==================== hamming_tx
Figure 1. M3 wires (hamming_tx).
Cells faint in the background.
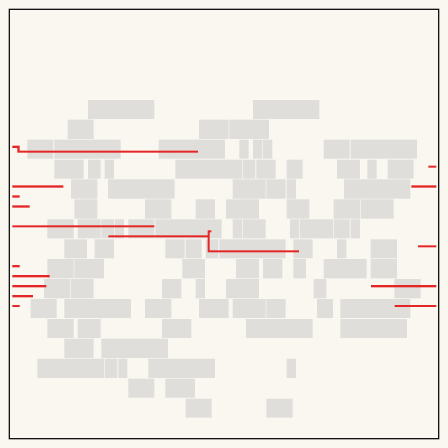

<file path="config.mk">
export PLATFORM = sky130hd
export DESIGN_NAME = hamming_tx
export DESIGN_NICKNAME = d
export VERILOG_FILES = /design/src/rtl/hamming_tx.sv
export SDC_FILE = /design/constraint.sdc
export NUM_CORES = 1
export LEC_CHECK = 0
export CAP_MARGIN = 0
export CORE_MARGIN = 2
export CORE_UTILIZATION = 30
export DETAILED_ROUTE_END_ITERATION = 12
export SETUP_SLACK_MARGIN = 0.5
export SYNTH_ARGS = -nofsm -noshare
export SYNTH_HDL_FRONTEND = slang
export SYNTH_SLANG_ARGS = --single-unit
export TNS_END_PERCENT = 1
</file>
<file path="constraint.sdc">
create_clock -name clk -period 3.12 [get_ports clk]
set_input_delay 0.624 -clock clk [delete_from_list [all_inputs] [get_ports clk]]
set_output_delay 0.624 -clock clk [all_outputs]
set_load 0.005 [all_outputs]
</file>
<file path="src/rtl/hamming_tx.sv">
// hamming_tx: Hamming(7,4) encoder with UART-style serialiser (start, a1..a7, stop).
// Optional error injection on the codeword when HAMMING_TX_ERR_INJECT_EN is defined.
module hamming_tx #(
    parameter int CLKS_PER_BIT = 4
) (
    input  logic       clk,
    input  logic       rst,
    input  logic [3:0] data,
    input  logic       valid,
`ifdef HAMMING_TX_ERR_INJECT_EN
    input  logic [2:0] err_pos,
`endif
    output logic       ready,
    output logic       tx,
    output logic [7:1] code,
    output logic       busy,
    output logic       done
);
    localparam int TW = $clog2(CLKS_PER_BIT + 1);
    localparam logic [TW-1:0] LAST = TW'(CLKS_PER_BIT - 1);

    typedef enum logic [1:0] {IDLE, START, DATA, STOP} state_t;

    state_t          state_q, state_d;
    logic [TW-1:0]   timer_q, timer_d;
    logic [2:0]      idx_q, idx_d;
    logic            tx_q, tx_d;
    logic [7:1]      code_q, code_d;
    logic            done_q, done_d;
    logic [7:1]      enc, flip;
    logic [7:0]      line;
    logic            expire;

    assign enc = {data[3], data[2], data[1], data[1] ^ data[2] ^ data[3],
                  data[0], data[0] ^ data[2] ^ data[3], data[0] ^ data[1] ^ data[3]};
`ifdef HAMMING_TX_ERR_INJECT_EN
    assign flip = 7'((8'd1 << err_pos) >> 1);
`else
    assign flip = '0;
`endif
    // bit 0 is the idle/stop level so index 0 after a7 naturally yields the stop bit
    assign line   = {code_q, 1'b1};
    assign expire = timer_q == LAST;

    always_comb begin
        state_d = state_q;
        timer_d = timer_q;
        idx_d   = idx_q;
        tx_d    = tx_q;
        code_d  = code_q;
        done_d  = 1'b0;
        if (state_q == IDLE) begin
            if (valid) begin
                state_d = START;
                code_d  = enc ^ flip;
                tx_d    = 1'b0;
                timer_d = '0;
                idx_d   = '0;
            end
        end else if (!expire) begin
            timer_d = timer_q + 1'b1;
        end else if (state_q == STOP) begin
            timer_d = '0;
            state_d = IDLE;
            done_d  = 1'b1;
        end else begin
            timer_d = '0;
            idx_d   = (idx_q == 3'd7) ? 3'd0 : idx_q + 3'd1;
            state_d = (idx_q == 3'd7) ? STOP : DATA;
            tx_d    = line[idx_d];
        end
    end

    always_ff @(posedge clk or posedge rst) begin
        if (rst) begin
            state_q <= IDLE;
            timer_q <= '0;
            idx_q   <= '0;
            tx_q    <= 1'b1;
            code_q  <= '0;
            done_q  <= 1'b0;
        end else begin
            state_q <= state_d;
            timer_q <= timer_d;
            idx_q   <= idx_d;
            tx_q    <= tx_d;
            code_q  <= code_d;
            done_q  <= done_d;
        end
    end

    assign ready = state_q == IDLE;
    assign busy  = state_q != IDLE;
    assign tx    = tx_q;
    assign code  = code_q;
    assign done  = done_q;
endmodule

</file>
==================== fir_tap_sequencer
## config.mk

```make
export PLATFORM = sky130hd
export DESIGN_NAME = fir_tap_sequencer
export DESIGN_NICKNAME = d
export VERILOG_FILES = /design/src/rtl/fir_tap_sequencer.sv
export SDC_FILE = /design/constraint.sdc
export NUM_CORES = 1
export LEC_CHECK = 0
export CORE_MARGIN = 10
export CORE_UTILIZATION = 35
export CTS_CLUSTER_SIZE = 40
export DETAILED_ROUTE_END_ITERATION = 10
export PLACE_DENSITY = 0.77
export SLEW_MARGIN = 20
export SYNTH_ARGS = -nofsm -noshare
export SYNTH_HDL_FRONTEND = slang
export SYNTH_SLANG_ARGS = --single-unit
```

## constraint.sdc

```tcl
create_clock -name clk_i -period 2 [get_ports clk_i]
set_input_delay 0.3 -clock clk_i [delete_from_list [all_inputs] [get_ports clk_i]]
set_output_delay 0.3 -clock clk_i [all_outputs]
set_load 0.05 [all_outputs]
```

## src/rtl/fir_tap_sequencer.sv

```systemverilog
// FIR tap sequencer: writes each accepted sample into a circular delay line in
// the sample RAM, then reads NumTaps samples back, newest to oldest, and hands
// them to the MAC with a tap index and a last-tap flag.
module fir_tap_sequencer #(
   parameter int unsigned DataWidth = 18,
   parameter int unsigned AddrWidth = 7,
   parameter int unsigned NumTaps   = 64,
   parameter int unsigned IdxWidth  = (NumTaps > 1) ? $clog2(NumTaps) : 1
) (
   input  logic                 clk_i,
   input  logic                 rst_ni,
   input  logic                 in_valid_i,
   output logic                 in_ready_o,
   input  logic [DataWidth-1:0] in_data_i,
   output logic                 ram_wen_o,
   output logic [AddrWidth-1:0] ram_wr_addr_o,
   output logic [DataWidth-1:0] ram_data_o,
   output logic                 ram_ren_o,
   output logic [AddrWidth-1:0] ram_rd_addr_o,
   input  logic [DataWidth-1:0] ram_data_i,
   output logic                 tap_valid_o,
   output logic [DataWidth-1:0] tap_data_o,
   output logic [IdxWidth-1:0]  tap_idx_o,
   output logic                 tap_last_o,
   output logic                 busy_o
);

   localparam logic [0:0] StIdle = 1'b0;
   localparam logic [0:0] StRead = 1'b1;

   localparam logic [IdxWidth-1:0] LastIdx = IdxWidth'(NumTaps - 1);

   logic [0:0]           state_q, state_d;
   logic [AddrWidth-1:0] wr_ptr_q, wr_ptr_d;
   logic [AddrWidth-1:0] last_ptr_q, last_ptr_d;
   logic [IdxWidth-1:0]  rd_cnt_q, rd_cnt_d;
   logic                 tap_valid_q;
   logic [IdxWidth-1:0]  tap_idx_q;
   logic                 tap_last_q;

   // Ready and busy are pure decodes of the state register.
   assign in_ready_o = (state_q == StIdle);
   assign busy_o     = (state_q == StRead);

   // State, pointer and read-counter registers.
   always_ff @(posedge clk_i or negedge rst_ni) begin
      if (!rst_ni) begin
         state_q    <= StIdle;
         wr_ptr_q   <= '0;
         last_ptr_q <= '0;
         rd_cnt_q   <= '0;
      end else begin
         state_q    <= state_d;
         wr_ptr_q   <= wr_ptr_d;
         last_ptr_q <= last_ptr_d;
         rd_cnt_q   <= rd_cnt_d;
      end
   end

   // Next-state logic plus the RAM write/read strobes for the current cycle.
   always_comb begin
      state_d       = state_q;
      wr_ptr_d      = wr_ptr_q;
      last_ptr_d    = last_ptr_q;
      rd_cnt_d      = rd_cnt_q;
      ram_wen_o     = 1'b0;
      ram_wr_addr_o = '0;
      ram_data_o    = '0;
      ram_ren_o     = 1'b0;
      ram_rd_addr_o = '0;
      case (state_q)
         StIdle: begin
            if (in_valid_i) begin
               ram_wen_o     = 1'b1;
               ram_wr_addr_o = wr_ptr_q;
               ram_data_o    = in_data_i;
               last_ptr_d    = wr_ptr_q;
               wr_ptr_d      = wr_ptr_q + AddrWidth'(1);
               rd_cnt_d      = '0;
               state_d       = StRead;
            end
         end
         StRead: begin
            ram_ren_o     = 1'b1;
            // Walk backwards from the newest sample, wrapping below address 0.
            ram_rd_addr_o = last_ptr_q - AddrWidth'(rd_cnt_q);
            if (rd_cnt_q == LastIdx) begin
               rd_cnt_d = '0;
               state_d  = StIdle;
            end else begin
               rd_cnt_d = rd_cnt_q + IdxWidth'(1);
            end
         end
      endcase
   end

   // Tap qualifiers trail the read strobe by the RAM's one-cycle latency.
   always_ff @(posedge clk_i or negedge rst_ni) begin
      if (!rst_ni) begin
         tap_valid_q <= 1'b0;
         tap_idx_q   <= '0;
         tap_last_q  <= 1'b0;
      end else begin
         tap_valid_q <= ram_ren_o;
         tap_idx_q   <= ram_ren_o ? rd_cnt_q : '0;
         tap_last_q  <= ram_ren_o && (rd_cnt_q == LastIdx);
      end
   end

   assign tap_valid_o = tap_valid_q;
   assign tap_idx_o   = tap_idx_q;
   assign tap_last_o  = tap_last_q;
   assign tap_data_o  = ram_data_i;

endmodule

```

==================== imem_loader_flat
`config.mk`:
```
export PLATFORM = sky130hd
export DESIGN_NAME = imem_loader_flat
export DESIGN_NICKNAME = d
export VERILOG_FILES = /design/src/rtl/imem_loader_pkg.sv /design/src/rtl/imem_loader_if.sv /design/src/rtl/imem_word_assembler.sv /design/src/rtl/imem_loader.sv /design/src/flat_wrapper.sv
export SDC_FILE = /design/constraint.sdc
export NUM_CORES = 1
export LEC_CHECK = 0
export CORE_AREA = 2 2 90 101
export DETAILED_ROUTE_END_ITERATION = 7
export DIE_AREA = 0 0 92 103
export PLACE_DENSITY = 0.83
export SLEW_MARGIN = 10
export SYNTH_ARGS = -nofsm -noshare
export SYNTH_HDL_FRONTEND = slang
export SYNTH_SLANG_ARGS = --single-unit
```
`constraint.sdc`:
```
create_clock -name clk -period 3.1 [get_ports clk]
set_clock_uncertainty 0.1 [all_clocks]
set_input_delay 0.62 -clock clk [delete_from_list [all_inputs] [get_ports clk]]
set_output_delay 0.62 -clock clk [all_outputs]
set_load 0.1 [all_outputs]
```
`src/rtl/imem_loader_pkg.sv`:
```
// imem_loader_pkg
// Shared definitions for the byte-stream program loader: word/byte widths and
// the loader state encoding. No ports.
package imem_loader_pkg;

   localparam int unsigned WORD_W = 32;
   localparam int unsigned BYTE_W = 8;

   // StCheck is only reachable when IMEM_LOADER_CHECKSUM_EN is defined.
   typedef enum logic [2:0] {
      StIdle  = 3'd0,
      StLen   = 3'd1,
      StLoad  = 3'd2,
      StWrite = 3'd3,
      StCheck = 3'd4,
      StDone  = 3'd5,
      StError = 3'd6
   } state_e;

endpackage

```
`src/rtl/imem_loader_if.sv`:
```
// imem_loader_if
// Bundles the incoming byte stream handshake and the instruction-memory write
// port of the loader.
//   byte_in/byte_valid  : byte source -> loader
//   byte_ready          : loader -> byte source
//   imem_wr_en/addr/data: loader -> instruction memory
// Modports: master = loader side, slave = byte source / memory side.
interface imem_loader_if
   import imem_loader_pkg::*;
#(
   parameter int unsigned ADDR_W = 10
);

   logic [BYTE_W-1:0] byte_in;
   logic              byte_valid;
   logic              byte_ready;
   logic              imem_wr_en;
   logic [ADDR_W-1:0] imem_addr;
   logic [WORD_W-1:0] imem_wr_data;

   modport master (
      input  byte_in,
      input  byte_valid,
      output byte_ready,
      output imem_wr_en,
      output imem_addr,
      output imem_wr_data
   );

   modport slave (
      output byte_in,
      output byte_valid,
      input  byte_ready,
      input  imem_wr_en,
      input  imem_addr,
      input  imem_wr_data
   );

endinterface

```
`src/rtl/imem_word_assembler.sv`:
```
// imem_word_assembler
// Big-endian byte-to-word assembler: a 2-bit lane counter plus a 24-bit shift
// register holding the first three bytes of the current word.
//   clk, rst       : clock, asynchronous active-high reset
//   i_byte         : incoming byte
//   i_accept       : byte is accepted this cycle
//   o_word         : assembled word, valid together with o_word_valid
//   o_word_valid   : the accepted byte completes a word (lane 3)
// o_word/o_word_valid are combinational so the caller can register the word on
// the same edge that accepts its last byte.
module imem_word_assembler
   import imem_loader_pkg::*;
(
   input  logic              clk,
   input  logic              rst,
   input  logic [BYTE_W-1:0] i_byte,
   input  logic              i_accept,
   output logic [WORD_W-1:0] o_word,
   output logic              o_word_valid
);

   logic [1:0]               r_lane;
   logic [WORD_W-BYTE_W-1:0] r_shift;

   always_ff @(posedge clk or posedge rst) begin
      if (rst) begin
         r_lane  <= 2'd0;
         r_shift <= '0;
      end else if (i_accept) begin
         r_lane  <= r_lane + 2'd1;  // wraps 3 -> 0
         r_shift <= {r_shift[WORD_W-2*BYTE_W-1:0], i_byte};
      end
   end

   assign o_word       = {r_shift, i_byte};
   assign o_word_valid = i_accept && (r_lane == 2'd3);

endmodule

```
`src/rtl/imem_loader.sv`:
```
// imem_loader
// Byte-stream program loader. Receives a big-endian 32-bit word count N followed
// by N big-endian instruction words, writes them to instruction memory at word
// addresses 0..N-1 and holds the processor in start-up until the load completes.
//   clk           : system clock, rising edge
//   start_up      : asynchronous active-high reset
//   bus           : imem_loader_if.master (byte handshake + imem write port)
//   cpu_start_up  : processor start_up, high holds the PC at 0
//   busy          : length or data bytes being received
//   done          : program resident, processor released
//   error         : malformed stream, processor stays held
// Optional feature macro IMEM_LOADER_CHECKSUM_EN: after the Nth word a
// big-endian checksum word must equal the XOR of all data words.
// MAX_WORDS must not exceed 2**ADDR_W, so the write address never wraps.
module imem_loader
   import imem_loader_pkg::*;
#(
   parameter int unsigned ADDR_W    = 10,
   parameter int unsigned MAX_WORDS = 1024
) (
   input  logic          clk,
   input  logic          start_up,
   imem_loader_if.master bus,
   output logic          cpu_start_up,
   output logic          busy,
   output logic          done,
   output logic          error
);

   logic              w_accept;
   logic              w_word_valid;
   logic [WORD_W-1:0] w_word;
   logic [ADDR_W:0]   w_idx_inc;

   state_e            r_state;
   logic              r_byte_ready;
   logic              r_wr_en;
   logic [WORD_W-1:0] r_wr_data;
   logic [ADDR_W:0]   r_idx;   // one extra bit so it can reach N == 2**ADDR_W
   logic [ADDR_W:0]   r_len;
   logic              r_cpu_start_up;
   logic              r_busy;
   logic              r_done;
   logic              r_error;
`ifdef IMEM_LOADER_CHECKSUM_EN
   logic [WORD_W-1:0] r_csum;
`endif

   assign w_accept  = bus.byte_valid && r_byte_ready;
   assign w_idx_inc = r_idx + (ADDR_W + 1)'(1);

   imem_word_assembler u_assembler (
      .clk          (clk),
      .rst          (start_up),
      .i_byte       (bus.byte_in),
      .i_accept     (w_accept),
      .o_word       (w_word),
      .o_word_valid (w_word_valid)
   );

   // Every output is a register updated alongside the state, so each transition
   // also sets the output values of the state being entered.
   always_ff @(posedge clk or posedge start_up) begin
      if (start_up) begin
         r_state        <= StIdle;
         r_byte_ready   <= 1'b0;
         r_wr_en        <= 1'b0;
         r_wr_data      <= '0;
         r_idx          <= '0;
         r_len          <= '0;
         r_cpu_start_up <= 1'b1;
         r_busy         <= 1'b0;
         r_done         <= 1'b0;
         r_error        <= 1'b0;
`ifdef IMEM_LOADER_CHECKSUM_EN
         r_csum         <= '0;
`endif
      end else begin
         r_wr_en <= 1'b0;
         case (r_state)
            StIdle: begin
               r_byte_ready <= 1'b1;
               if (w_accept) begin
                  r_state <= StLen;
                  r_busy  <= 1'b1;
`ifdef IMEM_LOADER_CHECKSUM_EN
                  r_csum  <= '0;
`endif
               end
            end

            StLen: begin
               if (w_word_valid) begin
                  if (w_word == '0) begin
                     r_state        <= StDone;
                     r_byte_ready   <= 1'b0;
                     r_busy         <= 1'b0;
                     r_done         <= 1'b1;
                     r_cpu_start_up <= 1'b0;
                  end else if (w_word > MAX_WORDS) begin
                     // Compared at full width: large counts are rejected, not truncated.
                     r_state      <= StError;
                     r_byte_ready <= 1'b0;
                     r_busy       <= 1'b0;
                     r_error      <= 1'b1;
                  end else begin
                     r_state <= StLoad;
                     r_len   <= w_word[ADDR_W:0];
                  end
               end
            end

            StLoad: begin
               if (w_word_valid) begin
                  r_state      <= StWrite;
                  r_byte_ready <= 1'b0;
                  r_busy       <= 1'b0;
                  r_wr_en      <= 1'b1;
                  r_wr_data    <= w_word;
`ifdef IMEM_LOADER_CHECKSUM_EN
                  r_csum       <= r_csum ^ w_word;
`endif
               end
            end

            StWrite: begin
               r_idx <= w_idx_inc;
               if (w_idx_inc == r_len) begin
`ifdef IMEM_LOADER_CHECKSUM_EN
                  r_state        <= StCheck;
                  r_byte_ready   <= 1'b1;
`else
                  r_state        <= StDone;
                  r_done         <= 1'b1;
                  r_cpu_start_up <= 1'b0;
`endif
               end else begin
                  r_state      <= StLoad;
                  r_byte_ready <= 1'b1;
                  r_busy       <= 1'b1;
               end
            end

`ifdef IMEM_LOADER_CHECKSUM_EN
            StCheck: begin
               if (w_word_valid) begin
                  r_byte_ready <= 1'b0;
                  if (w_word == r_csum) begin
                     r_state        <= StDone;
                     r_done         <= 1'b1;
                     r_cpu_start_up <= 1'b0;
                  end else begin
                     r_state <= StError;
                     r_error <= 1'b1;
                  end
               end
            end
`endif

            StDone: begin
               r_state <= StDone;
            end

            StError: begin
               r_state <= StError;
            end

            // Unused encodings fail safe: processor stays held.
            default: begin
               r_state        <= StError;
               r_byte_ready   <= 1'b0;
               r_busy         <= 1'b0;
               r_error        <= 1'b1;
               r_cpu_start_up <= 1'b1;
            end
         endcase
      end
   end

   assign bus.byte_ready   = r_byte_ready;
   assign bus.imem_wr_en   = r_wr_en;
   assign bus.imem_addr    = r_idx[ADDR_W-1:0];
   assign bus.imem_wr_data = r_wr_data;
   assign cpu_start_up     = r_cpu_start_up;
   assign busy             = r_busy;
   assign done             = r_done;
   assign error            = r_error;

endmodule

```
`src/flat_wrapper.sv`:
```
// flat-port wrapper written by rule: the top's interface ports become plain ports
module imem_loader_flat import imem_loader_pkg::*;
#(
   parameter int unsigned ADDR_W    = 10,
   parameter int unsigned MAX_WORDS = 1024
)
  (clk, start_up, cpu_start_up, busy, done, error, bus_byte_in, bus_byte_valid, bus_byte_ready, bus_imem_wr_en, bus_imem_addr, bus_imem_wr_data);
  imem_loader_if #(.ADDR_W(ADDR_W)) bus_i ();
  input  logic clk;
  input  logic start_up;
  output logic cpu_start_up;
  output logic busy;
  output logic done;
  output logic error;
  input wire logic [$bits(bus_i.byte_in)-1:0] bus_byte_in;
  input wire logic [$bits(bus_i.byte_valid)-1:0] bus_byte_valid;
  output wire logic [$bits(bus_i.byte_ready)-1:0] bus_byte_ready;
  output wire logic [$bits(bus_i.imem_wr_en)-1:0] bus_imem_wr_en;
  output wire logic [$bits(bus_i.imem_addr)-1:0] bus_imem_addr;
  output wire logic [$bits(bus_i.imem_wr_data)-1:0] bus_imem_wr_data;
  assign bus_i.byte_in = bus_byte_in;
  assign bus_i.byte_valid = bus_byte_valid;
  assign bus_byte_ready = bus_i.byte_ready;
  assign bus_imem_wr_en = bus_i.imem_wr_en;
  assign bus_imem_addr = bus_i.imem_addr;
  assign bus_imem_wr_data = bus_i.imem_wr_data;
  imem_loader #(.ADDR_W(ADDR_W), .MAX_WORDS(MAX_WORDS)) u_core (.clk(clk), .start_up(start_up), .bus(bus_i), .cpu_start_up(cpu_start_up), .busy(busy), .done(done), .error(error));
endmodule
```

## Gallery

Metal 2.
The bar under the picture is 20 um long.
Plate I
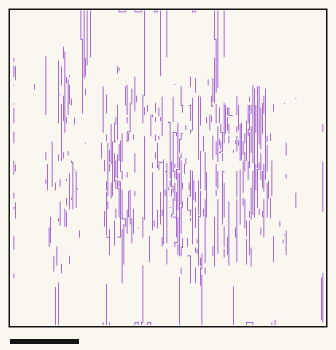
Plate II
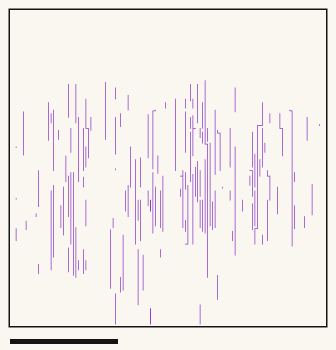
Plate III
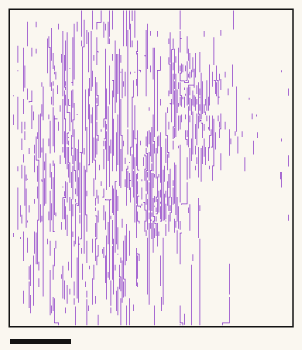
Plate III is imem_loader_flat.
Plate I is fir_tap_sequencer.
Plate II is hamming_tx.
The one with the smallest die is Plate II.

Key to Plate III:
longest straight run	51.3 um
main direction	vertical
nets with wire on the layer	352
share of all routed wire	50%

Figure 2. Met1 routing (fir_tap_sequencer).
The bar under the picture is 20 um long. Supply wires on this layer in gray.
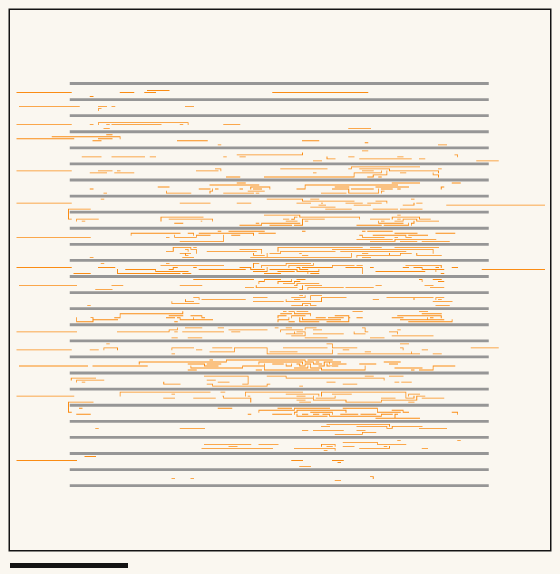
nets with wire on the layer	238
wire length on this layer	1890 um
longest straight run	17.0 um
main direction	horizontal
share of all routed wire	38%

Figure 3. Routing congestion map (fir_tap_sequencer).
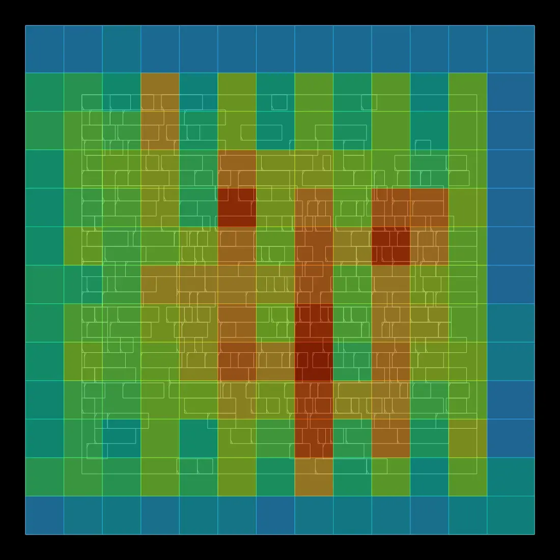
WL per Instance: 15.1 um
Global Route Usage Sum: 0.121
met1 Resource Use GR: 0.124
GRT busiest layer: met2

==> flow_metrics.py, fir_tap_sequencer <==
# Flow results
metrics = {
    "final_timing": {
        "tightestPinTransition_ps": 515,
        "worst_slack_ps": -439,
        "setup_viol": 5,
    },
    "layout": {
        "largestClassByArea": "non-clock buffers",
        "finalInstanceArea_um2": 3050,
        "bufAreaShareNonClock": 0.391,
        "inverters_excl_clock": 11,
    },
    "power_and_ir_drop": {
        "p_per_area_nw_per_um2": 1630,
        "power.leakage_nw": 1.44,
    },
    "worst_setup_path": {
        "r2r_end": "rd_cnt_q[0]$_DFFE_PN0P_",
        "r2r_slack_ps": 440,
    },
    "synth": {
        "ys.flops": 29,
        "simple_gate_share": 0.257,
        "synth.top_cells.by_count": "29 x dfrtp_1, 26 x and2_1, 19 x buf_4",
        "syn-num-nets": 237,
        "yosys-top-cells-area": "dfrtp_1 41%, and2_1 9.1%, buf_4 8.0%",
        "yosys_cells": 189,
    },
    "outcome": {
        "status": "complete, but fails checks",
        "violations": "negative setup slack",
    },
    "route": {
        "routed_wl_mm": 4.96,
        "drt_iter0_markers": 73,
        "routed-wl-met3_um": 669,
    },
    "clock_network": {
        "cts_root_buf": "clkbuf_8",
        "post_cts_buffers": 2,
        "cts_hold_buf": 0,
        "post_cts_resized": 11,
    },
    "die": {
        "die_w_um": 91.3,
    },
    "grt": {
        "grt_overflow": 0,
        "grt_pass1_vias": 1746,
    },
    "place": {
        "dp_hpwl_mm": 3.92,
        "dpl_cell_area_um2": 2880,
    },
}
## fir_tap_sequencer: where the power goes
| part | internal [mW] | total [mW] | switching, mW |
|---|---|---|---|
| clock | 0.272 | 0.477 | 0.205 |
| sequential | 0.769 | 0.899 | 0.130 |
| combinational | 1.71 | 3.59 | 1.88 |
## fir_tap_sequencer: worst max-delay path, stage by stage, from the launching register on
cell and delay (ps):
dfrtp_1 380, inv_2 70, ha_4 130, inv_2 30
fa_2 370, a211oi_4 270, nor3_2 60, or3b_4 390
buf_8 160
## fir_tap_sequencer: worst max-delay path by stage
| stage | from | endpoint |
|---|---|---|
| 6_report | last_ptr_q[0]$_DFFE_PN0P_ | ram_rd_addr_o[6] |
| 5_1_grt | last_ptr_q[0]$_DFFE_PN0P_ | ram_rd_addr_o[6] |
| 4_1_cts | last_ptr_q[0]$_DFFE_PN0P_ | ram_rd_addr_o[6] |
| 3_5_place_dp | last_ptr_q[0]$_DFFE_PN0P_ | ram_rd_addr_o[6] |
| 3_3_place_gp | last_ptr_q[0]$_DFFE_PN0P_ | ram_rd_addr_o[6] |
| 2_1_floorplan | rd_cnt_q[5]$_DFFE_PN0P_ | ram_rd_addr_o[5] |
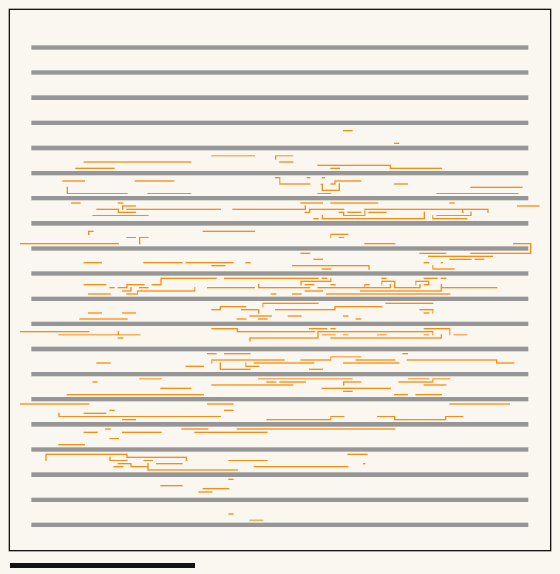
Figure 4: hamming_tx, met1 routing.
The bar under the picture is 20 um long. Supply wires on this layer in gray.
wire length on this layer	755 um
nets with wire on the layer	92
main direction	horizontal
share of all routed wire	45%
longest straight run	17.5 um

## Picture notes: Figure 1
longest straight run	24.4 um
share of all routed wire	6.9%
wire length on this layer	116 um
main direction	horizontal
nets with wire on the layer	16
Vias: 640
GR Layer Usage met3: 0.0527
WL final: 1.69 mm

==> flow_metrics.py, hamming_tx <==
# Flow results
metrics = {
    "final_timing": {
        "worst_slack_ps": 760,
        "min_period_ps": 2360,
        "setup_viol": 0,
        "max_freq_mhz": 424,
        "slew_headroom": 0.549,
        "finalCritPeriodShare": 0.756,
    },
    "place": {
        "preCtsSetupSlack_ps": 994,
        "io_buffer_count": 17,
    },
    "layout": {
        "comb_share": 0.394,
        "post-route-util": 0.402,
        "clock_area_frac": 0.0246,
        "largestClassByArea": "combinational gates",
        "syn2layout_area_growth_pct": 25.7,
        "inverters_excl_clock": 4,
        "n_clock_buffer": 3,
        "logic_gates": 54,
        "stdcell_count": 127,
    },
    "worst_setup_path": {
        "worstPathMaxFanout": 9,
        "r2r_end": "tx$_DFFE_PP1P_",
        "worstSetupPathType": "register to output pin",
        "r2r_slack_ps": 1170,
        "cp_top_family": "buffers and inverters",
        "crit_path_top_delay_cell": "clkdlybuf4s50_1",
        "cp.arrival_ps": 1740,
        "endpoint": "busy",
        "rr_worst_depth": 5,
    },
    "clock_network": {
        "clockBufferDepth": 2,
        "post_cts_resized": 0,
        "cts_tree": "done",
        "post_cts_buffers": 0,
        "cts_root_buf": "clkbuf_4",
        "numCtsBuffers": 3,
    },
    "outcome": {
        "status": "finished clean",
    },
    "grt": {
        "grt_pass1_wl_mm": 2.95,
        "grt_max_degree": 18,
    },
    "die": {
        "die_height_um": 58.5,
        "core-area_um2": 2780,
    },
    "synth": {
        "syn-num-nets": 90,
        "ys_chip_area_um2": 890,
        "ff_type": "dfrtp_1",
        "ys.flops": 17,
    },
    "hold_path": {
        "hold_path_end": "code[2]$_DFFE_PP0P_",
    },
    "power_and_ir_drop": {
        "peakVddDrop_mv": 0.420,
    },
    "flow_run": {
        "drv_cap": 0,
    },
}
==> hamming_tx: layer usage <==
metal,wire length [um],GRT usage,up-vias,share of wire
li1,-,-,315,-
met1,755,0.130,307,0.45
met2,821,0.197,18,0.49
met3,116,0.0527,0,0.069
met4,0,0.0199,0,0
met5,0,0,-,0
==> hamming_tx: registers in the layout, summed over array words and instances, names as in the netlist <==
| register | flops |
|---|---|
| tx | 1 |
| timer_q | 3 |
| code | 7 |
| state_q | 2 |
| idx_q | 3 |
| done | 1 |
==> hamming_tx: cells by family (layout without fill, tap and decap cells) <==
logic type | count (synthesis) | in the layout | share of synthesized area
adders and majority gates | 6 | 6 | 0.0844
and+or+nand+nor | 18 | 18 | 0.107
AOI/OAI and AO/OA | 16 | 16 | 0.141
DFF | 17 | 17 | 0.480
xor gates and xnor gates | 5 | 5 | 0.0492
buffers and inverters | 6 | 25 | 0.0281
muxes | 9 | 9 | 0.111
==> hamming_tx: power breakdown <==
| part | total [mW] | switching [mW] | internal, mW |
|---|---|---|---|
| Sequential | 0.393 | 0.0715 | 0.321 |
| Combinational | 0.563 | 0.242 | 0.321 |
| Clock | 0.121 | 0.0728 | 0.0478 |
Figure 5. M3 wires (imem_loader_flat).
Cells faint in the background.
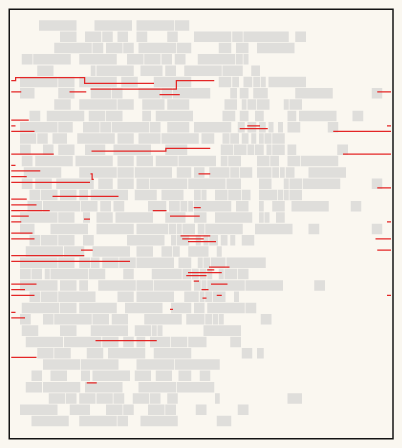
nets with wire on the layer	52
main direction	horizontal
share of all routed wire	4.8%
longest straight run	28.3 um
GR Layer Usage met3: 0.0497
Vias: 2653
WL final: 8.37 mm

==> flow_metrics.py, imem_loader_flat <==
# Flow results
metrics = {
    "synth": {
        "yosysUniqueCellTypes": 49,
        "synth.logic.top_family": "multiplexers",
        "xor_share": 0.0520,
        "avgSynthCellArea_um2": 12.9,
        "yosys_cells": 314,
        "synth_area_leader_cell": "dfrtp_1",
        "synthMuxAreaShare": 0.199,
        "ff_type": "dfrtp_1",
        "ys_seq_frac": 0.551,
    },
    "grt": {
        "top_usage_layer": "met2",
        "grt_overflow": 0,
        "track_usage": 0.191,
    },
    "layout": {
        "drive_above_1_share": 0.396,
    },
    "worst_setup_path": {
        "r2r_end": "u_core.r_len[2]$_DFFE_PP0P_",
        "crit_start": "bus_byte_in[3]",
        "r2r_slack_ps": 670,
        "endpoint": "u_core.r_len[2]$_DFFE_PP0P_",
        "worstPathMaxFanout": 11,
    },
    "clock_network": {
        "cts.htree.levels": 3,
        "cts.reportedPaths.clkPinSlew_ps": 90,
        "cts_root_buf": "clkbuf_8",
        "post_cts_buffers": 0,
        "cts.sinks": 89,
    },
    "final_timing": {
        "worst_slack_ps": 399,
        "slew_headroom": 0.581,
    },
    "die": {
        "chipArea_um2": 9480,
        "die_height_um": 103,
    },
    "route": {
        "top_layer_used": "met4",
        "dr.pass1.iters": 4,
    },
    "outcome": {
        "status": "finished clean",
    },
    "place": {
        "preCtsSetupSlack_ps": 67.9,
    },
    "power_and_ir_drop": {
        "peakVddDrop_mv": 0.380,
    },
}
==> imem_loader_flat: final cells by class <==
type | instances | area (um^2)
clock buffer | 12 | 145
clock inverter | 3 | 65.1
fill | 710 | 3730
inverter | 5 | 20.0
multi-input combinational | 196 | 1650
sequential | 89 | 2230
tap | 114 | 143
timing repair buffer | 71 | 571
==> imem_loader_flat: synth_stat cells, types with 2 or more instances <==
library cell / count
a21oi_1: 7
a31oi_1: 3
and3_1: 4
and4_1: 2
buf_2: 7
buf_4: 10
clkbuf_1: 6
dfrtp_1: 88
ha_1: 2
inv_1: 5
mux2_1: 4
mux2_2: 54
mux2_4: 10
nand2_1: 21
nand3_1: 5
nand4_1: 4
nor2_1: 10
nor3_1: 6
nor4_1: 8
o21ai_0: 4
o21ai_1: 2
or3_1: 3
xnor2_1: 18
xor2_1: 6
==> imem_loader_flat: registers in the layout, summed over array words and instances (netlist names), 2 cells and up <==
signal                      count
u_core.u_assembler.r_lane       2
u_core.r_idx                   11
u_core.r_state                  3
u_core.bus.imem_wr_data        32
u_core.r_len                   11
u_core.u_assembler.r_shift     24

==================== lamp_scan_decoder_flat
Figure 6. Clock distribution (lamp_scan_decoder_flat).
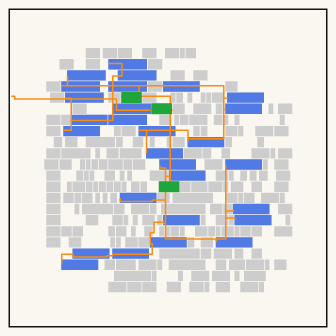

$ cat src/rtl/lamp_scan_decoder_if.sv
// Lamp decoder bus: the select/enable/scan controls toward the decoder and
// the registered lamp, index and wrap outputs back from it.
interface lamp_scan_decoder_if #(
  parameter int SEL_W = 3,
  parameter int DIV_W = 16
);
  localparam int OUTS = 1 << SEL_W;

  logic [SEL_W-1:0] sel;
  logic             G;
  logic             G2A;
  logic             G2B;
  logic             mode;
  logic             dir;
  logic [DIV_W-1:0] period;
  logic [OUTS-1:0]  Y;
  logic [SEL_W-1:0] idx;
  logic             wrap;

  // Lamp-control side: drives select, enables and scan controls.
  modport master (
    output sel, G, G2A, G2B, mode, dir, period,
    input  Y, idx, wrap
  );

  // Decoder side: consumes controls, drives the lamp pins.
  modport slave (
    input  sel, G, G2A, G2B, mode, dir, period,
    output Y, idx, wrap
  );
endinterface

$ cat src/rtl/lamp_scan_decoder.sv
// Registered SEL_W-to-2^SEL_W active-low lamp decoder with G/G2A/G2B
// enable gating and an auto-scan mode that steps the lit output up or down
// every period+1 enabled cycles, pulsing wrap when the index rolls over.
module lamp_scan_decoder #(
  parameter int SEL_W   = 3,
  parameter int DIV_W   = 16,
  parameter int RST_IDX = 0
) (
  input  logic                clk,
  input  logic                rst,
  lamp_scan_decoder_if.slave  bus
);

  localparam int OUTS = 1 << SEL_W;

  typedef enum logic {
    MODE_MANUAL = 1'b0,
    MODE_SCAN   = 1'b1
  } mode_e;

  mode_e            mode_s;
  logic             en;
  logic [SEL_W-1:0] idx_d,   idx_q;
  logic [DIV_W-1:0] presc_d, presc_q;
  logic             wrap_d,  wrap_q;
  logic [OUTS-1:0]  y_d,     y_q;

  assign mode_s = mode_e'(bus.mode);
  assign en     = bus.G & ~bus.G2A & ~bus.G2B;

  // Next index, prescaler and wrap: manual follows sel, scan steps on tick.
  always_comb begin
    idx_d   = idx_q;
    presc_d = presc_q;
    wrap_d  = 1'b0;
    case (mode_s)
      MODE_MANUAL: begin
        idx_d   = bus.sel;
        presc_d = '0;
      end
      MODE_SCAN: begin
        if (en) begin
          // ">=" rather than "==" so lowering period below the running
          // count ticks on the next edge instead of waiting for rollover.
          if (presc_q >= bus.period) begin
            presc_d = '0;
            if (bus.dir) begin
              idx_d  = idx_q - SEL_W'(1);
              wrap_d = (idx_q == '0);
            end else begin
              idx_d  = idx_q + SEL_W'(1);
              wrap_d = (idx_q == '1);
            end
          end else begin
            presc_d = presc_q + DIV_W'(1);
          end
        end
      end
      default: begin
        idx_d   = idx_q;
        presc_d = presc_q;
      end
    endcase
  end

  // Lamp pattern follows the index being loaded this edge, so Y and idx
  // always change together.
  always_comb begin
    y_d = '1;
    for (int unsigned i = 0; i < OUTS; i++) begin
      y_d[i] = !(en && (idx_d == SEL_W'(i)));
    end
  end

  // State and output registers; reset forces all lamps off.
  always_ff @(posedge clk or posedge rst) begin
    if (rst) begin
      idx_q   <= SEL_W'(RST_IDX);
      presc_q <= '0;
      wrap_q  <= 1'b0;
      y_q     <= '1;
    end else begin
      idx_q   <= idx_d;
      presc_q <= presc_d;
      wrap_q  <= wrap_d;
      y_q     <= y_d;
    end
  end

  assign bus.Y    = y_q;
  assign bus.idx  = idx_q;
  assign bus.wrap = wrap_q;

endmodule

$ cat src/flat_wrapper.sv
// flat-port wrapper written by rule: the top's interface ports become plain ports
module lamp_scan_decoder_flat 
#(
  parameter int SEL_W   = 3,
  parameter int DIV_W   = 16,
  parameter int RST_IDX = 0
)
  (clk, rst, bus_sel, bus_G, bus_G2A, bus_G2B, bus_mode, bus_dir, bus_period, bus_Y, bus_idx, bus_wrap);
  lamp_scan_decoder_if #(.SEL_W(SEL_W), .DIV_W(DIV_W)) bus_i ();
  input  logic clk;
  input  logic rst;
  input wire logic [$bits(bus_i.sel)-1:0] bus_sel;
  input wire logic [$bits(bus_i.G)-1:0] bus_G;
  input wire logic [$bits(bus_i.G2A)-1:0] bus_G2A;
  input wire logic [$bits(bus_i.G2B)-1:0] bus_G2B;
  input wire logic [$bits(bus_i.mode)-1:0] bus_mode;
  input wire logic [$bits(bus_i.dir)-1:0] bus_dir;
  input wire logic [$bits(bus_i.period)-1:0] bus_period;
  output wire logic [$bits(bus_i.Y)-1:0] bus_Y;
  output wire logic [$bits(bus_i.idx)-1:0] bus_idx;
  output wire logic [$bits(bus_i.wrap)-1:0] bus_wrap;
  assign bus_i.sel = bus_sel;
  assign bus_i.G = bus_G;
  assign bus_i.G2A = bus_G2A;
  assign bus_i.G2B = bus_G2B;
  assign bus_i.mode = bus_mode;
  assign bus_i.dir = bus_dir;
  assign bus_i.period = bus_period;
  assign bus_Y = bus_i.Y;
  assign bus_idx = bus_i.idx;
  assign bus_wrap = bus_i.wrap;
  lamp_scan_decoder #(.SEL_W(SEL_W), .DIV_W(DIV_W), .RST_IDX(RST_IDX)) u_core (.clk(clk), .rst(rst), .bus(bus_i));
endmodule
$ cat config.mk
export PLATFORM = sky130hd
export DESIGN_NAME = lamp_scan_decoder_flat
export DESIGN_NICKNAME = d
export VERILOG_FILES = /design/src/rtl/lamp_scan_decoder_if.sv /design/src/rtl/lamp_scan_decoder.sv /design/src/flat_wrapper.sv
export SDC_FILE = /design/constraint.sdc
export NUM_CORES = 1
export LEC_CHECK = 0
export CORE_MARGIN = 8
export CORE_UTILIZATION = 48
export CTS_BUF_LIST = sky130_fd_sc_hd__clkbuf_8
export DETAILED_ROUTE_END_ITERATION = 16
export HOLD_SLACK_MARGIN = 0.1
export PLACE_DENSITY = 0.79
export SLEW_MARGIN = 5
export SYNTH_ARGS = -nofsm -noshare
export SYNTH_HDL_FRONTEND = slang
export SYNTH_SLANG_ARGS = --single-unit
$ cat constraint.sdc
create_clock -name clk -period 2.58 [get_ports clk]
set_clock_uncertainty 0.05 [all_clocks]
set_input_delay 0.387 -clock clk [delete_from_list [all_inputs] [get_ports clk]]
set_output_delay 0.387 -clock clk [all_outputs]
set_load 0.01 [all_outputs]
==================== peripheral_bus
File: config.mk
export PLATFORM = sky130hd
export DESIGN_NAME = peripheral_bus
export DESIGN_NICKNAME = d
export VERILOG_FILES = /design/src/rtl/peripheral_bus.sv
export SDC_FILE = /design/constraint.sdc
export NUM_CORES = 1
export LEC_CHECK = 0
export ABC_AREA = 1
export CAP_MARGIN = 25
export CELL_PAD_IN_SITES_DETAIL_PLACEMENT = 0
export CELL_PAD_IN_SITES_GLOBAL_PLACEMENT = 1
export CORE_UTILIZATION = 35
export DETAILED_ROUTE_END_ITERATION = 10
export GPL_TIMING_DRIVEN = 0
export PLACE_DENSITY = 0.72
export SLEW_MARGIN = 10
export SYNTH_ARGS = -nofsm -noshare
export SYNTH_HDL_FRONTEND = slang
export SYNTH_SLANG_ARGS = --single-unit
File: constraint.sdc
create_clock -name clk -period 2.4 [get_ports clk]
set_input_delay 0.48 -clock clk [delete_from_list [all_inputs] [get_ports clk]]
set_output_delay 0.48 -clock clk [all_outputs]
set_load 0.02 [all_outputs]
File: src/rtl/peripheral_bus.sv
// peripheral_bus: memory-mapped timer, LED, switch, 7-seg and systick registers for the MEM stage
module peripheral_bus #(
  parameter logic [31:0] BASE_ADDR = 32'h4000_0000,
  parameter int          LED_W     = 8,
  parameter int          SW_W      = 8
) (
  input  logic             clk,
  input  logic             reset,
  input  logic [31:0]      addr,
  input  logic             rd,
  input  logic             wr,
  input  logic [31:0]      wdata,
  output logic [31:0]      rdata,
  input  logic [SW_W-1:0]  switch,
  output logic [LED_W-1:0] led,
  output logic [11:0]      digi,
  output logic             irqout
);
  logic [31:0] th_q, th_d, tl_q, tl_d, systick_q;
  logic [2:0] tcon_q, tcon_d;
  logic [LED_W-1:0] led_q, led_d;
  logic [11:0] digi_q, digi_d;
  logic [SW_W-1:0] sw_meta_q, sw_q;
  logic sel_th, sel_tl, sel_tcon, sel_led, sel_sw, sel_digi, sel_tick, ovf;
  assign sel_th   = addr == BASE_ADDR;
  assign sel_tl   = addr == BASE_ADDR + 32'h04;
  assign sel_tcon = addr == BASE_ADDR + 32'h08;
  assign sel_led  = addr == BASE_ADDR + 32'h0C;
  assign sel_sw   = addr == BASE_ADDR + 32'h10;
  assign sel_digi = addr == BASE_ADDR + 32'h14;
  assign sel_tick = addr == BASE_ADDR + 32'h18;
  assign ovf      = tl_q == 32'hFFFF_FFFF;
  // CPU writes take priority over timer increment, reload and status set
  always_comb begin
    th_d   = wr && sel_th ? wdata : th_q;
    tl_d   = wr && sel_tl ? wdata : !tcon_q[0] ? tl_q : ovf ? th_q : tl_q + 32'd1;
    tcon_d = wr && sel_tcon ? wdata[2:0]
           : {tcon_q[2] | (tcon_q[0] & tcon_q[1] & ovf), tcon_q[1:0]};
    led_d  = wr && sel_led ? wdata[LED_W-1:0] : led_q;
    digi_d = wr && sel_digi ? wdata[11:0] : digi_q;
    rdata  = !rd      ? 32'd0
           : sel_th   ? th_q
           : sel_tl   ? tl_q
           : sel_tcon ? 32'(tcon_q)
           : sel_led  ? 32'(led_q)
           : sel_sw   ? 32'(sw_q)
           : sel_digi ? 32'(digi_q)
           : sel_tick ? systick_q
           : 32'd0;
  end
  always_ff @(posedge clk) begin
    if (reset) begin
      th_q      <= '0;
      tl_q      <= '0;
      tcon_q    <= '0;
      led_q     <= '0;
      digi_q    <= '0;
      systick_q <= '0;
      sw_meta_q <= '0;
      sw_q      <= '0;
    end else begin
      th_q      <= th_d;
      tl_q      <= tl_d;
      tcon_q    <= tcon_d;
      led_q     <= led_d;
      digi_q    <= digi_d;
      systick_q <= systick_q + 32'd1;
      sw_meta_q <= switch;
      sw_q      <= sw_meta_q;
    end
  end
  assign led    = led_q;
  assign digi   = digi_q;
  assign irqout = tcon_q[2];
endmodule

==================== seq_detector_param
`src/rtl/seq_det_pkg.sv`:
```
// Shared types and defaults for the programmable serial pattern detector.
package seq_det_pkg;

  typedef enum logic [1:0] {
    IDLE  = 2'd0,
    FILL  = 2'd1,
    ARMED = 2'd2
  } state_t;

  localparam int unsigned DEFAULT_CNT_W = 8;

endpackage

```
`src/rtl/seq_match_cmp.sv`:
```
// Masked comparator: compares the low len bits of history against pattern.
module seq_match_cmp
  import seq_det_pkg::*;
#(
  parameter int unsigned MAX_LEN = 8,
  parameter int unsigned LEN_W   = 4
) (
  input  logic [MAX_LEN-1:0] history,
  input  logic [MAX_LEN-1:0] pattern,
  input  logic [LEN_W-1:0]   len,
  output logic               equal
);

  logic [MAX_LEN-1:0] mask;

  // Build a mask of the low len bits and compare only those positions.
  always_comb begin
    mask = '0;
    for (int unsigned i = 0; i < MAX_LEN; i++) begin
      mask[i] = (i < 32'(len));
    end
    equal = ((history ^ pattern) & mask) == '0;
  end

endmodule

```
`src/rtl/seq_detector_param.sv`:
```
// Runtime-programmable serial pattern detector with overlap control and a
// saturating match counter.
module seq_detector_param
  import seq_det_pkg::*;
#(
  parameter int unsigned MAX_LEN = 8,
  parameter int unsigned LEN_W   = 4,
  parameter int unsigned CNT_W   = DEFAULT_CNT_W
) (
  input  logic               clk,
  input  logic               reset_n,
  input  logic               in_valid,
  input  logic               data_in,
  input  logic               cfg_load,
  input  logic [MAX_LEN-1:0] cfg_pattern,
  input  logic [LEN_W-1:0]   cfg_len,
  input  logic               cfg_overlap,
  input  logic               count_clr,
  output logic               detected,
  output logic [CNT_W-1:0]   match_count,
  output logic               armed
);

  state_t             state, state_nxt;
  logic [MAX_LEN-1:0] history, history_nxt, shifted, pattern;
  logic [LEN_W-1:0]   hist_cnt, hist_cnt_nxt, hist_cnt_inc, len_eff, len_new;
  logic               overlap;
  logic               match, hit, cmp_eq;

  assign shifted      = {history[MAX_LEN-2:0], data_in};
  assign len_new      = (cfg_len > LEN_W'(MAX_LEN)) ? LEN_W'(MAX_LEN) : cfg_len;
  assign hist_cnt_inc = (hist_cnt == LEN_W'(MAX_LEN)) ? hist_cnt : hist_cnt + LEN_W'(1);
  assign armed        = (state == ARMED);

  seq_match_cmp #(
    .MAX_LEN (MAX_LEN),
    .LEN_W   (LEN_W)
  ) u_cmp (
    .history (shifted),
    .pattern (pattern),
    .len     (len_eff),
    .equal   (cmp_eq)
  );

  // Latch the configuration on cfg_load, clamping the length to MAX_LEN.
  always_ff @(posedge clk or negedge reset_n) begin
    if (!reset_n) begin
      pattern <= '0;
      len_eff <= '0;
      overlap <= 1'b1;
    end else if (cfg_load) begin
      pattern <= cfg_pattern;
      len_eff <= len_new;
      overlap <= cfg_overlap;
    end
  end

  // Next state, shift register and match evaluation on the shifted-in value.
  // A match is judged against the post-shift state, so the FILL->ARMED step
  // and the comparison happen on the same sampling edge.
  always_comb begin
    state_nxt    = state;
    history_nxt  = history;
    hist_cnt_nxt = hist_cnt;
    match        = 1'b0;
    if (cfg_load) begin
      history_nxt  = '0;
      hist_cnt_nxt = '0;
      state_nxt    = (len_new == '0) ? IDLE : FILL;
    end else if (in_valid) begin
      history_nxt  = shifted;
      hist_cnt_nxt = hist_cnt_inc;
      if (state == FILL && hist_cnt_inc >= len_eff) begin
        state_nxt = ARMED;
      end
      if (state_nxt == ARMED && cmp_eq) begin
        match = 1'b1;
        if (!overlap) begin
          hist_cnt_nxt = '0;
          state_nxt    = FILL;
        end
      end
    end
  end

  // State, history and fill-count registers.
  always_ff @(posedge clk or negedge reset_n) begin
    if (!reset_n) begin
      state    <= IDLE;
      history  <= '0;
      hist_cnt <= '0;
    end else begin
      state    <= state_nxt;
      history  <= history_nxt;
      hist_cnt <= hist_cnt_nxt;
    end
  end

  // Two-stage pulse so detected rises one edge after the last bit is sampled.
  always_ff @(posedge clk or negedge reset_n) begin
    if (!reset_n) begin
      hit      <= 1'b0;
      detected <= 1'b0;
    end else begin
      hit      <= match;
      detected <= hit;
    end
  end

  // Saturating match counter; a clear takes priority over a same-cycle match.
  always_ff @(posedge clk or negedge reset_n) begin
    if (!reset_n) begin
      match_count <= '0;
    end else if (count_clr) begin
      match_count <= '0;
    end else if (match && match_count != '1) begin
      match_count <= match_count + CNT_W'(1);
    end
  end

endmodule

```
`config.mk`:
```
export PLATFORM = sky130hd
export DESIGN_NAME = seq_detector_param
export DESIGN_NICKNAME = d
export VERILOG_FILES = /design/src/rtl/seq_det_pkg.sv /design/src/rtl/seq_match_cmp.sv /design/src/rtl/seq_detector_param.sv
export SDC_FILE = /design/constraint.sdc
export NUM_CORES = 1
export LEC_CHECK = 0
export CAP_MARGIN = 0
export CORE_ASPECT_RATIO = 1.1
export CORE_UTILIZATION = 49
export DETAILED_ROUTE_END_ITERATION = 16
export PLACE_DENSITY = 0.73
export SLEW_MARGIN = 0
export SYNTH_ARGS = -nofsm -noshare
export SYNTH_HDL_FRONTEND = slang
export SYNTH_SLANG_ARGS = --single-unit
```
`constraint.sdc`:
```
create_clock -name clk -period 3.9 [get_ports clk]
set_input_delay 0.78 -clock clk [delete_from_list [all_inputs] [get_ports clk]]
set_output_delay 0.78 -clock clk [all_outputs]
set_load 0.01 [all_outputs]
```
==================== stap_visa_reg_bank
### config.mk
export PLATFORM = sky130hd
export DESIGN_NAME = stap_visa_reg_bank
export DESIGN_NICKNAME = d
export VERILOG_FILES = /design/src/rtl/stap_visa_reg_bank.sv
export SDC_FILE = /design/constraint.sdc
export NUM_CORES = 1
export LEC_CHECK = 0
export ABC_AREA = 1
export CAP_MARGIN = 20
export CORE_UTILIZATION = 49
export CTS_CLUSTER_SIZE = 16
export DETAILED_ROUTE_END_ITERATION = 12
export PLACE_DENSITY = 0.79
export SLEW_MARGIN = 15
export SYNTH_ARGS = -nofsm -noshare
export SYNTH_HDL_FRONTEND = slang
export SYNTH_SLANG_ARGS = --single-unit
### constraint.sdc
create_clock -name ftap_tck -period 1.6 [get_ports ftap_tck]
set_input_delay 0.32 -clock ftap_tck [delete_from_list [all_inputs] [get_ports ftap_tck]]
set_output_delay 0.32 -clock ftap_tck [all_outputs]
set_load 0.03 [all_outputs]
### src/rtl/stap_visa_reg_bank.sv
// Bank of NUM_REGS VISA override registers behind one TAP data register.
// The target index is latched at Capture-DR; each write raises a one-cycle update pulse.
module stap_visa_reg_bank #(
    parameter int unsigned NUM_REGS = 4,
    parameter int unsigned DATA_WIDTH = 8,
    parameter logic [NUM_REGS*DATA_WIDTH-1:0] RESET_VALUE = '0,
    parameter bit TLR_CLEAR = 1'b1,
    localparam int unsigned SEL_WIDTH = (NUM_REGS > 1) ? $clog2(NUM_REGS) : 1
) (
    input  logic                           ftap_tck,
    input  logic                           powergoodrst,
    input  logic                           stap_fsm_tlrs,
    input  logic                           stap_fsm_capture_dr,
    input  logic                           stap_fsm_shift_dr,
    input  logic                           stap_fsm_update_dr,
    input  logic                           selected_visa_reg,
    input  logic [SEL_WIDTH-1:0]           visa_reg_sel,
    input  logic                           ftap_tdi,
    output logic                           visa_tdo,
    output logic [NUM_REGS*DATA_WIDTH-1:0] visa_reg_parallel_out,
    output logic [NUM_REGS-1:0]            visa_reg_update_pulse,
    output logic                           visa_reg_sel_err
);

    logic [DATA_WIDTH-1:0]          r_shift;
    logic [NUM_REGS*DATA_WIDTH-1:0] r_data;
    logic [SEL_WIDTH-1:0]           r_latched_sel;
    logic                           r_sel_valid;
    logic [NUM_REGS-1:0]            r_pulse;
    logic                           r_sel_err;

    logic                  w_sel_in_range;
    logic [DATA_WIDTH-1:0] w_cap_data;
    logic [DATA_WIDTH-1:0] w_shift_next;
    logic [NUM_REGS-1:0]   w_wr_hit;

    always_comb begin
        // A single-register bank ignores the index entirely
        w_sel_in_range = (NUM_REGS == 1) || (32'(visa_reg_sel) < NUM_REGS);
        w_cap_data = '0;
        for (int unsigned i = 0; i < NUM_REGS; i++) begin
            if ((NUM_REGS == 1) || (32'(visa_reg_sel) == i))
                w_cap_data = r_data[i*DATA_WIDTH +: DATA_WIDTH];
        end
        w_shift_next = '0;
        w_shift_next[DATA_WIDTH-1] = ftap_tdi;
        for (int unsigned i = 0; i + 1 < DATA_WIDTH; i++)
            w_shift_next[i] = r_shift[i+1];
        w_wr_hit = '0;
        for (int unsigned i = 0; i < NUM_REGS; i++) begin
            w_wr_hit[i] = selected_visa_reg && stap_fsm_update_dr && r_sel_valid &&
                          ((NUM_REGS == 1) || (32'(r_latched_sel) == i));
        end
    end

    always_ff @(posedge ftap_tck) begin
        if (powergoodrst) begin
            r_data        <= RESET_VALUE;
            r_shift       <= '0;
            r_latched_sel <= '0;
            r_sel_valid   <= 1'b0;
            r_pulse       <= '0;
            r_sel_err     <= 1'b0;
        end else if (stap_fsm_tlrs) begin
            r_shift     <= '0;
            r_sel_valid <= 1'b0;
            r_pulse     <= '0;
            if (TLR_CLEAR)
                r_data <= RESET_VALUE;
        end else begin
            // Update uses the pre-edge shift value, independent of capture/shift
            r_pulse <= w_wr_hit;
            for (int unsigned i = 0; i < NUM_REGS; i++) begin
                if (w_wr_hit[i])
                    r_data[i*DATA_WIDTH +: DATA_WIDTH] <= r_shift;
            end
            if (selected_visa_reg) begin
                if (stap_fsm_capture_dr) begin
                    r_latched_sel <= visa_reg_sel;
                    r_sel_valid   <= w_sel_in_range;
                    r_shift       <= w_sel_in_range ? w_cap_data : '0;
                    if (!w_sel_in_range)
                        r_sel_err <= 1'b1;
                end else if (stap_fsm_shift_dr) begin
                    r_shift <= w_shift_next;
                end
            end
        end
    end

    assign visa_tdo              = r_shift[0];
    assign visa_reg_parallel_out = r_data;
    assign visa_reg_update_pulse = r_pulse;
    assign visa_reg_sel_err      = r_sel_err;

endmodule


==> gallery <==
M3 wires.
Cells faint in the background.
shot_01.png
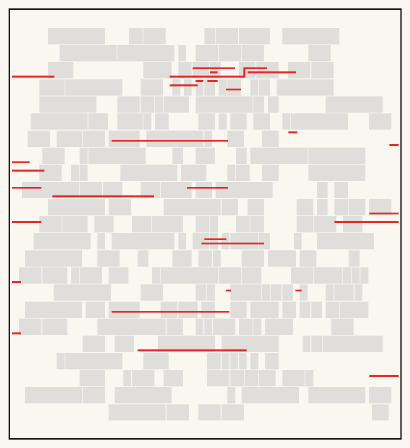
shot_02.png
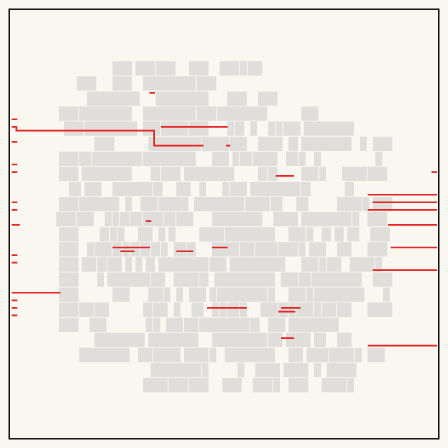
shot_03.png
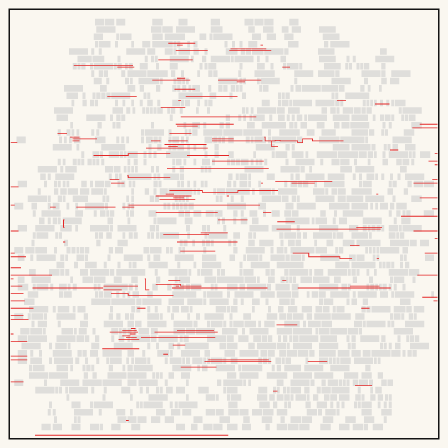
shot_04.png
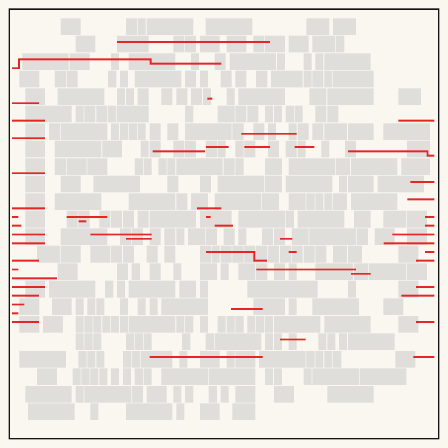
| from | picture |
|---|---|
| stap_visa_reg_bank | shot_04.png |
| peripheral_bus | shot_03.png |
| lamp_scan_decoder_flat | shot_02.png |
| seq_detector_param | shot_01.png |

Key to shot_02.png:
nets with wire on the layer	31
wire length on this layer	177 um
share of all routed wire	4.4%
main direction	horizontal

Figure 7. Routing congestion map (peripheral_bus).
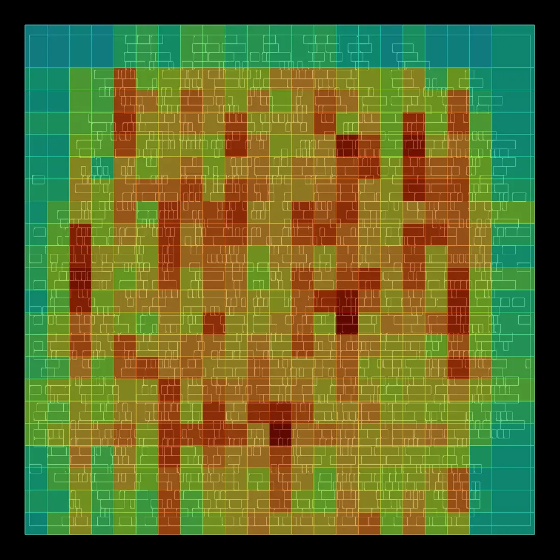
Global Route Usage Sum: 0.269
GRT busiest layer: met2
GR Layer Usage met3: 0.0367
WL per Instance: 18.7 um

Figure 8. M4 wires (peripheral_bus).
The bar under the picture is 50 um long. Supply wires on this layer in gray.
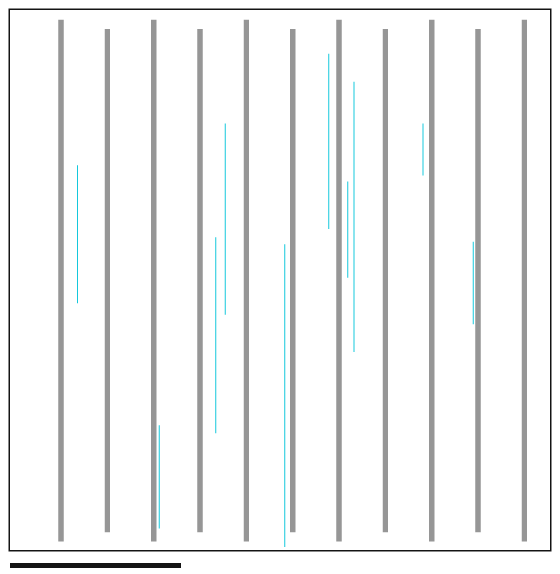
wire length on this layer	468 um
main direction	vertical

==> flow_metrics.py, peripheral_bus <==
# Flow results
metrics = {
    "outcome": {
        "status": "complete, but fails checks",
        "violations": "negative setup slack",
    },
    "place": {
        "preCtsSetupSlack_ps": -1480,
        "dp_hpwl_mm": 25.2,
        "place.gp.congestion": 0.916,
        "dpl_cell_area_um2": 10200,
    },
    "clock_network": {
        "post_cts_buffers": 24,
        "cts.reportedPaths.clkPinSlew_ps": 70,
        "clk_latency_ps": 440,
    },
    "worst_setup_path": {
        "crit_path_top_delay_cell": "nor2_4",
        "cp.arrival_ps": 2250,
        "r2r_end": "tl_q[21]$_SDFFE_PP0P_",
        "worstPathCellList": "buf_8 > nor2_4 > nand2_2 > nor2_4 > nand2_4 > nor2_8 > nand2_8 > nor2_4 > nand3_2 > nand2_2 > nor2_2 > nand2_1 > nand2_1 > a21oi_2 > buf_6",
        "critPathCaptureType": "output pin",
        "cp_slowest_stage_delay_ps": 230,
        "crit_required_ps": 1920,
    },
    "synth": {
        "ys_seq_frac": 0.317,
        "async_flop_share": 0,
        "simple_gate_share": 0.326,
        "synth.logic.top_family": "simple AND/OR/NAND/NOR gates",
    },
    "route": {
        "drt_iter0_markers": 571,
        "dr.pass1.iters": 5,
        "drc": 0,
    },
    "layout": {
        "fin_nets": 1518,
        "drive_above_1_share": 0.295,
    },
    "power_and_ir_drop": {
        "peakVddDrop_mv": 0.365,
    },
    "final_timing": {
        "worst_slack_ps": -330,
        "setup_viol": 32,
    },
    "die": {
        "well_tap_count": 319,
        "die_height_um": 158,
    },
}
-- peripheral_bus: power breakdown --
part	total (mW)	internal, mW	switching, mW	leakage [nW]
Combinational	0.381	0.160	0.220	3.00
Sequential	2.27	2.26	0.0110	1.09
Clock	2.70	1.47	1.23	0.278
Total	5.35	3.89	1.46	4.37
-- peripheral_bus: worst max-delay path by stage --
stage	from	to	slack, ps	cells past startpoint
final	addr[24]	rdata[1]	-330	15
after CTS	addr[15]	rdata[2]	-300	15
after global routing	addr[24]	rdata[6]	-430	15
after detailed placement	addr[1]	rdata[10]	-1480	10
after floorplan	addr[16]	rdata[29]	-30	12
after global placement	addr[1]	rdata[10]	-1470	10
-- peripheral_bus: flip-flops by register name (all words and copies together), names as in the netlist --
| signal | flops |
|---|---|
| sw_q | 8 |
| th_q | 32 |
| led | 8 |
| tcon_q | 3 |
| systick_q | 32 |
| tl_q | 32 |
| digi | 12 |
| sw_meta_q | 8 |
-- peripheral_bus: per-layer routing --
layer	share of wire	GRT usage	up-vias
li1	-	-	4488
met1	0.47	0.371	4380
met2	0.47	0.436	259
met3	0.045	0.0367	22
met4	0.014	0.0746	0
met5	0	0	-
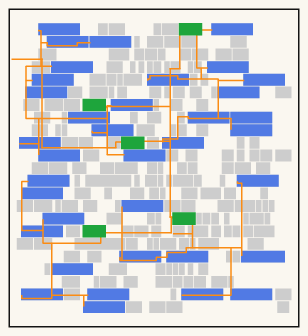
Figure 9: seq_detector_param, clock distribution.
[blue] flip-flops | count: 36
[green] cells driving clock nets | count: 5
[orange] clock wires | length: 445 um
flops lie	widely spread

Figure 10. Metal 2 (seq_detector_param).
The bar under the picture is 20 um long.
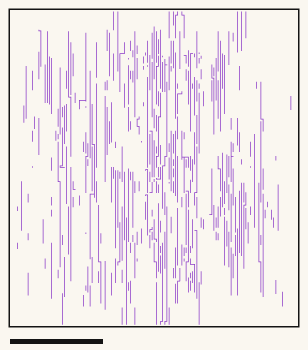
nets with wire on the layer	214
main direction	vertical
longest straight run	24.7 um

==> flow_metrics.py, seq_detector_param <==
# Flow results
metrics = {
    "worst_setup_path": {
        "path_common_cell": "ha_1",
    },
    "route": {
        "dr.pass1.iters": 4,
        "met1_length_mm": 1.67,
        "vias": 1533,
    },
    "power_and_ir_drop": {
        "p_per_area_nw_per_um2": 374,
        "intPower_uw": 657,
    },
    "final_timing": {
        "hold_viol_final": 0,
        "finalCritPeriodShare": 0.772,
        "tightestPinTransition_ps": 501,
    },
    "synth": {
        "xor_share": 0.0450,
        "synth_area_leader_cell": "dfrtp_1",
        "ff_type": "dfrtp_1",
        "synth-adder-area-share": 0.0450,
    },
    "die": {
        "core-area_um2": 3710,
    },
    "clock_network": {
        "cts.htree.levels": 2,
        "cts_root_buf": "clkbuf_8",
    },
    "outcome": {
        "status": "finished clean",
    },
    "layout": {
        "clock_area_frac": 0.0466,
    },
}
==> seq_detector_param: final timing paths <==
kind / startpoint / endpoint / depth (start not counted)
setup / recovery: hist_cnt[0]$_DFFE_PN0P_ / match_count[6]$_DFFE_PN0P_ / 12
hold / removal: hit$_DFF_PN0_ / detected$_DFF_PN0_ / 0
setup reg to reg: hist_cnt[0]$_DFFE_PN0P_ / match_count[6]$_DFFE_PN0P_ / 12
hold reg to reg: hit$_DFF_PN0_ / detected$_DFF_PN0_ / 0
max in group asynchronous: reset_n / match_count[6]$_DFFE_PN0P_ / 2
min in group asynchronous: reset_n / hist_cnt[2]$_DFFE_PN0P_ / 2
==> seq_detector_param: per-layer routing <==
metal,vias to the layer above,GRT usage
met5,-,0
met2,43,0.376
met3,8,0.0586
met1,734,0.255
li1,748,-
met4,0,0.100
==> seq_detector_param: through the flow <==
stage	cells	utilization	setup WS, ps	power (mW)	instance area, um^2
2_1_floorplan	190	-	1340	0.519	1940
3_3_place_gp	263	0.614	854	0.568	2280
3_5_place_dp	263	0.614	792	0.575	2280
4_1_cts	271	0.644	898	0.909	2390
5_1_grt	271	0.644	671	0.941	2390
6_report	271	0.644	888	0.894	2390
Figure 11. Routing congestion map (stap_visa_reg_bank).
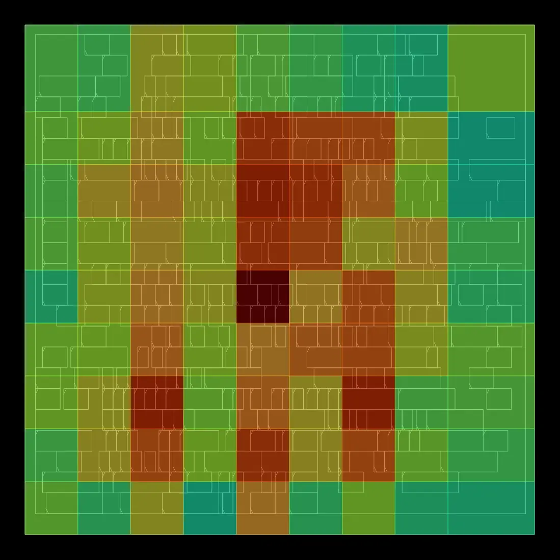
GR Layer Usage met3: 0.0599
GRT busiest layer: met2
fin util: 0.679

Figure 12. Clock distribution (stap_visa_reg_bank).
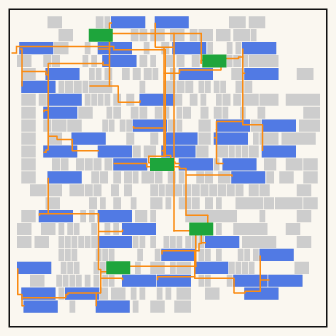
[blue] flip-flops | count: 47
[orange] clock wires | length: 551 um
[green] cells driving clock nets | count: 5
routed clock nets	6
flops lie	widely spread

==> flow_metrics.py, stap_visa_reg_bank <==
# Flow results
metrics = {
    "clock_network": {
        "cts.htree.levels": 2,
        "cts.reportedPaths.clkPinSlew_ps": 80,
    },
    "place": {
        "dpl_cell_area_um2": 2640,
    },
    "worst_setup_path": {
        "crit_start": "visa_reg_parallel_out[13]$_SDFFE_PP0P_",
        "cp_top_family": "buffers and inverters",
        "crit_required_ps": 1280,
        "critical_path_buf_inv_count": 1,
    },
    "layout": {
        "seq_area_um2": 941,
        "fillers": 367,
        "syn2layout_area_growth_pct": 33.3,
        "drive_above_1_share": 0.121,
    },
    "grt": {
        "antenna_found_initial": 0,
    },
    "synth": {
        "yosysUniqueCellTypes": 23,
        "synth.most_common_cell": "nor2_1",
        "synth.logic.top_family": "simple AND/OR/NAND/NOR gates",
        "async_flop_share": 0,
        "ff_type": "dfxtp_1",
    },
    "route": {
        "ant_nets": 0,
        "dr.pass1.iters": 5,
        "routed_via_density": 5.25,
    },
    "flow_run": {
        "warnings": 26,
    },
    "final_timing": {
        "finalCritPeriodShare": 0.892,
    },
    "power_and_ir_drop": {
        "power.leakage_nw": 1.20,
    },
    "outcome": {
        "status": "finished clean",
    },
}
-- stap_visa_reg_bank: placed cells by master, fill, tap and decap left out --
cell type        instances
nand2_1                 52
nor2_1                  52
dfxtp_1                 47
o21ai_0                 37
dlygate4sd2_1           36
a21oi_1                 20
nand3_1                 16
inv_1                   14
buf_4                   11
clkdlybuf4s50_1          9
clkbuf_8                 6
o21ai_2                  4
a21oi_2                  4
buf_12                   4
nand2_2                  2
nor2_4                   2
a211oi_1                 2
nor3_1                   2
nor4_1                   2
nor3_4                   2
inv_2                    1
nand3_4                  1
nor2_2                   1
conb_1                   1
clkinv_2                 1
bufinv_16                1
dlymetal6s2s_1           1
-- stap_visa_reg_bank: what timing repair did --
item,CTS,global route
hold endpoints to repair,0,0
resized,36,1
cloned,0,0
pin swaps,0,0
endpoints found under the setup margin,36,1
-- stap_visa_reg_bank: per-stage QoR --
step | setup slack [ps] | total power, mW | TNS, ps | std cells
2_1_floorplan | 419 | 1.34 | 0 | 275
3_3_place_gp | -44.4 | 1.42 | -623 | 373
3_5_place_dp | -61.7 | 1.42 | -1120 | 373
4_1_cts | 0.0122 | 2.32 | 0 | 381
5_1_grt | 126 | 2.39 | 0 | 381
6_report | 172 | 2.30 | 0 | 381
Figure 13. Metal 2 (lamp_scan_decoder_flat).
The bar under the picture is 20 um long.
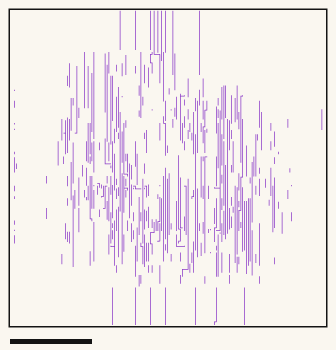
nets with wire on the layer	241
wire length on this layer	2030 um

About Figure 6:
[green] cells driving clock nets | count: 3
[blue] flip-flops | count: 28
[orange] clock wires | length: 315 um
routed clock nets	4

==> flow_metrics.py, lamp_scan_decoder_flat <==
# Flow results
metrics = {
    "outcome": {
        "status": "finished clean",
    },
    "route": {
        "top_layer_used": "met4",
        "met1_length_mm": 1.75,
        "met2_length_mm": 2.03,
        "routed-wl-met3_um": 176,
        "routedWlPerCell_um": 14.1,
    },
    "synth": {
        "ys_chip_area_um2": 1800,
        "edf_count": 0,
        "synth_area_leader_cell": "dfrtp_1",
        "top_cell_area_share": 0.279,
        "avgSynthCellArea_um2": 9.60,
        "yosys_cells": 187,
        "ys_seq_frac": 0.396,
        "netlist_instances": 187,
        "yosys-top-cells-area": "dfrtp_1 28%, ha_1 12%, dfstp_2 12%",
    },
    "clock_network": {
        "cts.reportedPaths.clkPinSlew_ps": 100,
        "clk_latency_ps": 280,
        "post_cts_buffers": 1,
    },
    "grt": {
        "antenna_found_initial": 0,
        "grt_pass1_wl_mm": 6.64,
    },
    "worst_setup_path": {
        "cp_slowest_stage_delay_ps": 510,
        "critPathCaptureType": "register",
        "critical_path_buf_inv_count": 1,
        "crit_path_top_delay_cell": "a2111o_1",
    },
    "power_and_ir_drop": {
        "peakVddDrop_mv": 0.303,
        "power.leakage_nw": 1.15,
        "p_seq_frac": 0.470,
        "p_per_area_nw_per_um2": 394,
        "powerComb_uw": 171,
        "p_sw_uw": 231,
        "p_clk_uw": 347,
    },
    "layout": {
        "largestClassByArea": "combinational gates",
        "bufAreaShareNonClock": 0.192,
        "comb_share": 0.432,
        "fin_nets": 283,
        "seq_area_um2": 711,
        "clock_area_frac": 0.0288,
    },
    "die": {
        "chipArea_um2": 5950,
        "ioPinCount": 38,
        "die_height_um": 77.2,
        "placementRows": 22,
        "fp_util": 0.494,
    },
    "final_timing": {
        "hold_viol_final": 0,
        "tightestPinTransition_ps": 378,
        "finalCritPeriodShare": 0.985,
    },
    "place": {
        "dpl_cell_area_um2": 2280,
    },
}
[lamp_scan_decoder_flat: per-stage QoR]
| stage | setup slack (ps) | setup TNS, ps | instances | util |
|---|---|---|---|---|
| after floorplan | 131 | 0 | 187 | - |
| after global placement | -403 | -5910 | 278 | 0.627 |
| after detailed placement | -438 | -6520 | 278 | 0.627 |
| after CTS | 6.36 | 0 | 283 | 0.658 |
| after global routing | -56.1 | -302 | 286 | 0.682 |
| final | 38.4 | 0 | 286 | 0.682 |
[lamp_scan_decoder_flat: flip-flops by register name, indices dropped and copies added (netlist names)]
| name | cells |
|---|---|
| u_core.bus.wrap | 1 |
| u_core.bus.Y | 8 |
| u_core.presc_q | 16 |
| u_core.bus.idx | 3 |
[lamp_scan_decoder_flat: logic make-up (layout without fill, tap and decap cells)]
group / after synthesis / after routing / share of synthesized area
simple gates: 73 / 73 / 0.205
flops: 28 / 28 / 0.396
buf+inv: 25 / 76 / 0.0550
fa+ha+maj: 18 / 18 / 0.130
compound gates: 26 / 26 / 0.130
mux: 1 / 1 / 0.00627
xor+xnor: 16 / 16 / 0.0781


==> notes/layouts.md <==
Pictures saved along the way, in no particular order.

Met1 routing.
(a)
The bar under the picture is 20 um long. Supply wires on this layer in gray.
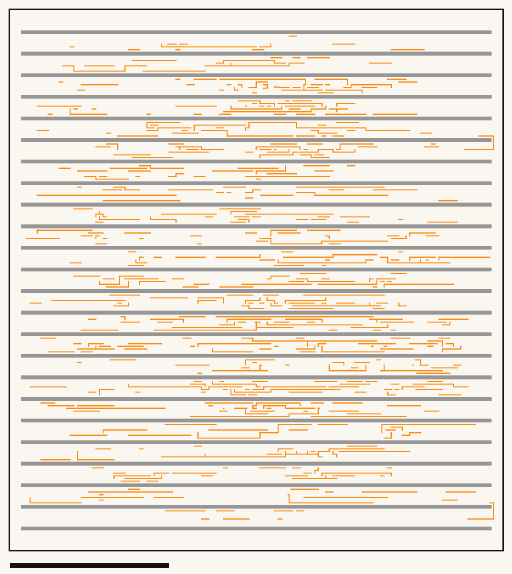
(b)
The bar under the picture is 20 um long. Supply wires on this layer in gray.
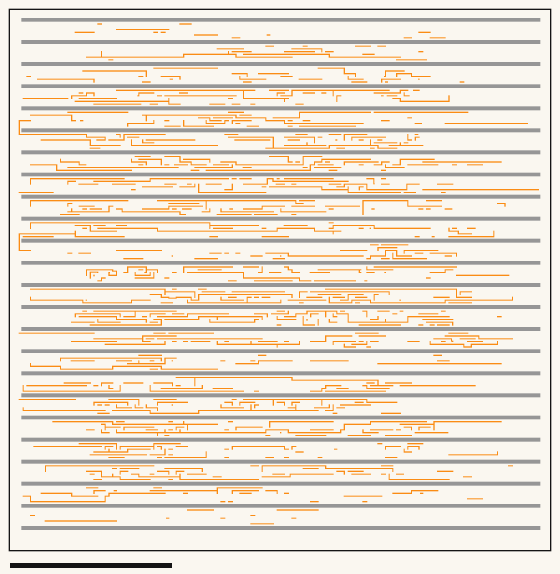
(c)
The bar under the picture is 50 um long. Supply wires on this layer in gray.
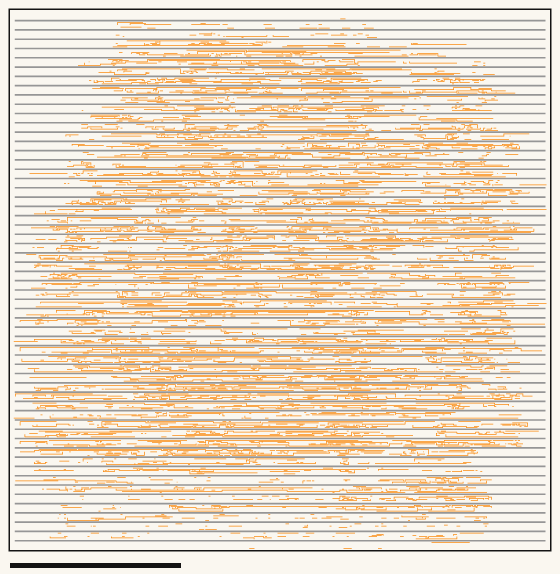
(d)
The bar under the picture is 20 um long. Supply wires on this layer in gray.
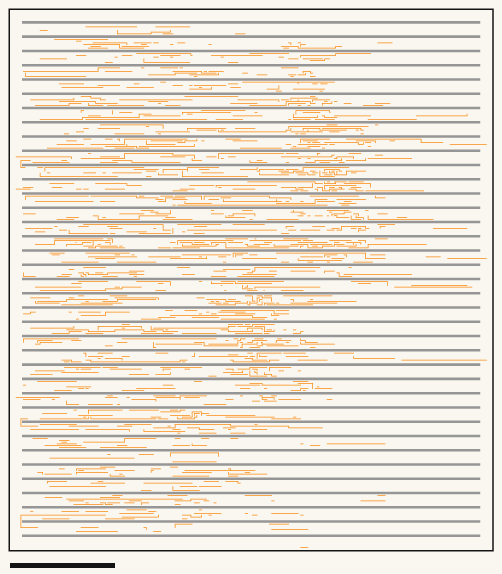
(e)
The bar under the picture is 20 um long. Supply wires on this layer in gray.
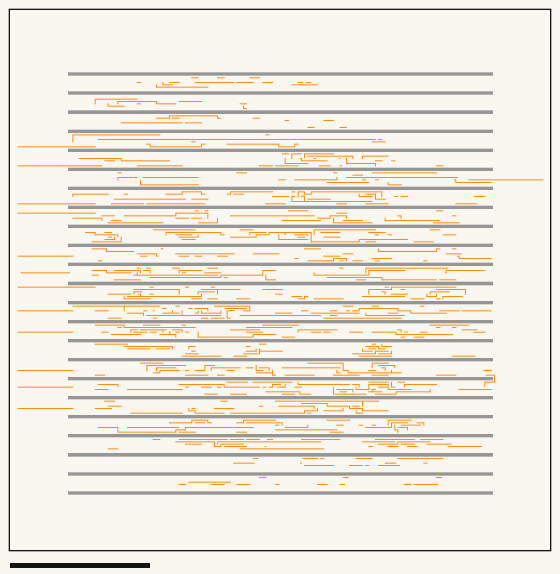
imem_loader_flat: (d)
lamp_scan_decoder_flat: (e)
peripheral_bus: (c)
stap_visa_reg_bank: (b)
seq_detector_param: (a)


## Gallery

Routing congestion map.
picture 1
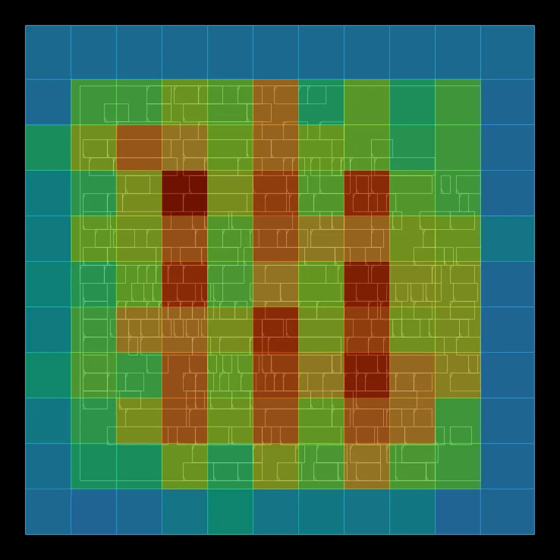
picture 2
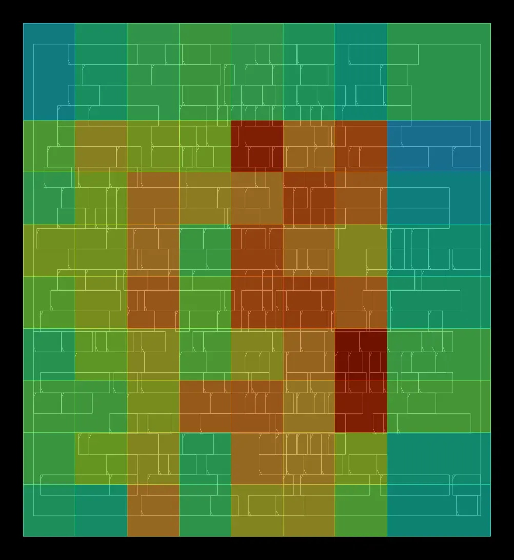
picture 3
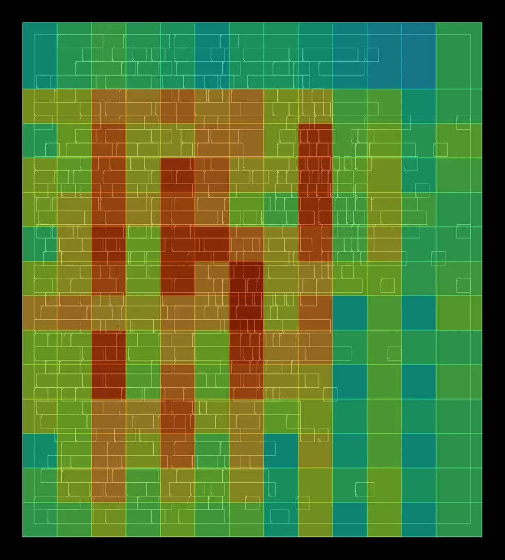
| picture | from |
|---|---|
| picture 1 | lamp_scan_decoder_flat |
| picture 2 | seq_detector_param |
| picture 3 | imem_loader_flat |

Power and IR drop assume default switching activity.
